# mult_share_arbiter

==> mult_share_arbiter/sizes.png <==
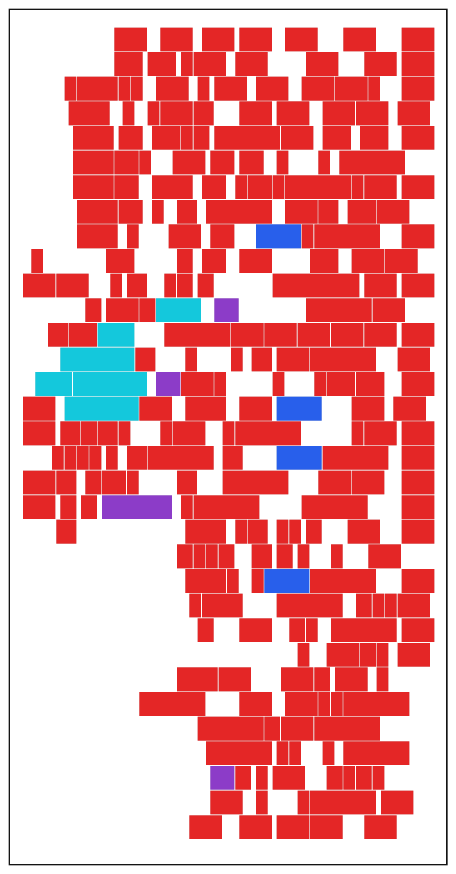

===== config.mk =====
export PLATFORM = sky130hd
export DESIGN_NAME = mult_share_arbiter
export DESIGN_NICKNAME = d
export VERILOG_FILES = /design/src/rtl/mult_share_arbiter_pkg.sv /design/src/rtl/mult_share_arbiter_rr_pick.sv /design/src/rtl/mult_share_arbiter.sv
export SDC_FILE = /design/constraint.sdc
export NUM_CORES = 1
export LEC_CHECK = 0
export CORE_ASPECT_RATIO = 2
export CORE_MARGIN = 1
export CORE_UTILIZATION = 40
export CTS_CLUSTER_SIZE = 12
export DETAILED_ROUTE_END_ITERATION = 7
export HOLD_SLACK_MARGIN = 0.03
export PLACE_DENSITY = 0.86
export REMOVE_ABC_BUFFERS = 1
export SETUP_SLACK_MARGIN = 0.2
export SLEW_MARGIN = 40
export SYNTH_ARGS = -nofsm -noshare
export SYNTH_HDL_FRONTEND = slang
export SYNTH_SLANG_ARGS = --single-unit

===== constraint.sdc =====
create_clock -name clk -period 4.7 [get_ports clk]
set_input_delay 0.47 -clock clk [delete_from_list [all_inputs] [get_ports clk]]
set_output_delay 0.47 -clock clk [all_outputs]
set_load 0.05 [all_outputs]

===== src/rtl/mult_share_arbiter_pkg.sv =====
// Shared state encoding, default sizes and index-width helper for mult_share_arbiter.
package mult_arb_pkg;

    typedef enum logic [1:0] {
        ST_IDLE,
        ST_ISSUE,
        ST_WAIT,
        ST_RESP
    } arb_state_t;

    localparam int DEF_NREQ    = 4;
    localparam int DEF_W       = 4;
    localparam int DEF_TIMEOUT = 31;

    function automatic int idx_w(input int n);
        return (n > 1) ? $clog2(n) : 1;
    endfunction

endpackage


===== src/rtl/mult_share_arbiter_rr_pick.sv =====
// Combinational round-robin picker: first set request at or above ptr, wrapping at NREQ.
module rr_pick import mult_arb_pkg::*; #(
    parameter int NREQ = DEF_NREQ,
    parameter int IW   = idx_w(NREQ)
) (
    input  logic [NREQ-1:0] req,
    input  logic [IW-1:0]   ptr,
    output logic [NREQ-1:0] gnt,
    output logic [IW-1:0]   idx,
    output logic            any
);

    always_comb begin
        logic [IW-1:0] c;
        gnt = '0;
        idx = '0;
        any = 1'b0;
        c   = '0;
        for (int i = 0; i < NREQ; i++) begin
            c = IW'((int'(ptr) + i) % NREQ);
            if (!any && req[c]) begin
                any    = 1'b1;
                idx    = c;
                gnt[c] = 1'b1;
            end
        end
    end

endmodule


===== src/rtl/mult_share_arbiter.sv =====
// Round-robin sequencer sharing one sequential multiplier among NREQ clients.
// Define MULT_ARB_TIMEOUT_EN to bound WAIT at TIMEOUT cycles and report expiry on resp_err.
module mult_share_arbiter import mult_arb_pkg::*; #(
    parameter int NREQ    = DEF_NREQ,
    parameter int W       = DEF_W,
    parameter int TIMEOUT = DEF_TIMEOUT
) (
    input  logic                    clk,
    input  logic                    reset,
    input  logic [NREQ-1:0]         req_valid,
    output logic [NREQ-1:0]         req_ready,
    input  logic [NREQ*W-1:0]       req_a,
    input  logic [NREQ*W-1:0]       req_b,
    output logic                    resp_valid,
    output logic [$clog2(NREQ)-1:0] resp_id,
    output logic [2*W-1:0]          resp_prod,
    output logic                    resp_err,
    output logic [W-1:0]            mul_a,
    output logic [W-1:0]            mul_b,
    output logic                    mul_in_valid,
    input  logic [2*W-1:0]          mul_prod,
    input  logic                    mul_done
);

    localparam int IW = idx_w(NREQ);

    if (NREQ < 2 || NREQ > 8 || TIMEOUT < 1) begin : g_param_check
        $error("mult_share_arbiter: unsupported NREQ/TIMEOUT");
    end

    arb_state_t      r_state, w_next;
    logic [NREQ-1:0] w_gnt;
    logic [IW-1:0]   w_idx, r_ptr, r_g, r_id;
    logic            w_any, w_take, w_done;
    logic [W-1:0]    r_a, r_b;
    logic [2*W-1:0]  r_prod;
    logic [W-1:0]    w_opa [NREQ];
    logic [W-1:0]    w_opb [NREQ];

    for (genvar i = 0; i < NREQ; i++) begin : g_unpack
        assign w_opa[i] = req_a[i*W +: W];
        assign w_opb[i] = req_b[i*W +: W];
    end

    rr_pick #(.NREQ(NREQ), .IW(IW)) u_pick (
        .req (req_valid),
        .ptr (r_ptr),
        .gnt (w_gnt),
        .idx (w_idx),
        .any (w_any)
    );

`ifdef MULT_ARB_TIMEOUT_EN
    localparam int CW = $clog2(TIMEOUT + 1);
    logic [CW-1:0] r_cnt;
    logic          r_err, w_expire;
    assign w_expire = (r_cnt == CW'(TIMEOUT));
`endif

    always_comb begin
        w_next       = r_state;
        w_take       = 1'b0;
        w_done       = 1'b0;
        req_ready    = '0;
        mul_in_valid = 1'b0;
        resp_valid   = 1'b0;
        case (r_state)
            ST_IDLE: begin
                // ready is suppressed while reset is held so a reset cycle never looks like an accept
                if (!reset) req_ready = w_gnt;
                if (w_any) begin
                    w_next = ST_ISSUE;
                    w_take = 1'b1;
                end
            end
            ST_ISSUE: begin
                mul_in_valid = 1'b1;
                w_next       = ST_WAIT;
            end
            ST_WAIT: begin
                if (mul_done) begin
                    w_next = ST_RESP;
                    w_done = 1'b1;
                end
`ifdef MULT_ARB_TIMEOUT_EN
                else if (w_expire) begin
                    w_next = ST_RESP;
                end
`endif
            end
            ST_RESP: begin
                resp_valid = 1'b1;
                w_next     = ST_IDLE;
            end
            default: w_next = ST_IDLE;
        endcase
    end

    always_ff @(posedge clk) begin
        if (reset) r_state <= ST_IDLE;
        else       r_state <= w_next;
    end

    always_ff @(posedge clk) begin
        if (reset) begin
            r_ptr  <= '0;
            r_g    <= '0;
            r_id   <= '0;
            r_a    <= '0;
            r_b    <= '0;
            r_prod <= '0;
        end else begin
            if (w_take) begin
                r_g <= w_idx;
                r_a <= w_opa[w_idx];
                r_b <= w_opb[w_idx];
            end
            if (w_done) begin
                r_prod <= mul_prod;
                r_id   <= r_g;
            end
`ifdef MULT_ARB_TIMEOUT_EN
            if (r_state == ST_WAIT && !mul_done && w_expire) begin
                r_prod <= '0;
                r_id   <= r_g;
            end
`endif
            if (r_state == ST_RESP) r_ptr <= (r_g == IW'(NREQ - 1)) ? '0 : r_g + 1'b1;
        end
    end

`ifdef MULT_ARB_TIMEOUT_EN
    always_ff @(posedge clk) begin
        if (reset) begin
            r_cnt <= '0;
            r_err <= 1'b0;
        end else begin
            if (r_state == ST_ISSUE)                r_cnt <= '0;
            else if (r_state == ST_WAIT && !w_expire) r_cnt <= r_cnt + 1'b1;
            if (w_done)                              r_err <= 1'b0;
            else if (r_state == ST_WAIT && w_expire) r_err <= 1'b1;
        end
    end
    assign resp_err = r_err && (r_state == ST_RESP);
`else
    assign resp_err = 1'b0;
`endif

    assign resp_id   = r_id;
    assign resp_prod = r_prod;
    assign mul_a     = r_a;
    assign mul_b     = r_b;

endmodule


# mem_access_unit

<file path="src/rtl/mem_access_unit.sv">
// Load/store initiator for the word-wide data RAM: lane select, extension,
// and read-modify-write for sub-word stores behind a valid/ready handshake.
module mem_access_unit #(
    parameter int DATA_SIZE  = 32,
    parameter int SELEC_SIZE = 16
) (
    input  logic                  clk,
    input  logic                  rst_n,
    input  logic                  req_valid,
    output logic                  req_ready,
    input  logic                  req_we,
    input  logic [1:0]            req_size,
    input  logic                  req_unsigned,
    input  logic [31:0]           req_addr,
    input  logic [31:0]           req_wdata,
    output logic                  rsp_valid,
    output logic [31:0]           rsp_rdata,
    output logic                  rsp_misaligned,
    output logic                  dm_we,
    output logic [SELEC_SIZE-1:0] dm_address,
    output logic [DATA_SIZE-1:0]  dm_d,
    input  logic [DATA_SIZE-1:0]  dm_q
);

    localparam logic [2:0] S_IDLE  = 3'd0;
    localparam logic [2:0] S_LOAD  = 3'd1;
    localparam logic [2:0] S_RMW   = 3'd2;
    localparam logic [2:0] S_WRITE = 3'd3;
    localparam logic [2:0] S_RESP  = 3'd4;

    localparam int AW = SELEC_SIZE + 2;

    logic [2:0]           state_q, state_d;
    logic [1:0]           size_q, size_d;
    logic                 uns_q, uns_d;
    logic [AW-1:0]        addr_q, addr_d;
    logic [31:0]          wdata_q, wdata_d;
    logic                 mis_q, mis_d;
    logic [31:0]          rdata_q, rdata_d;
    logic [DATA_SIZE-1:0] merge_q, merge_d;

    logic                 accept;
    logic                 req_mis;
    logic [7:0]           byte_sel;
    logic [15:0]          half_sel;
    logic [31:0]          load_val;
    logic [DATA_SIZE-1:0] merge_val;

    assign accept = req_valid && (state_q == S_IDLE);

    always_comb begin
        req_mis = 1'b0;
        case (req_size)
            2'b00:   req_mis = 1'b0;
            2'b01:   req_mis = req_addr[0];
            2'b10:   req_mis = |req_addr[1:0];
            default: req_mis = 1'b1;
        endcase
    end

    // Little-endian lanes: byte offset selects bits [8*off +: 8].
    always_comb begin
        byte_sel = dm_q[{addr_q[1:0], 3'b000} +: 8];
        half_sel = addr_q[1] ? dm_q[31:16] : dm_q[15:0];
        load_val = dm_q;
        case (size_q)
            2'b00: load_val = uns_q ? {24'd0, byte_sel}
                                    : {{24{byte_sel[7]}}, byte_sel};
            2'b01: load_val = uns_q ? {16'd0, half_sel}
                                    : {{16{half_sel[15]}}, half_sel};
            default: load_val = dm_q;
        endcase
        merge_val = dm_q;
        if (size_q == 2'b00)
            merge_val[{addr_q[1:0], 3'b000} +: 8] = wdata_q[7:0];
        else
            merge_val[{addr_q[1], 4'b0000} +: 16] = wdata_q[15:0];
    end

    always_comb begin
        state_d = state_q;
        size_d  = size_q;
        uns_d   = uns_q;
        addr_d  = addr_q;
        wdata_d = wdata_q;
        mis_d   = mis_q;
        rdata_d = rdata_q;
        merge_d = merge_q;
        case (state_q)
            S_IDLE: begin
                if (accept) begin
                    size_d  = req_size;
                    uns_d   = req_unsigned;
                    addr_d  = req_addr[AW-1:0];
                    wdata_d = req_wdata;
                    mis_d   = req_mis;
                    rdata_d = 32'd0;
                    if (req_mis)
                        state_d = S_RESP;
                    else if (!req_we)
                        state_d = S_LOAD;
                    else if (req_size == 2'b10)
                        state_d = S_WRITE;
                    else
                        state_d = S_RMW;
                end
            end
            S_LOAD: begin
                rdata_d = load_val;
                state_d = S_RESP;
            end
            S_RMW: begin
                merge_d = merge_val;
                state_d = S_WRITE;
            end
            S_WRITE: state_d = S_RESP;
            S_RESP:  state_d = S_IDLE;
            default: state_d = S_IDLE;
        endcase
    end

    always_ff @(posedge clk or negedge rst_n) begin
        if (!rst_n) begin
            state_q <= S_IDLE;
            size_q  <= 2'b00;
            uns_q   <= 1'b0;
            addr_q  <= '0;
            wdata_q <= 32'd0;
            mis_q   <= 1'b0;
            rdata_q <= 32'd0;
            merge_q <= '0;
        end else begin
            state_q <= state_d;
            size_q  <= size_d;
            uns_q   <= uns_d;
            addr_q  <= addr_d;
            wdata_q <= wdata_d;
            mis_q   <= mis_d;
            rdata_q <= rdata_d;
            merge_q <= merge_d;
        end
    end

    assign req_ready      = (state_q == S_IDLE);
    assign rsp_valid      = (state_q == S_RESP);
    assign rsp_rdata      = rdata_q;
    assign rsp_misaligned = mis_q && (state_q == S_RESP);
    assign dm_we          = (state_q == S_WRITE);
    assign dm_address     = addr_q[AW-1:2];
    assign dm_d           = (size_q == 2'b10) ? wdata_q : merge_q;

endmodule
</file>
<file path="config.mk">
export PLATFORM = sky130hd
export DESIGN_NAME = mem_access_unit
export DESIGN_NICKNAME = d
export VERILOG_FILES = /design/src/rtl/mem_access_unit.sv
export SDC_FILE = /design/constraint.sdc
export NUM_CORES = 1
export LEC_CHECK = 0
export ABC_AREA = 1
export CAP_MARGIN = 20
export CORE_UTILIZATION = 49
export DETAILED_ROUTE_END_ITERATION = 10
export PLACE_DENSITY = 0.81
export SYNTH_ARGS = -nofsm -noshare
export SYNTH_HDL_FRONTEND = slang
export SYNTH_SLANG_ARGS = --single-unit
</file>
<file path="constraint.sdc">
create_clock -name clk -period 2.6 [get_ports clk]
set_input_delay 0.39 -clock clk [delete_from_list [all_inputs] [get_ports clk]]
set_output_delay 0.39 -clock clk [all_outputs]
set_load 0.02 [all_outputs]
</file>
# fb_scan_hub75

**src/rtl/fb_scan_hub75.sv**
```systemverilog
// Scans one 64x64 RGB332 screen out of the dual-screen pixel memory and drives
// a 1/32-scan 64x64 HUB75 panel using 3 bit-planes with binary-weighted OE time.
module fb_scan_hub75 #(
    parameter int DELAY_UNIT = 64
) (
    input  logic        clk,
    input  logic        rst,
    input  logic        init,
    input  logic        selector,
    output logic [12:0] rd_addr,
    output logic        rd_en,
    input  logic [7:0]  rd_data,
    output logic        r0,
    output logic        g0,
    output logic        b0,
    output logic        r1,
    output logic        g1,
    output logic        b1,
    output logic [4:0]  row_addr,
    output logic        panel_clk,
    output logic        latch,
    output logic        oe_n,
    output logic        frame_done,
    output logic [2:0]  dbg_state
);

    typedef enum logic [2:0] {
        IDLE   = 3'd0,
        RD_UP  = 3'd1,
        RD_LO  = 3'd2,
        CLK_LO = 3'd3,
        CLK_HI = 3'd4,
        LATCH  = 3'd5,
        SHOW   = 3'd6
    } state_t;

    localparam logic [13:0] DELAY_BASE = 14'(DELAY_UNIT);

    state_t      state;
    state_t      next_state;
    logic [5:0]  col;
    logic [4:0]  row;
    logic [1:0]  plane;
    logic        sel_q;
    logic [13:0] show_cnt;
    logic [7:0]  pix_up;
    logic        show_done;
    logic        frame_end;

    // Blue carries only 2 bits, so it is widened to {B1,B0,B1} before slicing.
    function automatic logic [2:0] plane_bits(input logic [7:0] px, input logic [1:0] p);
        logic [2:0] blue3;
        blue3 = {px[1], px[0], px[1]};
        case (p)
            2'd0:    plane_bits = {px[5], px[2], blue3[0]};
            2'd1:    plane_bits = {px[6], px[3], blue3[1]};
            default: plane_bits = {px[7], px[4], blue3[2]};
        endcase
    endfunction

    assign show_done = (state == SHOW) && (show_cnt == 14'd1);
    assign frame_end = show_done && (plane == 2'd2) && (row == 5'd31);
    assign dbg_state = state;

    always_ff @(posedge clk or negedge rst) begin
        if (!rst) begin
            state <= IDLE;
        end else begin
            state <= next_state;
        end
    end

    // Memory port: rd_en/rd_addr are issued for one cycle and rd_data is
    // valid on the following cycle with no back-pressure; the upper pixel is
    // requested in RD_UP and the lower one in RD_LO.
    always_comb begin
        next_state = state;
        rd_en      = 1'b0;
        rd_addr    = 13'd0;
        case (state)
            IDLE: begin
                if (init) next_state = RD_UP;
            end
            RD_UP: begin
                rd_en      = 1'b1;
                rd_addr    = {sel_q, 1'b0, row, col};
                next_state = RD_LO;
            end
            RD_LO: begin
                rd_en      = 1'b1;
                rd_addr    = {sel_q, 1'b1, row, col};
                next_state = CLK_LO;
            end
            CLK_LO: next_state = CLK_HI;
            CLK_HI: next_state = (col == 6'd63) ? LATCH : RD_UP;
            LATCH:  next_state = SHOW;
            SHOW: begin
                if (show_done) next_state = init ? RD_UP : IDLE;
            end
            default: next_state = IDLE;
        endcase
    end

    // Panel outputs are registered one cycle behind the state, so colour
    // settles a full cycle before panel_clk rises and latch lands while blanked.
    always_ff @(posedge clk or negedge rst) begin
        if (!rst) begin
            col        <= 6'd0;
            row        <= 5'd0;
            plane      <= 2'd0;
            sel_q      <= 1'b0;
            show_cnt   <= 14'd0;
            pix_up     <= 8'd0;
            r0         <= 1'b0;
            g0         <= 1'b0;
            b0         <= 1'b0;
            r1         <= 1'b0;
            g1         <= 1'b0;
            b1         <= 1'b0;
            row_addr   <= 5'd0;
            panel_clk  <= 1'b0;
            latch      <= 1'b0;
            oe_n       <= 1'b1;
            frame_done <= 1'b0;
        end else begin
            panel_clk  <= (state == CLK_HI);
            latch      <= (state == LATCH);
            oe_n       <= (state != SHOW);
            frame_done <= frame_end;
            case (state)
                IDLE: begin
                    {r0, g0, b0, r1, g1, b1} <= 6'd0;
                    row_addr <= 5'd0;
                    if (init) begin
                        sel_q <= selector;
                        col   <= 6'd0;
                        row   <= 5'd0;
                        plane <= 2'd0;
                    end
                end
                RD_LO: pix_up <= rd_data;
                CLK_LO: begin
                    {r0, g0, b0} <= plane_bits(pix_up, plane);
                    {r1, g1, b1} <= plane_bits(rd_data, plane);
                end
                CLK_HI: col <= (col == 6'd63) ? 6'd0 : col + 6'd1;
                LATCH: begin
                    row_addr <= row;
                    show_cnt <= DELAY_BASE << plane;
                end
                SHOW: begin
                    show_cnt <= show_cnt - 14'd1;
                    if (show_done) begin
                        if (plane != 2'd2) begin
                            plane <= plane + 2'd1;
                        end else begin
                            plane <= 2'd0;
                            if (row != 5'd31) begin
                                row <= row + 5'd1;
                            end else begin
                                row   <= 5'd0;
                                sel_q <= selector;
                            end
                        end
                    end
                end
                default: ;
            endcase
        end
    end

endmodule
```
**config.mk**
```make
export PLATFORM = sky130hd
export DESIGN_NAME = fb_scan_hub75
export DESIGN_NICKNAME = d
export VERILOG_FILES = /design/src/rtl/fb_scan_hub75.sv
export SDC_FILE = /design/constraint.sdc
export NUM_CORES = 1
export LEC_CHECK = 0
export CORE_MARGIN = 5
export CORE_UTILIZATION = 45
export DETAILED_ROUTE_END_ITERATION = 8
export PLACE_DENSITY = 0.68
export SYNTH_ARGS = -nofsm -noshare
export SYNTH_HDL_FRONTEND = slang
export SYNTH_SLANG_ARGS = --single-unit
```
**constraint.sdc**
```tcl
create_clock -name clk -period 3.8 [get_ports clk]
set_input_delay 0.38 -clock clk [delete_from_list [all_inputs] [get_ports clk]]
set_output_delay 0.38 -clock clk [all_outputs]
set_load 0.02 [all_outputs]
```
# rhythm_tick_gen

`src/rtl/rhythm_tick_gen.sv`:
```
// Multi-channel tick generator: per-channel programmable divisor producing one-cycle
// enable strobes plus a half-rate square output; divisor changes land only on period boundaries.
module rhythm_tick_gen #(
  parameter int unsigned NUM_CH  = 4,
  parameter int unsigned CNT_W   = 32,
  parameter int unsigned DEF_DIV = 25_000,
  localparam int unsigned CH_W   = (NUM_CH > 1) ? $clog2(NUM_CH) : 1
) (
  input  logic              clk_50m,
  input  logic              rst,
  input  logic [NUM_CH-1:0] ch_en,
  input  logic              sync_restart,
  input  logic              div_wr,
  input  logic [CH_W-1:0]   div_ch,
  input  logic [CNT_W-1:0]  div_val,
  output logic [NUM_CH-1:0] tick,
  output logic [NUM_CH-1:0] sq,
  output logic [NUM_CH-1:0] pend
);

  localparam logic [CNT_W-1:0] DEF_P = CNT_W'((DEF_DIV < 2) ? 2 : DEF_DIV);
  localparam logic [CNT_W-1:0] ONE   = CNT_W'(1);
  localparam logic [CNT_W-1:0] TWO   = CNT_W'(2);

  logic [CNT_W-1:0]  p_q   [NUM_CH];
  logic [CNT_W-1:0]  p_d   [NUM_CH];
  logic [CNT_W-1:0]  n_q   [NUM_CH];
  logic [CNT_W-1:0]  n_d   [NUM_CH];
  logic [CNT_W-1:0]  cnt_q [NUM_CH];
  logic [CNT_W-1:0]  cnt_d [NUM_CH];
  logic [NUM_CH-1:0] pend_q, pend_d;
  logic [NUM_CH-1:0] tick_q, tick_d;
  logic [NUM_CH-1:0] sq_q, sq_d;
  logic [NUM_CH-1:0] wrap_c, apply_c, wr_hit_c;
  logic [CNT_W-1:0]  wr_val_c;

  always_comb begin
    wr_val_c = (div_val < TWO) ? TWO : div_val;
    wrap_c   = '0;
    apply_c  = '0;
    wr_hit_c = '0;
    pend_d   = pend_q;
    tick_d   = '0;
    sq_d     = sq_q;
    for (int unsigned i = 0; i < NUM_CH; i++) begin
      p_d[i]   = p_q[i];
      n_d[i]   = n_q[i];
      cnt_d[i] = cnt_q[i] + ONE;

      wrap_c[i]   = ch_en[i] && (cnt_q[i] == (p_q[i] - ONE));
      apply_c[i]  = sync_restart || !ch_en[i] || wrap_c[i];
      wr_hit_c[i] = div_wr && (div_ch == CH_W'(i));

      if (sync_restart) begin
        cnt_d[i] = '0;
        sq_d[i]  = 1'b0;
      end else if (!ch_en[i]) begin
        cnt_d[i] = '0;
      end else if (wrap_c[i]) begin
        cnt_d[i]  = '0;
        tick_d[i] = 1'b1;
        sq_d[i]   = ~sq_q[i];
      end

      if (apply_c[i] && pend_q[i]) begin
        p_d[i]    = n_q[i];
        pend_d[i] = 1'b0;
      end
      // A write on the applying edge wins over the clear: it waits for the next boundary.
      if (wr_hit_c[i]) begin
        n_d[i]    = wr_val_c;
        pend_d[i] = 1'b1;
      end
    end
  end

  always_ff @(posedge clk_50m or posedge rst) begin
    if (rst) begin
      for (int unsigned i = 0; i < NUM_CH; i++) begin
        p_q[i]   <= DEF_P;
        n_q[i]   <= DEF_P;
        cnt_q[i] <= '0;
      end
      pend_q <= '0;
      tick_q <= '0;
      sq_q   <= '0;
    end else begin
      for (int unsigned i = 0; i < NUM_CH; i++) begin
        p_q[i]   <= p_d[i];
        n_q[i]   <= n_d[i];
        cnt_q[i] <= cnt_d[i];
      end
      pend_q <= pend_d;
      tick_q <= tick_d;
      sq_q   <= sq_d;
    end
  end

  assign tick = tick_q;
  assign sq   = sq_q;
  assign pend = pend_q;

endmodule

```
`config.mk`:
```
export PLATFORM = sky130hd
export DESIGN_NAME = rhythm_tick_gen
export DESIGN_NICKNAME = d
export VERILOG_FILES = /design/src/rtl/rhythm_tick_gen.sv
export SDC_FILE = /design/constraint.sdc
export NUM_CORES = 1
export LEC_CHECK = 0
export CORE_MARGIN = 4
export CORE_UTILIZATION = 55
export CTS_CLUSTER_DIAMETER = 100
export DETAILED_ROUTE_END_ITERATION = 16
export DONT_BUFFER_PORTS = 1
export GPL_TIMING_DRIVEN = 0
export PLACE_DENSITY = 0.7
export SYNTH_ARGS = -nofsm -noshare
export SYNTH_HDL_FRONTEND = slang
export SYNTH_SLANG_ARGS = --single-unit
```
`constraint.sdc`:
```
create_clock -name clk_50m -period 26.6 [get_ports clk_50m]
set_input_delay 2.66 -clock clk_50m [delete_from_list [all_inputs] [get_ports clk_50m]]
set_output_delay 2.66 -clock clk_50m [all_outputs]
set_load 0.01 [all_outputs]
```

==> gallery <==
Drive-strength map.
panel A
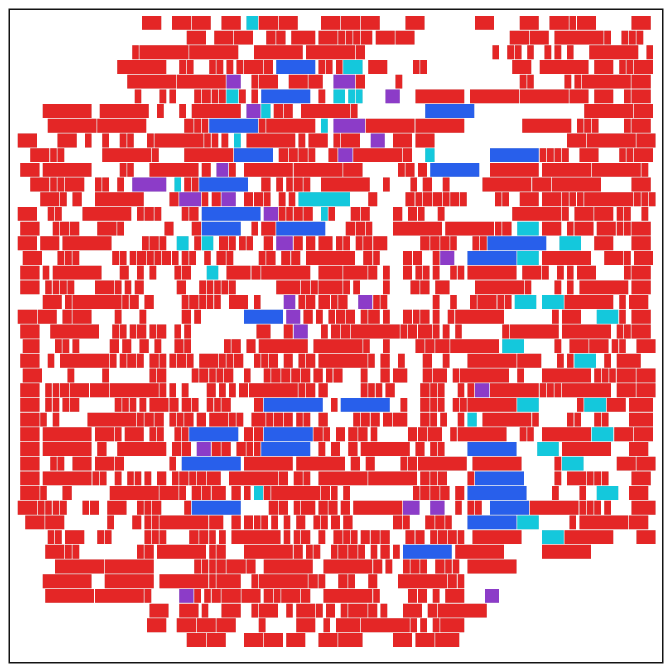
panel B
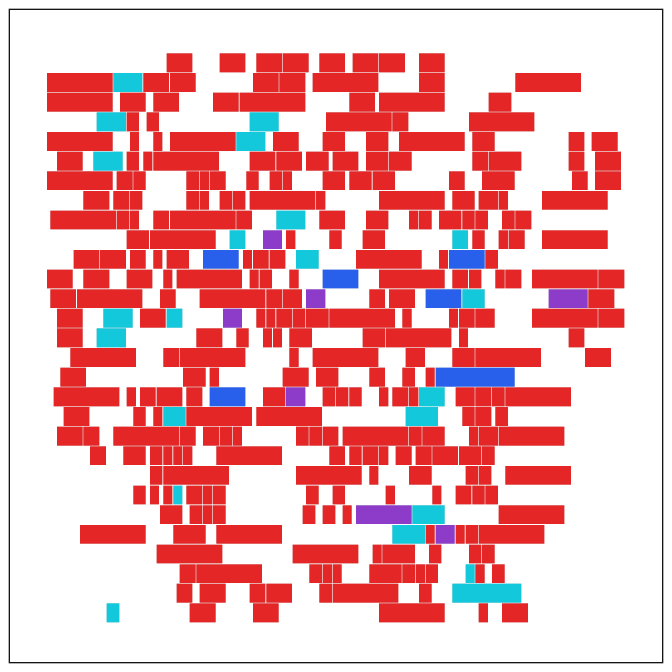
panel C
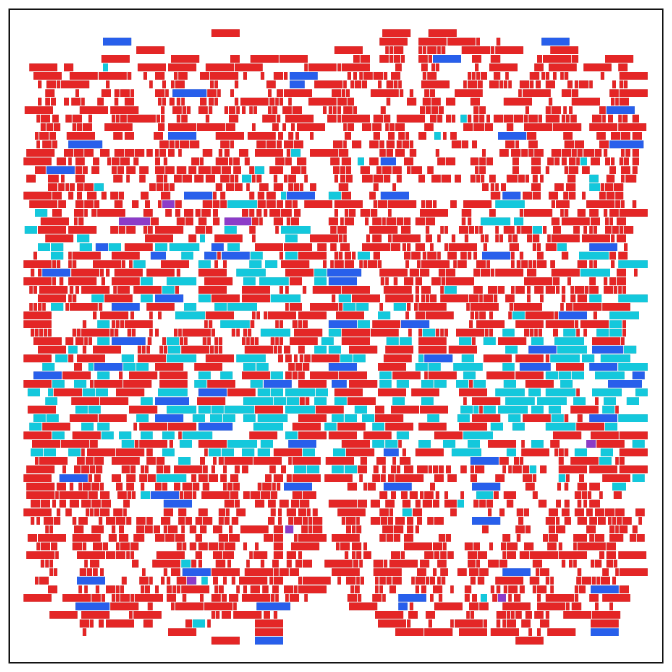
rhythm_tick_gen is panel C.
fb_scan_hub75 is panel B.
mem_access_unit is panel A.
Of these, fewest cells: panel B

==> mem_access_unit/layer_met1.png <==
Supply wires on this layer in grey.
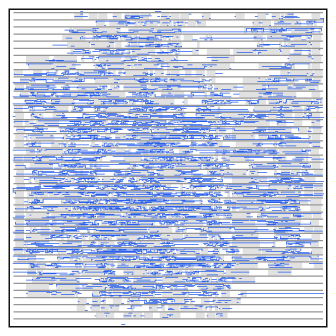
- longest straight run: 45.5 um
- nets with wire on the layer: 1020
- main direction: horizontal
- wire length on this layer: 8990 um

==> flow_summary.json, mem_access_unit <==
{
  "status": "finished, violations left",
  "violations": "hold timing",
  "numSynthFlops": 121,
  "ant_nets": 0,
  "cts_root_buffer": "clkbuf_16",
  "p_clk_share_pct": 19.8,
  "p_switching_mw": 5.67,
  "finalClockPeriodUsage_pct": 96.8,
  "clk_latency_ns": 0.41,
  "ir_worst_vdd_mv": 0.707,
  "required_ns": 2.21,
  "yosys_area_mm2": 0.00691,
  "fa_ha_area_share_pct": 0.906,
  "whs_ns": -0.0167,
  "ios": 187,
  "grt_max_degree": 54,
  "final_area_mm2": 0.00924,
  "die_height_um": 121,
  "critPathMaxFanout": 48,
  "drive_above_1_share_pct": 7.78,
  "busiest_layer": "met2",
  "sw_frac_of_total_pct": 44.4,
  "yosysWarnings": 0,
  "gp_congestion": 0.935,
  "logic_family": "simple AND/OR/NAND/NOR gates",
  "ys_top_cells_by_area": "dfrtp_1, nand2_1, o21ai_0",
  "pg_comb_mw": 6.88,
  "wl_met1_um": 8990,
  "maxSlewHeadroom_pct": 54.8,
  "powerDensity_mw_per_mm2": 1380,
  "fin_crit_ns": 2.52,
  "cp-startpoint": "size_q[0]",
  "routed_via_density": 5.41,
  "fin_ws_ns": 0.0842,
  "min_path_type": "in -> async",
  "dp.cells": 1242,
  "finalHoldViolCount": 8,
  "grt_pass1_vias": 6576,
  "grt_pass1_wl_um": 33100,
  "cts_tree": "built",
  "die-area_mm2": 0.0146
}
==> mem_access_unit: state kept, by name (all words and copies together) (netlist names) <==
signal,count
wdata_q,32
uns_q,1
merge_q,32
state_q,3
addr_q,18
size_q,2
rsp_rdata,32
mis_q,1
==> mem_access_unit: final cells by class <==
class	count	area (um^2)	area share, %
multi-input cells	689	3220	34.9
well taps	180	225	2.44
clock buffers	18	429	4.65
flip-flops and latches	121	3030	32.8
clock inverters	13	203	2.19
inverters	65	249	2.70
repair buffers	187	1880	20.4
==> mem_access_unit: worst paths after layout <==
kind                          endpoint  slack (ns)  cells after the start
max                           dm_d[18]        0.08                      5
min                         merge_q[5]       -0.02                      1
max reg2reg                merge_q[12]        0.45                      8
min reg2reg                 addr_q[10]        0.46                      2
max in group asynchronous  merge_q[12]        1.89                      2
min in group clk            addr_q[10]        0.46                      2
==> mem_access_unit: cells in the mapped netlist, drive strengths merged <==
master,instances
buf,53
nand3,21
mux2,16
and2,1
and3,1
nor2,27
a21oi,43
dfrtp,121
nand4,1
o21a,1
nand2,387
ha,5
clkbuf,15
o21ai,167
o21bai,16
inv,65
or2,1
nor3,2
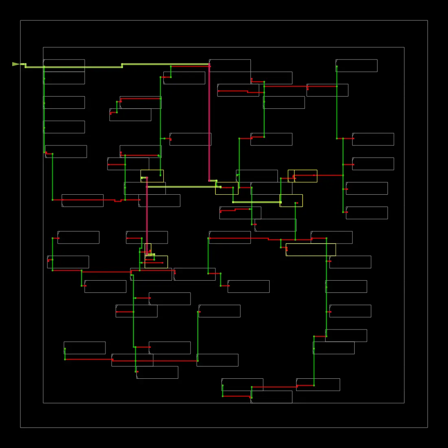
(fb_scan_hub75/clocks.png)
CLK BUF: 7
Clock Skews: 0.00658 ns
Power Clock: 0.377 mW
Clock Sinks: 54
CTS buffer count: 5

==> flow_summary.json, fb_scan_hub75 <==
{
  "ys_seq_share_pct": 46.6,
  "crit_arrival_ns": 2.96,
  "routed_via_density": 5.66,
  "preCtsSetupSlack_ns": 0.770,
  "end_kind": "output port",
  "netlist_top_cells_count": "dfrtp_1, o21ai_0, nand2_1, nor2_1, a22o_1",
  "dr.pass1.iters": 4,
  "syn_avg_cell_area_um2": 9.67,
  "numSynthFlops": 54,
  "antenna_found_initial": 0,
  "layout_top_cell": "dfrtp_1",
  "finalSetupViolCount": 0,
  "status": "finished, final reports clean",
  "whs_ns": 0.0827,
  "rows": 29,
  "internal-power_mw": 1.47,
  "syn-num-nets": 317,
  "ant_nets": 0,
  "yosys.area_share.xor_xnor_pct": 0.604,
  "core_area_mm2": 0.00631,
  "groute.usage.overall_pct": 16.1,
  "pg_comb_mw": 1.15,
  "die-area_mm2": 0.00815,
  "ios": 44,
  "fp_util_pct": 45.9,
  "yosysWarnings": 0,
  "io_buffers": 43,
  "slowest_delay_ns": 0.62,
  "drive_above_1_share_pct": 10.3,
  "synthMuxAreaShare_pct": 5.69,
  "ys_cells": 300,
  "drv_cap": 0,
  "syn-cell-area_mm2": 0.00290
}
fb_scan_hub75: cell type report:
type | instances | area [um^2]
fillers | 584 | 2820
multi-input cells | 218 | 1430
flip-flops and latches | 54 | 1350
repair buffers | 48 | 463
well taps | 77 | 96.3
clock buffers | 7 | 76.3
inverters | 13 | 48.8
clock inverters | 1 | 30.0
fb_scan_hub75: state kept, by name, summed over array words and instances (netlist names), 2 cells and up:
register	count
row_addr	5
pix_up	8
show_cnt	14
dbg_state	3
col	6
row	5
plane	2
fb_scan_hub75: path summary, 6_finish.rpt:
check                                  start    endpoint  slack [ns]  cells past startpoint
worst min-delay path                     rst      col[0]        0.08                      1
worst max register to register  dbg_state[2]       sel_q        1.75                      6
worst max-delay path            dbg_state[0]  rd_addr[7]        0.46                      6
worst min register to register     pix_up[5]   pix_up[5]        0.51                      1
max in group asynchronous                rst   pix_up[3]        2.92                      2
min in group clk                   pix_up[5]   pix_up[5]        0.51                      1
fb_scan_hub75: per-layer routing:
metal  part of all wire, %  wire length [um]  global-route usage [%]
met5                     0                 0                       0
met4                  0.64                42                    3.23
met3                   3.4               224                    3.00
met2                    48              3140                    27.4
met1                    48              3150                    21.6
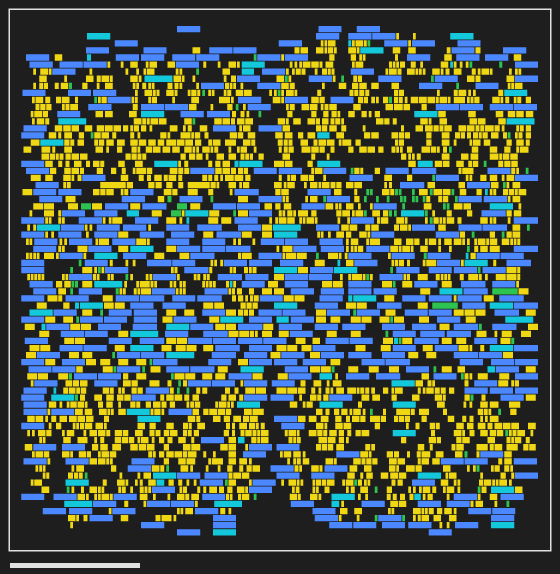
(rhythm_tick_gen/placement_by_type.png)
Scale bar: 50 um.
- other buffers and delay cells: green (cells 114)
- combinational and other logic: yellow (cells 1718)
- clock drivers and dummy loads: cyan (cells 82)
- flops: blue (cells 396)

==> flow_summary.json, rhythm_tick_gen <==
{
  "status": "finished, final reports clean",
  "ys_seq_share_pct": 45.6,
  "hold_buffers": 0,
  "synthAoiAreaFrac_pct": 7.68,
  "path_common_cell": "clkbuf_1",
  "worstSetupPathDepth": 12,
  "cp-startpoint": "p_q[67]",
  "crit_arrival_ns": 5.63,
  "groute.usage.overall_pct": 25.5,
  "utilization_pct": 62.2,
  "ys_top_cells_by_area": "dfrtp_1, mux2_2, xnor2_1",
  "grt-ovfl-total": 0,
  "slew_viol_final": 0,
  "p_leak_nw": 9.52,
  "tightest_slew_ns": 1.44,
  "numSynthFlops": 396,
  "drc": 0,
  "critPathSlowestCell": "nor3_1",
  "pwr-share-comb_pct": 21.4,
  "dp.cells": 2746,
  "p_clk_mw": 0.695,
  "layout_top_cell": "dfrtp_1",
  "rows": 72,
  "netlist_top_cells_count": "dfrtp_1, nor2_1, nand2_1, mux2_2, xnor2_1"
}
## rhythm_tick_gen: layer usage
layer | track usage (%) | wire [um] | vias to the layer above
li1 | - | - | 7960
met1 | 34.1 | 24300 | 8341
met2 | 41.0 | 26000 | 467
met3 | 7.06 | 4280 | 103
met4 | 7.39 | 1320 | 0
met5 | 0 | 0 | -
## rhythm_tick_gen: registers in the layout, summed over array words and instances (netlist names)
signal,cells
sq,4
n_q,128
tick,4
pend,4
p_q,128
cnt_q,128
## rhythm_tick_gen: worst register-to-register path: cells and delay by family, from the launching register on
family | cells | cell delay [ns]
and+or+nand+nor | 5 | 2.46
AOI/OAI and AO/OA | 3 | 1.12
buffers and inverters | 4 | 1.13
DFF | 1 | 0.36
## rhythm_tick_gen: cell type report
cell class              count  area, um^2  share of cell area (%)
clock inverters            22         388                    1.60
inverters                  36         143                   0.589
clock buffers              60        1270                    5.26
plain buffers             112         444                    1.83
diodes                      1        2.50                  0.0103
repair buffers              2        55.1                   0.227
flip-flops and latches    396        9970                    41.2
well taps                 518         648                    2.68
multi-input cells        1682       11300                    46.6
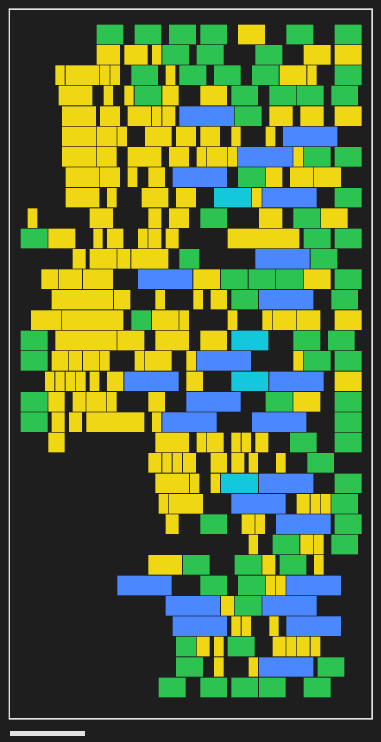
(mult_share_arbiter/placement_by_type.png)
Scale bar: 10 um.
- combinational and other logic: yellow (cells 166)
- flops: blue (cells 24)
- clock drivers and dummy loads: cyan (cells 4)
- other buffers and delay cells: green (cells 73)
Final Util: 60.6%
core area: 0.00409 mm^2
design area: 0.00248 mm^2
Std-Cell Rows: 33
flop share of the area: 19.4%

## Picture notes: mult_share_arbiter/sizes.png
- _6 and larger: blue (cells 4; most used clkbuf_8)
- _0 and _1 cells: red (cells 253; most used clkdlybuf4s50_1)
- _3 and _4 cells: purple (cells 4; most used buf_4)
- _2 cells: cyan (cells 6; most used mux4_2)
final worst slack: 0.556 ns
Area Overhead vs Synth: 45.2%

==> flow_summary.json, mult_share_arbiter <==
{
  "slew_viol_final": 0,
  "cts_max_level": 1,
  "status": "finished, final reports clean",
  "power_frac_seq_pct": 27.5,
  "drt_wl_total_um": 4170,
  "ff_type": "dfxtp_1",
  "cts.clk_slew.worst_paths_ns": 0.08,
  "dp.cells": 315,
  "routed_via_density": 5.26,
  "grt_pass1_vias": 1543,
  "worstReg2RegEnd": "mul_b[2]",
  "drv_cap": 0,
  "p_clk_mw": 0.140,
  "met2_length_um": 2370,
  "pwr-share-comb_pct": 58.9,
  "cp_cell_sequence": "buf_4 > inv_1 > ha_1 > mux4_2 > nor2b_1 > a22oi_1 > nor2_1 > a221oi_1 > nor2_1 > clkdlybuf4s50_1",
  "hold_path_depth": 2,
  "busiest_layer": "met2",
  "finalSetupViolCount": 0,
  "worstSetupPathDepth": 10,
  "p_clk_share_pct": 13.6,
  "die-area_mm2": 0.00455,
  "clk_latency_ns": 0.27,
  "antenna_found_initial": 0,
  "antenna_cells": 0,
  "finalHoldViolCount": 0,
  "die_height_um": 94.4,
  "finalClockPeriodUsage_pct": 88.2,
  "critPathSlowestCell": "clkdlybuf4s50_1",
  "wl_per_cell_um": 13.1,
  "critical_path_class": "reg -> out",
  "hold_buffers": 0,
  "ys_seq_share_pct": 28.2,
  "hold_start": "resp_prod[0]",
  "syn_avg_cell_area_um2": 8.37,
  "sw_frac_of_total_pct": 44.8,
  "startpoint_type": "flip-flop"
}
## mult_share_arbiter: kinds of logic (layout without fill, tap and decap cells)
| logic type | Yosys count | in the layout | synth area share (%) |
|---|---|---|---|
| AND-OR/OR-AND | 44 | 44 | 18.3 |
| flip-flops | 24 | 24 | 28.2 |
| other | 1 | 1 | 0.220 |
| AND/OR/NAND/NOR | 74 | 74 | 19.1 |
| buffers and inverters | 22 | 85 | 6.16 |
| multiplexers | 26 | 26 | 18.5 |
| adder cells (fa/ha/maj) | 13 | 13 | 9.53 |
## mult_share_arbiter: worst reg2reg max path: cells and delay by family, from the launching register on
family,cells,cell delay [ns]
compound gates,3,1.07
mux,2,1.06
flops,1,0.31
buf+inv,2,0.42
fa+ha+maj,1,0.49
## mult_share_arbiter: registers in the layout (all words and copies together) (netlist names)
signal     cells
mul_a          4
resp_prod      8
mul_b          4
r_g            2
resp_id        2
r_ptr          2
r_state        2
## mult_share_arbiter: area by class of cell
| cell class | count | area (um^2) |
|---|---|---|
| inverter | 8 | 30.0 |
| sequential | 24 | 480 |
| clock buffer | 4 | 55.1 |
| multi-input combinational | 158 | 1120 |
| tap | 52 | 65.1 |
| timing repair buffer | 73 | 723 |
| fill | 364 | 1610 |

# udma_adc_ts_gen_flat

## config.mk

```make
export PLATFORM = sky130hd
export DESIGN_NAME = udma_adc_ts_gen_flat
export DESIGN_NICKNAME = d
export VERILOG_FILES = /design/src/rtl/udma_adc_ts_gen_if.sv /design/src/rtl/udma_adc_ts_gen.sv /design/src/flat_wrapper.sv
export SDC_FILE = /design/constraint.sdc
export NUM_CORES = 1
export LEC_CHECK = 0
export CAP_MARGIN = 0
export CORE_MARGIN = 10
export CORE_UTILIZATION = 56
export CTS_BUF_LIST = sky130_fd_sc_hd__clkbuf_8
export DETAILED_ROUTE_END_ITERATION = 16
export HOLD_SLACK_MARGIN = 0.08
export PLACE_DENSITY = 0.76
export SLEW_MARGIN = 40
export SYNTH_ARGS = -nofsm -noshare
export SYNTH_HDL_FRONTEND = slang
export SYNTH_SLANG_ARGS = --single-unit
```

## constraint.sdc

```tcl
create_clock -name ts_clk_i -period 3.9 [get_ports ts_clk_i]
set_clock_uncertainty 0.1 [all_clocks]
set_input_delay 0.78 -clock ts_clk_i [delete_from_list [all_inputs] [get_ports ts_clk_i]]
set_output_delay 0.78 -clock ts_clk_i [all_outputs]
set_load 0.02 [all_outputs]
```

## src/rtl/udma_adc_ts_gen_if.sv

```systemverilog
// Output bundle of the ADC timestamp generator: per-channel valid toggles,
// emitted timestamp, live counter and per-channel drop pulses.
interface udma_adc_ts_gen_if #(
  parameter int unsigned TS_DATA_WIDTH = 28,
  parameter int unsigned TS_NUM_CHS    = 8
);

  logic [TS_NUM_CHS-1:0]    ts_valid_o;
  logic [TS_DATA_WIDTH-1:0] ts_data_o;
  logic [TS_DATA_WIDTH-1:0] ts_cnt_o;
  logic [TS_NUM_CHS-1:0]    drop_o;

  modport master (
    output ts_valid_o,
    output ts_data_o,
    output ts_cnt_o,
    output drop_o
  );

  modport slave (
    input ts_valid_o,
    input ts_data_o,
    input ts_cnt_o,
    input drop_o
  );

endinterface

```

## src/rtl/udma_adc_ts_gen.sv

```systemverilog
// Prescaled timestamp counter with per-channel rising-edge capture and a
// round-robin emitter that spaces valid toggles at least MIN_GAP cycles apart.
module udma_adc_ts_gen #(
  parameter int unsigned TS_DATA_WIDTH = 28,
  parameter int unsigned TS_NUM_CHS    = 8,
  parameter int unsigned PRESC_WIDTH   = 8,
  parameter int unsigned MIN_GAP       = 16
) (
  input  logic                   ts_clk_i,
  input  logic                   rst_ni,
  input  logic                   ts_en_i,
  input  logic                   ts_clr_i,
  input  logic [PRESC_WIDTH-1:0] presc_i,
  input  logic [TS_NUM_CHS-1:0]  evt_i,
  input  logic [TS_NUM_CHS-1:0]  evt_mask_i,
  udma_adc_ts_gen_if.master      ts_if
);

  localparam int unsigned ChW  = (TS_NUM_CHS > 1) ? $clog2(TS_NUM_CHS) : 1;
  localparam int unsigned GapW = 8;

  typedef enum logic [0:0] {StIdle, StHold} state_e;

  state_e                   state_q, state_d;
  logic [PRESC_WIDTH-1:0]   presc_q, presc_d;
  logic [TS_DATA_WIDTH-1:0] cnt_q, cnt_d;
  logic [TS_NUM_CHS-1:0]    evt_q;
  logic [TS_NUM_CHS-1:0]    pend_q, pend_d;
  logic [TS_DATA_WIDTH-1:0] slot_q [TS_NUM_CHS];
  logic [TS_DATA_WIDTH-1:0] data_q, data_d;
  logic [TS_NUM_CHS-1:0]    valid_q, valid_d;
  logic [TS_NUM_CHS-1:0]    drop_q, drop_d;
  logic [GapW-1:0]          gap_q, gap_d;
  logic [ChW-1:0]           rr_q, rr_d;

  logic [TS_NUM_CHS-1:0]    rise;
  logic [TS_NUM_CHS-1:0]    emit_vec;
  logic [TS_NUM_CHS-1:0]    capture;
  logic [ChW-1:0]           sel_idx;
  logic                     sel_found;

  // Prescaler and counter; clear wins over increment regardless of enable.
  always_comb begin
    presc_d = presc_q;
    cnt_d   = cnt_q;
    if (ts_clr_i) begin
      presc_d = '0;
      cnt_d   = '0;
    end else if (ts_en_i) begin
      if (presc_q >= presc_i) begin
        presc_d = '0;
        cnt_d   = cnt_q + 1'b1;
      end else begin
        presc_d = presc_q + 1'b1;
      end
    end
  end

  // Round-robin pick of the first pending channel at or after rr_q.
  always_comb begin : p_arb
    int unsigned idx;
    idx       = 0;
    sel_found = 1'b0;
    sel_idx   = '0;
    for (int unsigned i = 0; i < TS_NUM_CHS; i++) begin
      idx = (32'(rr_q) + i) % TS_NUM_CHS;
      if (!sel_found && pend_q[idx[ChW-1:0]]) begin
        sel_found = 1'b1;
        sel_idx   = idx[ChW-1:0];
      end
    end
  end

  always_comb begin
    state_d  = state_q;
    gap_d    = gap_q;
    rr_d     = rr_q;
    data_d   = data_q;
    valid_d  = valid_q;
    emit_vec = '0;
    unique case (state_q)
      StIdle: begin
        if (sel_found) begin
          emit_vec[sel_idx] = 1'b1;
          data_d            = slot_q[sel_idx];
          valid_d           = valid_q ^ emit_vec;
          rr_d              = (32'(sel_idx) == TS_NUM_CHS - 1) ? '0 : sel_idx + 1'b1;
          gap_d             = GapW'(MIN_GAP - 1);
          state_d           = StHold;
        end
      end
      StHold: begin
        // Leave one cycle early so toggles land exactly MIN_GAP apart.
        if (gap_q <= GapW'(1)) begin
          gap_d   = '0;
          state_d = StIdle;
        end else begin
          gap_d = gap_q - 1'b1;
        end
      end
      default: state_d = StIdle;
    endcase
  end

  // A channel emitted this cycle may take a new event without dropping it.
  always_comb begin
    rise    = evt_i & ~evt_q & ~evt_mask_i & {TS_NUM_CHS{ts_en_i}};
    capture = rise & (~pend_q | emit_vec);
    pend_d  = (pend_q & ~emit_vec) | rise;
    drop_d  = rise & pend_q & ~emit_vec;
  end

  always_ff @(posedge ts_clk_i or negedge rst_ni) begin
    if (!rst_ni) begin
      state_q <= StIdle;
      presc_q <= '0;
      cnt_q   <= '0;
      evt_q   <= '0;
      pend_q  <= '0;
      data_q  <= '0;
      valid_q <= '0;
      drop_q  <= '0;
      gap_q   <= '0;
      rr_q    <= '0;
    end else begin
      state_q <= state_d;
      presc_q <= presc_d;
      cnt_q   <= cnt_d;
      evt_q   <= evt_i;
      pend_q  <= pend_d;
      data_q  <= data_d;
      valid_q <= valid_d;
      drop_q  <= drop_d;
      gap_q   <= gap_d;
      rr_q    <= rr_d;
    end
  end

  always_ff @(posedge ts_clk_i or negedge rst_ni) begin
    if (!rst_ni) begin
      for (int unsigned c = 0; c < TS_NUM_CHS; c++) begin
        slot_q[c] <= '0;
      end
    end else begin
      for (int unsigned c = 0; c < TS_NUM_CHS; c++) begin
        if (capture[c]) begin
          slot_q[c] <= cnt_q;
        end
      end
    end
  end

  assign ts_if.ts_valid_o = valid_q;
  assign ts_if.ts_data_o  = data_q;
  assign ts_if.ts_cnt_o   = cnt_q;
  assign ts_if.drop_o     = drop_q;

endmodule
```

## src/flat_wrapper.sv

```systemverilog
// flat-port wrapper written by rule: the top's interface ports become plain ports
module udma_adc_ts_gen_flat 
#(
  parameter int unsigned TS_DATA_WIDTH = 28,
  parameter int unsigned TS_NUM_CHS    = 8,
  parameter int unsigned PRESC_WIDTH   = 8,
  parameter int unsigned MIN_GAP       = 16
)
  (ts_clk_i, rst_ni, ts_en_i, ts_clr_i, presc_i, evt_i, evt_mask_i, ts_if_ts_valid_o, ts_if_ts_data_o, ts_if_ts_cnt_o, ts_if_drop_o);
  udma_adc_ts_gen_if #(.TS_DATA_WIDTH(TS_DATA_WIDTH), .TS_NUM_CHS(TS_NUM_CHS)) ts_if_i ();
  input  logic ts_clk_i;
  input  logic rst_ni;
  input  logic ts_en_i;
  input  logic ts_clr_i;
  input  logic [PRESC_WIDTH-1:0] presc_i;
  input  logic [TS_NUM_CHS-1:0] evt_i;
  input  logic [TS_NUM_CHS-1:0] evt_mask_i;
  output wire logic [$bits(ts_if_i.ts_valid_o)-1:0] ts_if_ts_valid_o;
  output wire logic [$bits(ts_if_i.ts_data_o)-1:0] ts_if_ts_data_o;
  output wire logic [$bits(ts_if_i.ts_cnt_o)-1:0] ts_if_ts_cnt_o;
  output wire logic [$bits(ts_if_i.drop_o)-1:0] ts_if_drop_o;
  assign ts_if_ts_valid_o = ts_if_i.ts_valid_o;
  assign ts_if_ts_data_o = ts_if_i.ts_data_o;
  assign ts_if_ts_cnt_o = ts_if_i.ts_cnt_o;
  assign ts_if_drop_o = ts_if_i.drop_o;
  udma_adc_ts_gen #(.TS_DATA_WIDTH(TS_DATA_WIDTH), .TS_NUM_CHS(TS_NUM_CHS), .PRESC_WIDTH(PRESC_WIDTH), .MIN_GAP(MIN_GAP)) u_core (.ts_clk_i(ts_clk_i), .rst_ni(rst_ni), .ts_en_i(ts_en_i), .ts_clr_i(ts_clr_i), .presc_i(presc_i), .evt_i(evt_i), .evt_mask_i(evt_mask_i), .ts_if(ts_if_i));
endmodule
```

# seq_divider_8by4

## src/rtl/divider_pkg.sv

```systemverilog
// Shared constants and state encoding for the 8-by-4 sequential restoring divider.
`default_nettype none

package divider_pkg;
  localparam int DW    = 8;
  localparam int VW    = 4;
  localparam int CNT_W = 3;

  typedef enum logic [0:0] {
    IDLE = 1'b0,
    RUN  = 1'b1
  } div_state_t;
endpackage

`default_nettype wire

```

## src/rtl/seq_divider_8by4_div_step.sv

```systemverilog
// One combinational restoring-division step: shift in a dividend bit, trial-subtract, keep or restore.
`default_nettype none

module div_step
  import divider_pkg::*;
(
  input  logic [VW:0]   r_i,
  input  logic          bit_i,
  input  logic [VW-1:0] divisor_i,
  output logic [VW:0]   r_next_o,
  output logic          q_bit_o
);

  logic [VW:0] w_shifted;
  logic [VW:0] w_trial;
  // The partial remainder stays below the divisor, so its top bit never carries information.
  logic        unused_r_msb;

  assign unused_r_msb = r_i[VW];
  assign w_shifted    = {r_i[VW-1:0], bit_i};
  assign w_trial      = w_shifted - {1'b0, divisor_i};
  assign q_bit_o      = ~w_trial[VW];
  assign r_next_o     = q_bit_o ? w_trial : w_shifted;

endmodule

`default_nettype wire

```

## src/rtl/seq_divider_8by4.sv

```systemverilog
// Sequential 8-bit / 4-bit unsigned restoring divider, one quotient bit per clock, start/busy/done handshake.
`default_nettype none

module seq_divider_8by4 #(
  parameter int DW = 8,
  parameter int VW = 4
) (
  input  logic          clk_i,
  input  logic          rst_ni,
  input  logic          start_i,
  input  logic [DW-1:0] dividend_i,
  input  logic [VW-1:0] divisor_i,
  output logic          busy_o,
  output logic          done_o,
  output logic [DW-1:0] quotient_o,
  output logic [VW-1:0] remainder_o,
  output logic          div_by_zero_o
);
  import divider_pkg::div_state_t;
  import divider_pkg::IDLE;
  import divider_pkg::RUN;
  import divider_pkg::CNT_W;

  div_state_t       state_q;
  logic [CNT_W-1:0] cnt_q;
  logic [DW-1:0]    work_q;
  logic [VW-1:0]    div_q;
  logic [VW:0]      r_q;
  logic             busy_q;
  logic             done_q;
  logic [DW-1:0]    quot_q;
  logic [VW-1:0]    rem_q;
  logic             dbz_q;

  logic [VW:0]      r_d;
  logic             q_bit;
  logic [DW-1:0]    work_d;

  div_step u_step (
    .r_i       (r_q),
    .bit_i     (work_q[DW-1]),
    .divisor_i (div_q),
    .r_next_o  (r_d),
    .q_bit_o   (q_bit)
  );

  // Dividend bits leave at the MSB while quotient bits enter at the LSB, so after
  // the last step the same register holds the finished quotient.
  assign work_d = {work_q[DW-2:0], q_bit};

  always_ff @(posedge clk_i or negedge rst_ni) begin
    if (!rst_ni) begin
      state_q <= IDLE;
      cnt_q   <= '0;
      work_q  <= '0;
      div_q   <= '0;
      r_q     <= '0;
      busy_q  <= 1'b0;
      done_q  <= 1'b0;
      quot_q  <= '0;
      rem_q   <= '0;
      dbz_q   <= 1'b0;
    end else begin
      done_q <= 1'b0;
      case (state_q)
        IDLE: begin
          if (start_i) begin
            if (divisor_i == '0) begin
              done_q <= 1'b1;
              quot_q <= {DW{1'b1}};
              rem_q  <= '0;
              dbz_q  <= 1'b1;
            end else begin
              work_q  <= dividend_i;
              div_q   <= divisor_i;
              r_q     <= '0;
              cnt_q   <= '0;
              busy_q  <= 1'b1;
              state_q <= RUN;
            end
          end
        end
        RUN: begin
          r_q    <= r_d;
          work_q <= work_d;
          cnt_q  <= cnt_q + 1'b1;
          if (cnt_q == CNT_W'(DW - 1)) begin
            state_q <= IDLE;
            busy_q  <= 1'b0;
            done_q  <= 1'b1;
            quot_q  <= work_d;
            rem_q   <= r_d[VW-1:0];
            dbz_q   <= 1'b0;
          end
        end
        default: state_q <= IDLE;
      endcase
    end
  end

  assign busy_o        = busy_q;
  assign done_o        = done_q;
  assign quotient_o    = quot_q;
  assign remainder_o   = rem_q;
  assign div_by_zero_o = dbz_q;

endmodule

`default_nettype wire

```

## config.mk

```make
export PLATFORM = sky130hd
export DESIGN_NAME = seq_divider_8by4
export DESIGN_NICKNAME = d
export VERILOG_FILES = /design/src/rtl/divider_pkg.sv /design/src/rtl/seq_divider_8by4_div_step.sv /design/src/rtl/seq_divider_8by4.sv
export SDC_FILE = /design/constraint.sdc
export NUM_CORES = 1
export LEC_CHECK = 0
export ABC_AREA = 1
export CORE_UTILIZATION = 45
export CTS_CLUSTER_DIAMETER = 120
export DETAILED_ROUTE_END_ITERATION = 8
export GPL_TIMING_DRIVEN = 0
export HOLD_SLACK_MARGIN = 0.15
export PLACE_DENSITY = 0.7
export SETUP_SLACK_MARGIN = 0.4
export SLEW_MARGIN = 20
export SYNTH_ARGS = -nofsm -noshare
export SYNTH_HDL_FRONTEND = slang
export SYNTH_SLANG_ARGS = --single-unit
```

## constraint.sdc

```tcl
create_clock -name clk_i -period 2.2 [get_ports clk_i]
set_input_delay 0.22 -clock clk_i [delete_from_list [all_inputs] [get_ports clk_i]]
set_output_delay 0.22 -clock clk_i [all_outputs]
set_load 0.02 [all_outputs]
```

# vga_sync_monitor

## src/rtl/vga_sync_monitor.sv

```systemverilog
`default_nettype none
// +----------------------------------------------------------------------------+
// | Module      : vga_sync_monitor                                             |
// | Description : Receive-side VGA timing monitor. Registers hsync/vsync/rgb,  |
// |               locks a local x/y counter to the incoming sync pulses,       |
// |               reports timing errors and decodes the platform band (first   |
// |               contiguous run of all-PLAT_RGB active rows) per frame.       |
// | Ports       : clk, reset (sync, active-high)                               |
// |               hsync_in/vsync_in (active-low), rgb_in[2:0]                  |
// |               pix_x/pix_y/active : coordinates of the sampled pixel        |
// |               locked, sync_err, frame_done : status / pulses               |
// |               plat_start/plat_end/plat_valid : last decoded band           |
// | Revision    : 1.0 - initial release                                        |
// +----------------------------------------------------------------------------+
module vga_sync_monitor #(
    parameter int         H_ACTIVE     = 640,
    parameter int         H_TOTAL      = 800,
    parameter int         H_SYNC_START = 656,
    parameter int         H_SYNC_END   = 752,
    parameter int         V_ACTIVE     = 480,
    parameter int         V_TOTAL      = 525,
    parameter int         V_SYNC_START = 490,
    parameter int         LOCK_FRAMES  = 2,
    parameter logic [2:0] PLAT_RGB     = 3'b100
) (
    input  logic       clk,
    input  logic       reset,
    input  logic       hsync_in,
    input  logic       vsync_in,
    input  logic [2:0] rgb_in,
    output logic [9:0] pix_x,
    output logic [9:0] pix_y,
    output logic       active,
    output logic       locked,
    output logic       sync_err,
    output logic       frame_done,
    output logic [9:0] plat_start,
    output logic [9:0] plat_end,
    output logic       plat_valid
);

    localparam logic [9:0] c_H_LAST     = 10'(H_TOTAL - 1);
    localparam logic [9:0] c_V_LAST     = 10'(V_TOTAL - 1);
    localparam logic [9:0] c_HS_START   = 10'(H_SYNC_START);
    localparam logic [9:0] c_HS_END     = 10'(H_SYNC_END);
    // Pixel following the hsync fall: both the load value after a fall and
    // the point where a missing fall is declared.
    localparam logic [9:0] c_HS_AFTER   = 10'(H_SYNC_START + 1);
    localparam logic [9:0] c_VS_START   = 10'(V_SYNC_START);
    localparam logic [9:0] c_H_ACTIVE   = 10'(H_ACTIVE);
    localparam logic [9:0] c_V_ACTIVE   = 10'(V_ACTIVE);
    localparam logic [9:0] c_X_ACT_LAST = 10'(H_ACTIVE - 1);
    localparam logic [9:0] c_Y_ACT_LAST = 10'(V_ACTIVE - 1);
    localparam logic [3:0] c_LOCK       = 4'(LOCK_FRAMES);

    typedef enum logic [1:0] {
        ST_SEARCH = 2'd0,
        ST_ALIGN  = 2'd1,
        ST_LOCKED = 2'd2
    } state_t;

    state_t     r_state, w_state_next;
    logic       r_hs_q, r_hs_q2, r_vs_q, r_vs_q2;
    logic [2:0] r_rgb_q;
    logic [9:0] r_x, r_y, w_x_inc, w_y_inc, w_x_next, w_y_next;
    logic [3:0] r_good, w_good_next, w_good_inc;
    logic       r_clean, w_clean_next;
    logic       r_hs_seen, r_row_ok;
    logic       r_found, r_closed, w_found_next, w_closed_next;
    logic [9:0] r_start_cap, r_end_cap, w_start_next, w_end_next;
    logic       r_active, r_locked, r_sync_err, r_frame_done, r_plat_valid;
    logic [9:0] r_plat_start, r_plat_end;
    logic       w_hs_fall, w_hs_rise, w_vs_fall, w_mismatch;
    logic       w_pix_plat, w_row_plat, w_decode, w_eol, w_eof, w_frame_end;

    // Input sample stage plus a second stage for edge detection. Sync lines
    // reset to their idle (high) level so no edge is seen right after reset.
    always_ff @(posedge clk) begin
        if (reset) begin
            r_hs_q  <= 1'b1;
            r_hs_q2 <= 1'b1;
            r_vs_q  <= 1'b1;
            r_vs_q2 <= 1'b1;
            r_rgb_q <= 3'd0;
        end else begin
            r_hs_q  <= hsync_in;
            r_hs_q2 <= r_hs_q;
            r_vs_q  <= vsync_in;
            r_vs_q2 <= r_vs_q;
            r_rgb_q <= rgb_in;
        end
    end

    assign w_hs_fall = r_hs_q2 & ~r_hs_q;
    assign w_hs_rise = ~r_hs_q2 & r_hs_q;
    assign w_vs_fall = r_vs_q2 & ~r_vs_q;

    // r_x/r_y describe the pixel in the sample stage. An edge is seen in the
    // cycle its first pixel sits in that stage, so a load realigns the
    // counter to the pixel after the sync position.
    always_comb begin
        w_x_inc = (r_x == c_H_LAST) ? 10'd0 : r_x + 10'd1;
        w_y_inc = r_y;
        if (r_x == c_H_LAST) begin
            w_y_inc = (r_y == c_V_LAST) ? 10'd0 : r_y + 10'd1;
        end
        w_x_next = w_x_inc;
        w_y_next = w_y_inc;
        if (w_vs_fall) begin
            w_x_next = 10'd1;
            w_y_next = c_VS_START;
        end else if (w_hs_fall) begin
            w_x_next = c_HS_AFTER;
            w_y_next = r_y;
        end
    end

    assign w_mismatch = (w_hs_fall && (r_x != c_HS_START))
                     || (w_hs_rise && (r_x != c_HS_END))
                     || (w_vs_fall && ((r_x != 10'd0) || (r_y != c_VS_START)))
                     || ((r_x == c_HS_AFTER) && !r_hs_seen && !w_hs_fall);

    assign w_good_inc = r_good + 4'd1;

    always_comb begin
        w_state_next = r_state;
        w_good_next  = r_good;
        w_clean_next = r_clean;
        case (r_state)
            ST_SEARCH: begin
                if (w_vs_fall) begin
                    w_state_next = ST_ALIGN;
                    w_good_next  = 4'd0;
                    w_clean_next = 1'b1;
                end
            end
            ST_ALIGN: begin
                if (w_mismatch) begin
                    w_good_next  = 4'd0;
                    w_clean_next = 1'b0;
                end else if (w_vs_fall) begin
                    w_clean_next = 1'b1;
                    if (r_clean) begin
                        if (w_good_inc == c_LOCK) begin
                            w_state_next = ST_LOCKED;
                            w_good_next  = 4'd0;
                        end else begin
                            w_good_next = w_good_inc;
                        end
                    end
                end
            end
            ST_LOCKED: begin
                if (w_mismatch) begin
                    w_state_next = ST_SEARCH;
                    w_good_next  = 4'd0;
                    w_clean_next = 1'b0;
                end
            end
            default: begin
                w_state_next = ST_SEARCH;
                w_good_next  = 4'd0;
                w_clean_next = 1'b0;
            end
        endcase
    end

    always_ff @(posedge clk) begin
        if (reset) begin
            r_state   <= ST_SEARCH;
            r_good    <= 4'd0;
            r_clean   <= 1'b0;
            r_x       <= 10'd0;
            r_y       <= 10'd0;
            r_hs_seen <= 1'b0;
            r_row_ok  <= 1'b0;
        end else begin
            r_state <= w_state_next;
            r_good  <= w_good_next;
            r_clean <= w_clean_next;
            r_x     <= w_x_next;
            r_y     <= w_y_next;
            if (w_hs_fall) begin
                r_hs_seen <= 1'b1;
            end else if (w_vs_fall || (r_x == c_H_LAST)) begin
                r_hs_seen <= 1'b0;
            end
            // Running AND of "pixel is platform colour" across the active row.
            if (r_x == 10'd0) begin
                r_row_ok <= w_pix_plat;
            end else if (r_x < c_H_ACTIVE) begin
                r_row_ok <= r_row_ok & w_pix_plat;
            end
        end
    end

    // Platform band decode; a mismatch cycle is treated as out of lock.
    assign w_pix_plat  = (r_rgb_q == PLAT_RGB);
    assign w_row_plat  = r_row_ok & w_pix_plat;
    assign w_decode    = (r_state == ST_LOCKED) && !w_mismatch;
    assign w_eol       = (r_x == c_X_ACT_LAST) && (r_y < c_V_ACTIVE);
    assign w_eof       = (r_x == c_X_ACT_LAST) && (r_y == c_Y_ACT_LAST);
    assign w_frame_end = w_decode && w_eof;

    always_comb begin
        w_found_next  = r_found;
        w_closed_next = r_closed;
        w_start_next  = r_start_cap;
        w_end_next    = r_end_cap;
        if (!w_decode) begin
            w_found_next  = 1'b0;
            w_closed_next = 1'b0;
        end else if (w_eol) begin
            if (!r_found && w_row_plat) begin
                w_found_next = 1'b1;
                w_start_next = r_y;
            end else if (r_found && !r_closed && !w_row_plat) begin
                w_closed_next = 1'b1;
                w_end_next    = r_y;
            end
        end
        // Band still open at the last active row: it ends at the frame edge.
        if (w_frame_end && w_found_next && !w_closed_next) begin
            w_end_next = c_V_ACTIVE;
        end
    end

    always_ff @(posedge clk) begin
        if (reset) begin
            r_found      <= 1'b0;
            r_closed     <= 1'b0;
            r_start_cap  <= 10'd0;
            r_end_cap    <= 10'd0;
            r_active     <= 1'b0;
            r_locked     <= 1'b0;
            r_sync_err   <= 1'b0;
            r_frame_done <= 1'b0;
            r_plat_valid <= 1'b0;
            r_plat_start <= 10'd0;
            r_plat_end   <= 10'd0;
        end else begin
            r_found      <= w_frame_end ? 1'b0 : w_found_next;
            r_closed     <= w_frame_end ? 1'b0 : w_closed_next;
            r_start_cap  <= w_start_next;
            r_end_cap    <= w_end_next;
            r_locked     <= (w_state_next == ST_LOCKED);
            r_active     <= (w_state_next == ST_LOCKED) && (w_x_next < c_H_ACTIVE)
                            && (w_y_next < c_V_ACTIVE);
            r_sync_err   <= (r_state == ST_LOCKED) && w_mismatch;
            r_frame_done <= w_frame_end;
            if (w_frame_end) begin
                r_plat_valid <= w_found_next;
                if (w_found_next) begin
                    r_plat_start <= w_start_next;
                    r_plat_end   <= w_end_next;
                end
            end
        end
    end

    assign pix_x      = r_x;
    assign pix_y      = r_y;
    assign active     = r_active;
    assign locked     = r_locked;
    assign sync_err   = r_sync_err;
    assign frame_done = r_frame_done;
    assign plat_start = r_plat_start;
    assign plat_end   = r_plat_end;
    assign plat_valid = r_plat_valid;

endmodule
`default_nettype wire

```

## config.mk

```make
export PLATFORM = sky130hd
export DESIGN_NAME = vga_sync_monitor
export DESIGN_NICKNAME = d
export VERILOG_FILES = /design/src/rtl/vga_sync_monitor.sv
export SDC_FILE = /design/constraint.sdc
export NUM_CORES = 1
export LEC_CHECK = 0
export ABC_AREA = 1
export CORE_MARGIN = 2
export CORE_UTILIZATION = 51
export CTS_CLUSTER_DIAMETER = 80
export DETAILED_ROUTE_END_ITERATION = 16
export PLACE_DENSITY = 0.8
export SLEW_MARGIN = 20
export SYNTH_ARGS = -nofsm -noshare
export SYNTH_HDL_FRONTEND = slang
export SYNTH_SLANG_ARGS = --single-unit
```

## constraint.sdc

```tcl
create_clock -name clk -period 2 [get_ports clk]
set_input_delay 0.4 -clock clk [delete_from_list [all_inputs] [get_ports clk]]
set_output_delay 0.4 -clock clk [all_outputs]
set_load 0.01 [all_outputs]
```

# spi_packet_rx

### src/rtl/spi_rx_pkg.sv
// Shared types and defaults for the SPI packet receiver.
//   DEFAULT_HEADER : value byte 0 must carry unless the top overrides HEADER
//   err_code_t     : rejection cause reported on err_code
//   state_t        : receiver FSM states
package spi_rx_pkg;

  localparam logic [7:0] DEFAULT_HEADER = 8'hAA;

  typedef enum logic [1:0] {
    ERR_NONE = 2'd0,
    ERR_LEN  = 2'd1,
    ERR_HDR  = 2'd2,
    ERR_CSUM = 2'd3
  } err_code_t;

  typedef enum logic [1:0] {
    IDLE,
    RECV,
    CHECK
  } state_t;

endpackage

### src/rtl/spi_rx_sync.sv
// Three-flop synchroniser with registered edge pulses.
//   RESET_LEVEL : idle level every flop resets to
//   clk, rst_n  : system clock, async active-low reset
//   async_in    : asynchronous pin
//   level       : synchronised level (second flop)
//   rise, fall  : one-cycle pulses, registered, one cycle after level changes
module spi_rx_sync #(
  parameter logic RESET_LEVEL = 1'b0
) (
  input  logic clk,
  input  logic rst_n,
  input  logic async_in,
  output logic level,
  output logic rise,
  output logic fall
);

  logic q1, q2, q3;

  always_ff @(posedge clk or negedge rst_n) begin
    if (!rst_n) begin
      q1   <= RESET_LEVEL;
      q2   <= RESET_LEVEL;
      q3   <= RESET_LEVEL;
      rise <= 1'b0;
      fall <= 1'b0;
    end else begin
      q1   <= async_in;
      q2   <= q1;
      q3   <= q2;
      rise <= q2 & ~q3;
      fall <= ~q2 & q3;
    end
  end

  assign level = q2;

endmodule

### src/rtl/spi_packet_rx.sv
// SPI mode-0 slave receiver for fixed-length sensor packets. All pins are
// oversampled in the clk domain; nothing is clocked by sck.
// Packet: byte 0 header, bytes 1..2*NUM_CH channels (MSB first), byte
// 2*NUM_CH+1 flags, remaining bytes reserved.
// Optional feature macro: SPI_RX_CHECKSUM_EN -- last byte must equal the
// 8-bit sum of all preceding bytes. Without it the last byte is ignored.
// Ports:
//   clk, rst_n      : system clock, async active-low reset
//   cs_n, sck, sdi  : asynchronous SPI pins
//   ch_data         : NUM_CH signed int16 channels, channel k at [16k+15:16k]
//   flags           : flags byte of the last good packet
//   data_valid      : sticky, set by the first good packet
//   frame_valid     : one-cycle pulse, outputs updated by a good packet
//   frame_err       : one-cycle pulse, packet rejected
//   err_code        : cause of last rejection (0 none, 1 len, 2 hdr, 3 csum)
//   frame_cnt       : good packets, wraps
//   err_cnt         : rejected packets, saturates
// PKT_BYTES must be at least 2*NUM_CH+3.
module spi_packet_rx
  import spi_rx_pkg::*;
#(
  parameter int unsigned PKT_BYTES = 16,
  parameter int unsigned NUM_CH    = 6,
  parameter logic [7:0]  HEADER    = DEFAULT_HEADER
) (
  input  logic                   clk,
  input  logic                   rst_n,
  input  logic                   cs_n,
  input  logic                   sck,
  input  logic                   sdi,
  output logic [NUM_CH*16-1:0]   ch_data,
  output logic [7:0]             flags,
  output logic                   data_valid,
  output logic                   frame_valid,
  output logic                   frame_err,
  output logic [1:0]             err_code,
  output logic [15:0]            frame_cnt,
  output logic [15:0]            err_cnt
);

  localparam int unsigned CNT_W     = $clog2(PKT_BYTES + 1);
  localparam int unsigned FLAGS_IDX = 2 * NUM_CH + 1;

  // Pin synchronisation
  logic cs_n_sync, cs_rise, cs_fall;
  logic sck_level, sck_rise, sck_fall;
  logic sdi_q1, sdi_sync;

  spi_rx_sync #(
    .RESET_LEVEL (1'b1)
  ) u_cs_sync (
    .clk      (clk),
    .rst_n    (rst_n),
    .async_in (cs_n),
    .level    (cs_n_sync),
    .rise     (cs_rise),
    .fall     (cs_fall)
  );

  spi_rx_sync #(
    .RESET_LEVEL (1'b0)
  ) u_sck_sync (
    .clk      (clk),
    .rst_n    (rst_n),
    .async_in (sck),
    .level    (sck_level),
    .rise     (sck_rise),
    .fall     (sck_fall)
  );

  logic unused_sck;
  assign unused_sck = sck_level ^ sck_fall;

  always_ff @(posedge clk or negedge rst_n) begin
    if (!rst_n) begin
      sdi_q1   <= 1'b0;
      sdi_sync <= 1'b0;
    end else begin
      sdi_q1   <= sdi;
      sdi_sync <= sdi_q1;
    end
  end

  // The cs synchroniser resets to "high", so a cs_n held low through reset
  // looks like a fall once reset releases. Only accept falls after cs_n has
  // been seen high with the synchroniser settled, so a packet cut by reset
  // is ignored to its end.
  logic [1:0] settle_cnt;
  logic       armed;

  always_ff @(posedge clk or negedge rst_n) begin
    if (!rst_n) begin
      settle_cnt <= 2'd0;
      armed      <= 1'b0;
    end else if (settle_cnt != 2'd3) begin
      settle_cnt <= settle_cnt + 2'd1;
    end else if (cs_n_sync) begin
      armed <= 1'b1;
    end
  end

  // Receive state
  state_t           state;
  logic [2:0]       bit_cnt;
  logic [CNT_W-1:0] byte_cnt;
  logic             overrun;
  logic [6:0]       shift;
  logic [7:0]       pkt_buf [PKT_BYTES];
  logic [7:0]       rx_byte;
`ifdef SPI_RX_CHECKSUM_EN
  logic [7:0]       sum;
`endif

  assign rx_byte = {shift, sdi_sync};

  // A new frame starts from IDLE on a fresh fall, or straight out of CHECK
  // when the next cs_n low already arrived during evaluation.
  logic start_frame;
  assign start_frame = ((state == IDLE) && cs_fall && armed) ||
                       ((state == CHECK) && !cs_n_sync);

  // Packet evaluation
  logic                 len_err, hdr_err, csum_err;
  err_code_t            chk_code;
  logic [NUM_CH*16-1:0] new_ch;

  always_comb begin
    len_err  = (byte_cnt != CNT_W'(PKT_BYTES)) || overrun || (bit_cnt != 3'd0);
    hdr_err  = (pkt_buf[0] != HEADER);
`ifdef SPI_RX_CHECKSUM_EN
    csum_err = (pkt_buf[PKT_BYTES-1] != sum);
`else
    csum_err = 1'b0;
`endif
    if (len_err) begin
      chk_code = ERR_LEN;
    end else if (hdr_err) begin
      chk_code = ERR_HDR;
    end else if (csum_err) begin
      chk_code = ERR_CSUM;
    end else begin
      chk_code = ERR_NONE;
    end
  end

  always_comb begin
    new_ch = '0;
    for (int k = 0; k < NUM_CH; k++) begin
      new_ch[16*k +: 16] = {pkt_buf[1 + 2*k], pkt_buf[2 + 2*k]};
    end
  end

  always_ff @(posedge clk or negedge rst_n) begin
    if (!rst_n) begin
      state       <= IDLE;
      bit_cnt     <= 3'd0;
      byte_cnt    <= '0;
      overrun     <= 1'b0;
      shift       <= 7'd0;
      for (int i = 0; i < PKT_BYTES; i++) begin
        pkt_buf[i] <= 8'd0;
      end
`ifdef SPI_RX_CHECKSUM_EN
      sum         <= 8'd0;
`endif
      ch_data     <= '0;
      flags       <= 8'd0;
      data_valid  <= 1'b0;
      frame_valid <= 1'b0;
      frame_err   <= 1'b0;
      err_code    <= 2'd0;
      frame_cnt   <= 16'd0;
      err_cnt     <= 16'd0;
    end else begin
      frame_valid <= 1'b0;
      frame_err   <= 1'b0;

      if (start_frame) begin
        bit_cnt  <= 3'd0;
        byte_cnt <= '0;
        overrun  <= 1'b0;
`ifdef SPI_RX_CHECKSUM_EN
        sum      <= 8'd0;
`endif
      end

      case (state)
        IDLE: begin
          if (start_frame) state <= RECV;
        end

        RECV: begin
          if (cs_rise) begin
            state <= CHECK;
          end else if (sck_rise) begin
            shift <= rx_byte[6:0];
            if (bit_cnt == 3'd7) begin
              bit_cnt <= 3'd0;
              if (byte_cnt < CNT_W'(PKT_BYTES)) begin
                for (int i = 0; i < PKT_BYTES; i++) begin
                  if (byte_cnt == CNT_W'(i)) pkt_buf[i] <= rx_byte;
                end
                byte_cnt <= byte_cnt + 1'b1;
`ifdef SPI_RX_CHECKSUM_EN
                // The checksum byte itself is not part of the sum.
                if (byte_cnt < CNT_W'(PKT_BYTES - 1)) sum <= sum + rx_byte;
`endif
              end else begin
                overrun <= 1'b1;
              end
            end else begin
              bit_cnt <= bit_cnt + 3'd1;
            end
          end
        end

        CHECK: begin
          if (chk_code == ERR_NONE) begin
            ch_data     <= new_ch;
            flags       <= pkt_buf[FLAGS_IDX];
            data_valid  <= 1'b1;
            frame_cnt   <= frame_cnt + 16'd1;
            frame_valid <= 1'b1;
          end else begin
            err_code  <= chk_code;
            if (err_cnt != 16'hFFFF) err_cnt <= err_cnt + 16'd1;
            frame_err <= 1'b1;
          end
          state <= start_frame ? RECV : IDLE;
        end

        default: state <= IDLE;
      endcase
    end
  end

endmodule
### config.mk
export PLATFORM = sky130hd
export DESIGN_NAME = spi_packet_rx
export DESIGN_NICKNAME = d
export VERILOG_FILES = /design/src/rtl/spi_rx_pkg.sv /design/src/rtl/spi_rx_sync.sv /design/src/rtl/spi_packet_rx.sv
export SDC_FILE = /design/constraint.sdc
export NUM_CORES = 1
export LEC_CHECK = 0
export CORE_ASPECT_RATIO = 0.6
export CORE_MARGIN = 10
export CORE_UTILIZATION = 40
export DETAILED_ROUTE_END_ITERATION = 10
export GPL_ROUTABILITY_DRIVEN = 0
export MAX_ROUTING_LAYER = met4
export SLEW_MARGIN = 20
export SYNTH_ARGS = -nofsm -noshare
export SYNTH_HDL_FRONTEND = slang
export SYNTH_HIERARCHICAL = 1
export SYNTH_SLANG_ARGS = --single-unit
### constraint.sdc
create_clock -name clk -period 3.03 [get_ports clk]
set_input_delay 0.606 -clock clk [delete_from_list [all_inputs] [get_ports clk]]
set_output_delay 0.606 -clock clk [all_outputs]
set_load 0.02 [all_outputs]
==> vga_sync_monitor/clk_routes.png <==
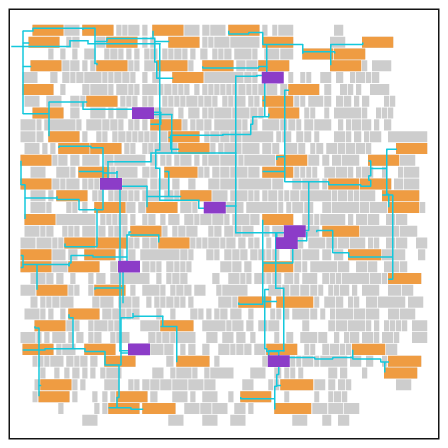
- flip-flops: orange (count 83)
- clock drivers: purple (count 9)
- clock wires: cyan (length 1090 um)
- flops lie: spread over the die

==> flow_summary.json, vga_sync_monitor <==
{
  "status": "finished, violations left",
  "violations": "setup timing",
  "drc": 0,
  "endpoint": "r_end_cap[4]",
  "edf_count": 0,
  "met2_length_um": 7720,
  "wl_met1_um": 5980,
  "antenna_cells": 0,
  "slowest_delay_ns": 0.37,
  "met2_usage_pct": 52.1,
  "path_common_cell": "nand2_2",
  "setup_tns_ns": -0.705,
  "required_ns": 2.26,
  "p_leak_nw": 2.79,
  "cts_root_buffer": "clkbuf_8",
  "rows": 34,
  "wl_per_cell_um": 15.7,
  "tightest_slew_ns": 0.400,
  "die_x_um": 98.5,
  "fin_ws_ns": -0.0597,
  "powerDensity_mw_per_mm2": 507,
  "routed_via_density": 5.52,
  "finalSetupViolCount": 21,
  "die_height_um": 98.5,
  "slew_viol_final": 0,
  "r2r_cells": 14,
  "hold_path_depth": 4,
  "clock_skew_ns": 0.0125,
  "grt_setup_unrepaired": "true",
  "min_path_type": "in -> reg",
  "top_layer": "met4",
  "clock.fmax_ghz": 0.486,
  "cts.clk_slew.worst_paths_ns": 0.09,
  "seqCellArea_mm2": 0.00169,
  "gp_congestion": 0.895,
  "yosys.area_share.simple_pct": 39.5,
  "sw_frac_of_total_pct": 28.8,
  "place_hpwl_um": 9530,
  "p_switching_mw": 0.961
}
==> vga_sync_monitor: power by group through the flow <==
stage | Combinational [mW] | Sequential [mW] | Clock, mW
final | 0.450 | 1.71 | 1.18
after global placement | 0.352 | 1.74 | 0
after global routing | 0.484 | 1.71 | 1.25
after floorplan | 0.173 | 1.75 | 0
after CTS | 0.393 | 1.71 | 1.18
after detailed placement | 0.356 | 1.74 | 0
==> vga_sync_monitor: area by class of cell <==
type / count / area share (%)
tap: 108 / 2.05
clock buffer: 10 / 2.09
clock inverter: 6 / 0.685
inverter: 100 / 5.82
timing repair buffer: 145 / 21.3
multi-input combinational: 509 / 42.4
sequential: 83 / 25.7
==> vga_sync_monitor: stage by stage <==
stage               setup WS [ns]  cell area [um^2]  instances  util (%)  total power [mW]
floorplan                 0.00314              4560        719         -              1.93
global placement          -0.0454              5560        912      64.1              2.09
detailed placement         -0.237              5560        912      64.1              2.10
CTS                       -0.0329              6090        948      70.2              3.28
global route               -0.152              6580        961      75.8              3.45
finish                    -0.0597              6580        961      75.8              3.34
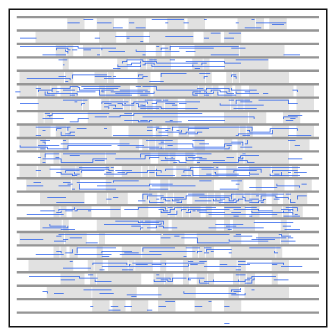
(seq_divider_8by4/layer_met1.png)
Supply wires on this layer in grey.
- nets with wire on the layer: 232
- wire length on this layer: 1780 um
- longest straight run: 22.5 um
- share of all routed wire: 46%

==> flow_summary.json, seq_divider_8by4 <==
{
  "wl_met1_um": 1780,
  "synth_async_sr_flop_share_pct": 100,
  "finalSetupViolCount": 0,
  "yosysWarnings": 0,
  "status": "finished, violations left",
  "logic_family": "simple AND/OR/NAND/NOR gates",
  "cts.clk_slew.worst_paths_ns": 0.07,
  "drc": 1,
  "violations": "DRC",
  "ys_cells": 194,
  "num-nets-final": 258,
  "die_x_um": 64.0,
  "gp_congestion": 0.851,
  "numSynthFlops": 35,
  "grt_pass1_vias": 1296,
  "synth_cell_types": 24,
  "pg_seq_mw": 1.12,
  "cp_cell_sequence": "inv_2 > ha_4 > fa_2 > inv_2 > nand2_2 > nand2_2 > nand3_2 > nand2_4 > nand2_2 > nand2_2 > nand2_1 > o21ai_1",
  "power_frac_seq_pct": 29.8,
  "cts_tree": "built",
  "cp-startpoint": "work_q[7]",
  "routed_via_density": 4.95
}
[seq_divider_8by4: stage by stage]
| step | cells | power, mW | setup slack (ns) | instance area [um^2] | hold WS, ns |
|---|---|---|---|---|---|
| after floorplan | 194 | 2.39 | 0.523 | 1730 | -0.0756 |
| after global placement | 271 | 2.92 | 0.126 | 2080 | 0.463 |
| after detailed placement | 272 | 2.96 | 0.263 | 2100 | 0.194 |
| after CTS | 283 | 3.52 | 0.402 | 2220 | 0.420 |
| after global routing | 285 | 4.07 | 0.276 | 2300 | 0.454 |
| final | 285 | 3.77 | 0.328 | 2300 | 0.401 |
[seq_divider_8by4: flip-flops by register name (all words and copies together) (netlist names)]
name	cells
r_q	4
state_q	1
remainder_o	4
busy_o	1
done_o	1
quotient_o	8
cnt_q	3
div_by_zero_o	1
work_q	8
div_q	4
[seq_divider_8by4: cell type report]
cell class,count,area share [%]
Sequential cell,35,38.1
Multi-Input combinational cell,130,34.0
Timing Repair Buffer,35,15.3
Inverter,21,3.53
Clock buffer,7,3.32
Buffer,8,2.94
Tap cell,48,2.61
Clock inverter,1,0.218
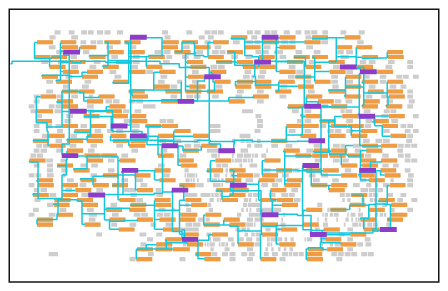
(spi_packet_rx/clk_routes.png)
- flip-flops: orange (count 285)
- clock drivers: purple (count 27)
- clock wires: cyan (length 3550 um)
- routed clock nets: 28
clock power share: 41.8%
Power Clock: 3.32 mW
clk latency of the worst-skew pair: 0.54 ns
Clock Skews: 0.00872 ns

==> flow_summary.json, spi_packet_rx <==
{
  "critPathMaxFanout": 72,
  "clk_share_pct": 6.18,
  "place_hpwl_um": 15900,
  "comb_area_share_pct": 27.4,
  "min_path_type": "in -> async",
  "p_switching_mw": 1.97,
  "wl_per_cell_um": 19.5,
  "crit_arrival_ns": 2.96,
  "crit_buf_inv": 2,
  "synthCells": 717,
  "die-area_mm2": 0.0354,
  "finalHoldViolCount": 0,
  "status": "finished, final reports clean",
  "warnings": 30,
  "seq_share_pct": 51.3,
  "inverters": 7,
  "syn_avg_cell_area_um2": 15.6,
  "critPathSlowestCell": "dfrtp_1",
  "fin_crit_ns": 2.54,
  "antenna_found_initial": 0,
  "grt_pass1_wl_um": 39200,
  "grt-ovfl-total": 0,
  "comb_area_mm2": 0.00381,
  "top_layer": "met4",
  "wl_met3_um": 1140,
  "maxSlewHeadroom_pct": 40.1,
  "ir_worst_vdd_mv": 0.393,
  "met2_length_um": 10100,
  "top_area_cell_class": "registers"
}
[spi_packet_rx: registers in the layout, summed over array words and instances, names as in the netlist, 2 cells and up]
name and cells:
frame_cnt 16, bit_cnt 3, pkt_buf 16, new_ch 96
err_cnt 16, flags 8, ch_data 96, state 2
err_code 2, shift 7, settle_cnt 2, byte_cnt 5
[spi_packet_rx: power by group through the flow]
stage / Combinational (mW) / Clock [mW] / Sequential (mW)
floorplan: 0.219 / 0 / 4.10
CTS: 0.400 / 3.43 / 4.25
global placement: 0.394 / 0 / 4.32
finish: 0.389 / 3.32 / 4.23
detailed placement: 0.398 / 0 / 4.32
global route: 0.440 / 3.58 / 4.27
[spi_packet_rx: path summary, 6_finish.rpt]
kind                               from  slack, ns  cells past startpoint              end
setup / recovery            byte_cnt[0]       0.49                      7      ch_data[46]
hold / removal                    rst_n       0.05                      1       ch_data[0]
setup reg to reg            byte_cnt[0]       0.49                      7      ch_data[46]
hold reg to reg            u_cs_sync/q1       0.36                      0  u_cs_sync/level
max in group asynchronous         rst_n       2.03                      2       new_ch[75]
min in group clk           u_cs_sync/q1       0.36                      0  u_cs_sync/level
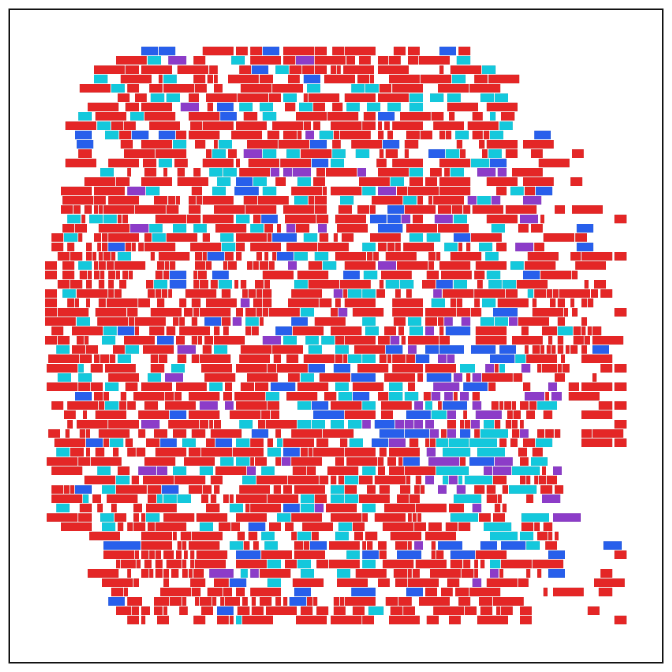
(udma_adc_ts_gen_flat/sizes.png)
- _3 and _4 cells: purple (cells 92; most used buf_4)
- _6 and larger: blue (cells 103; most used clkbuf_8)
- _2 cells: cyan (cells 235; most used mux2_2)
- _0 and _1 cells: red (cells 1081; most used dfrtp_1)
Area Overhead vs Synth: 19.6%
design area: 0.0194 mm^2
nonclk buf count: 183
final worst slack: 0.0961 ns

==> flow_summary.json, udma_adc_ts_gen_flat <==
{
  "yosys.area_share.xor_xnor_pct": 0.865,
  "drc": 0,
  "yosys.area_share.simple_pct": 8.78,
  "netlist_top_cells_count": "dfrtp_1, mux2_2, mux2i_1, clkbuf_1, nor2_1",
  "met2_length_um": 19500,
  "clk_share_pct": 6.06,
  "comb_area_share_pct": 38.2,
  "finalClockPeriodUsage_pct": 97.5,
  "tightest_slew_ns": 0.779,
  "finalSetupViolCount": 0,
  "cts_max_level": 2,
  "busiest_layer": "met2",
  "wl_met3_um": 2140,
  "seq_share_pct": 42.9,
  "antenna_cells": 0,
  "finalHoldViolCount": 0,
  "fa_ha_area_share_pct": 1.16,
  "yosysWarnings": 0,
  "drv_cap": 0,
  "p_leak_nw": 9.16,
  "met3_usage_pct": 3.99,
  "num-clock-buffers": 72,
  "synthMuxAreaShare_pct": 24.6,
  "top_cell": "dfrtp_1",
  "required_ns": 4.27,
  "maxSlewHeadroom_pct": 47.8,
  "clock.fmax_ghz": 0.263,
  "slowest_delay_ns": 0.55,
  "cts_sinks": 332,
  "clockBufferDepth": 3,
  "drive_above_1_share_pct": 28.5,
  "synthCells": 1336,
  "grt_pass1_wl_um": 63200,
  "min_path_type": "reg -> reg",
  "met2_usage_pct": 36.1,
  "regMostFlops": "u_core.slot_q",
  "ant_nets": 0,
  "p_switching_mw": 1.64,
  "cp_top_family": "multiplexers",
  "status": "finished, final reports clean"
}
==> udma_adc_ts_gen_flat: power by group through the flow <==
stage	logic, mW	clock network [mW]	registers, mW
after floorplan	0.135	0	3.58
after global placement	0.287	0	3.59
after detailed placement	0.293	0	3.60
after CTS	0.298	3.21	3.53
after global routing	0.325	3.38	3.54
final	0.292	3.15	3.54
==> udma_adc_ts_gen_flat: worst paths after layout <==
path	start	end	slack, ns	depth (start not counted)
setup / recovery	u_core.rr_q[0]	u_core.slot_q[93]	0.1	13
hold / removal	u_core.ts_if.ts_valid_o[2]	u_core.ts_if.ts_valid_o[2]	0.37	1
setup reg to reg	u_core.rr_q[0]	u_core.slot_q[93]	0.1	13
hold reg to reg	u_core.ts_if.ts_valid_o[2]	u_core.ts_if.ts_valid_o[2]	0.37	1
max in group asynchronous	rst_ni	u_core.ts_if.ts_cnt_o[1]	2.09	3
min in group asynchronous	rst_ni	u_core.evt_q[5]	0.60	2
==> udma_adc_ts_gen_flat: metrics by stage <==
step	TNS (ns)	hold slack, ns	util [%]
after global placement	-2.12	0.360	63.0
after CTS	0	0.371	67.3
after floorplan	-4.70	0.359	-
after detailed placement	-3.09	0.361	63.1
final	0	0.370	67.7
after global routing	-0.0519	0.376	67.7

==> gallery <==
Clock routing.
(a)
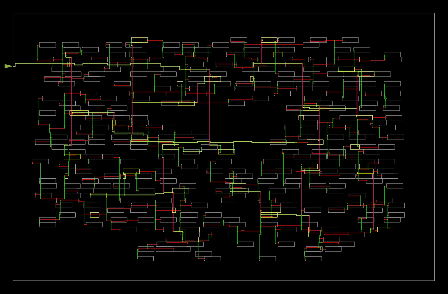
(b)
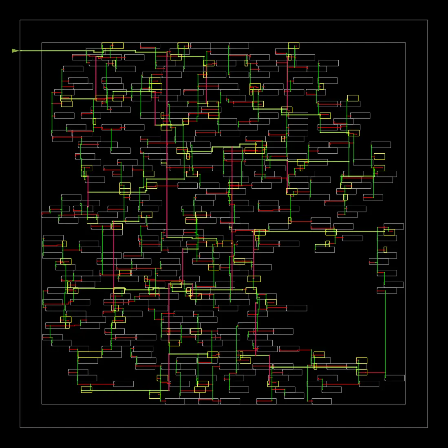
(c)
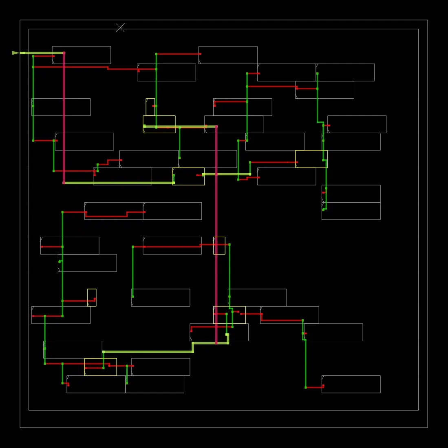
(d)
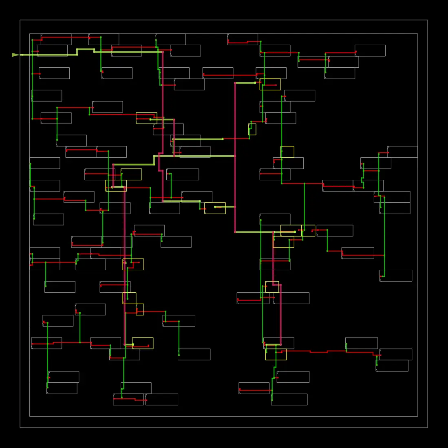
- (d) = vga_sync_monitor
- (a) = spi_packet_rx
- (c) = seq_divider_8by4
- (b) = udma_adc_ts_gen_flat



==> screenshots <==
Cells coloured by class.
picture 1
Scale bar: 20 um.
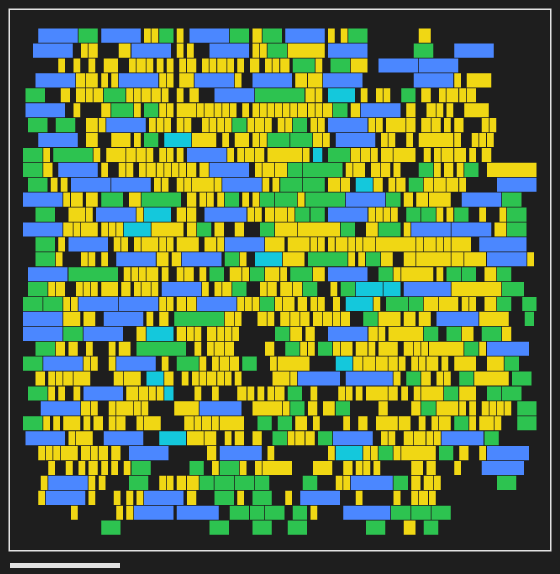
picture 2
Scale bar: 20 um.
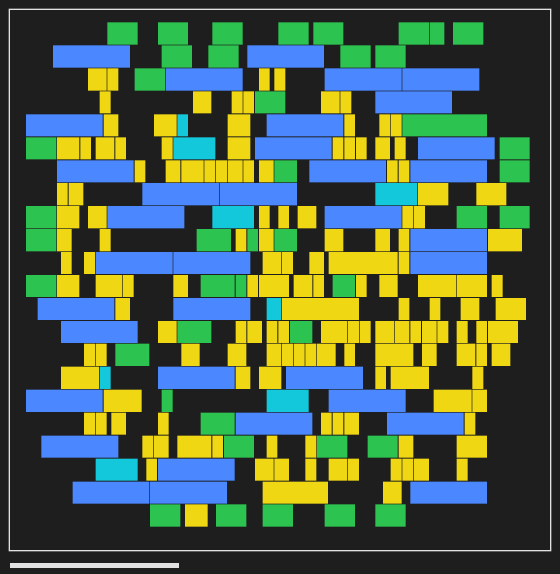
picture 3
Scale bar: 20 um.
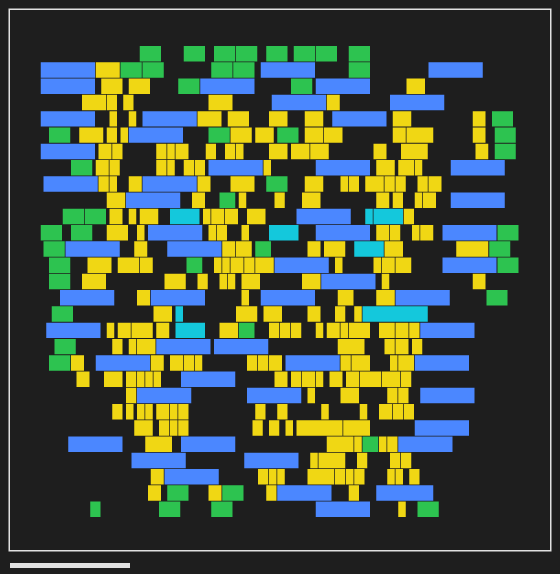
picture 4
Scale bar: 50 um.
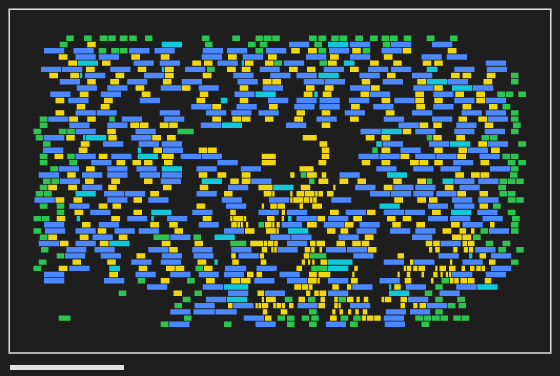
picture 5
Scale bar: 20 um.
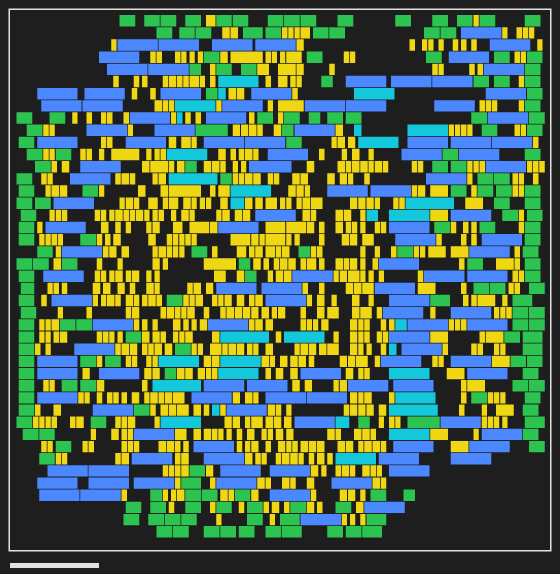
picture 6
Scale bar: 50 um.
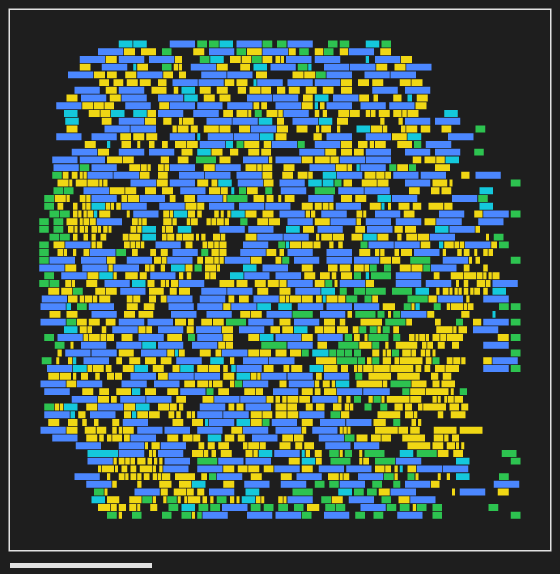
Of these, most sequential cells: picture 6
Of these, smallest die: picture 2
Picture 4 comes from spi_packet_rx.
Picture 6 comes from udma_adc_ts_gen_flat.
Picture 2 comes from seq_divider_8by4.
Picture 3 comes from fb_scan_hub75.
Picture 1 comes from vga_sync_monitor.
Picture 5 comes from mem_access_unit.


==> layout pictures side by side <==
Clock routing.
image #1
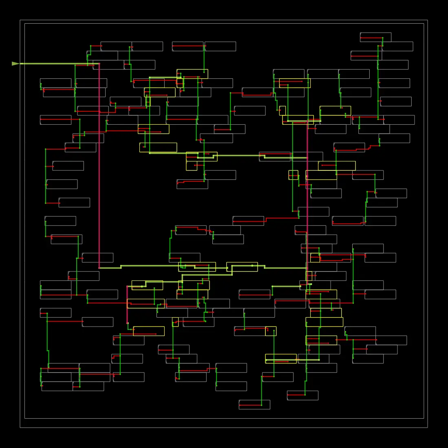
image #2
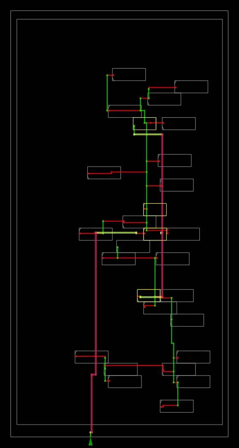
image #3
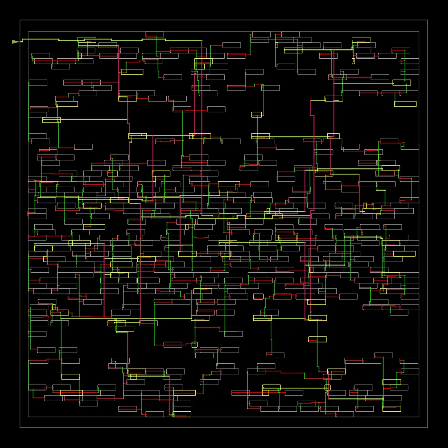
Image #2 is mult_share_arbiter.
Image #1 is mem_access_unit.
Image #3 is rhythm_tick_gen.
- fewest sequential cells: image #2
- most sequential cells: image #3

Power and IR drop assume default switching activity.
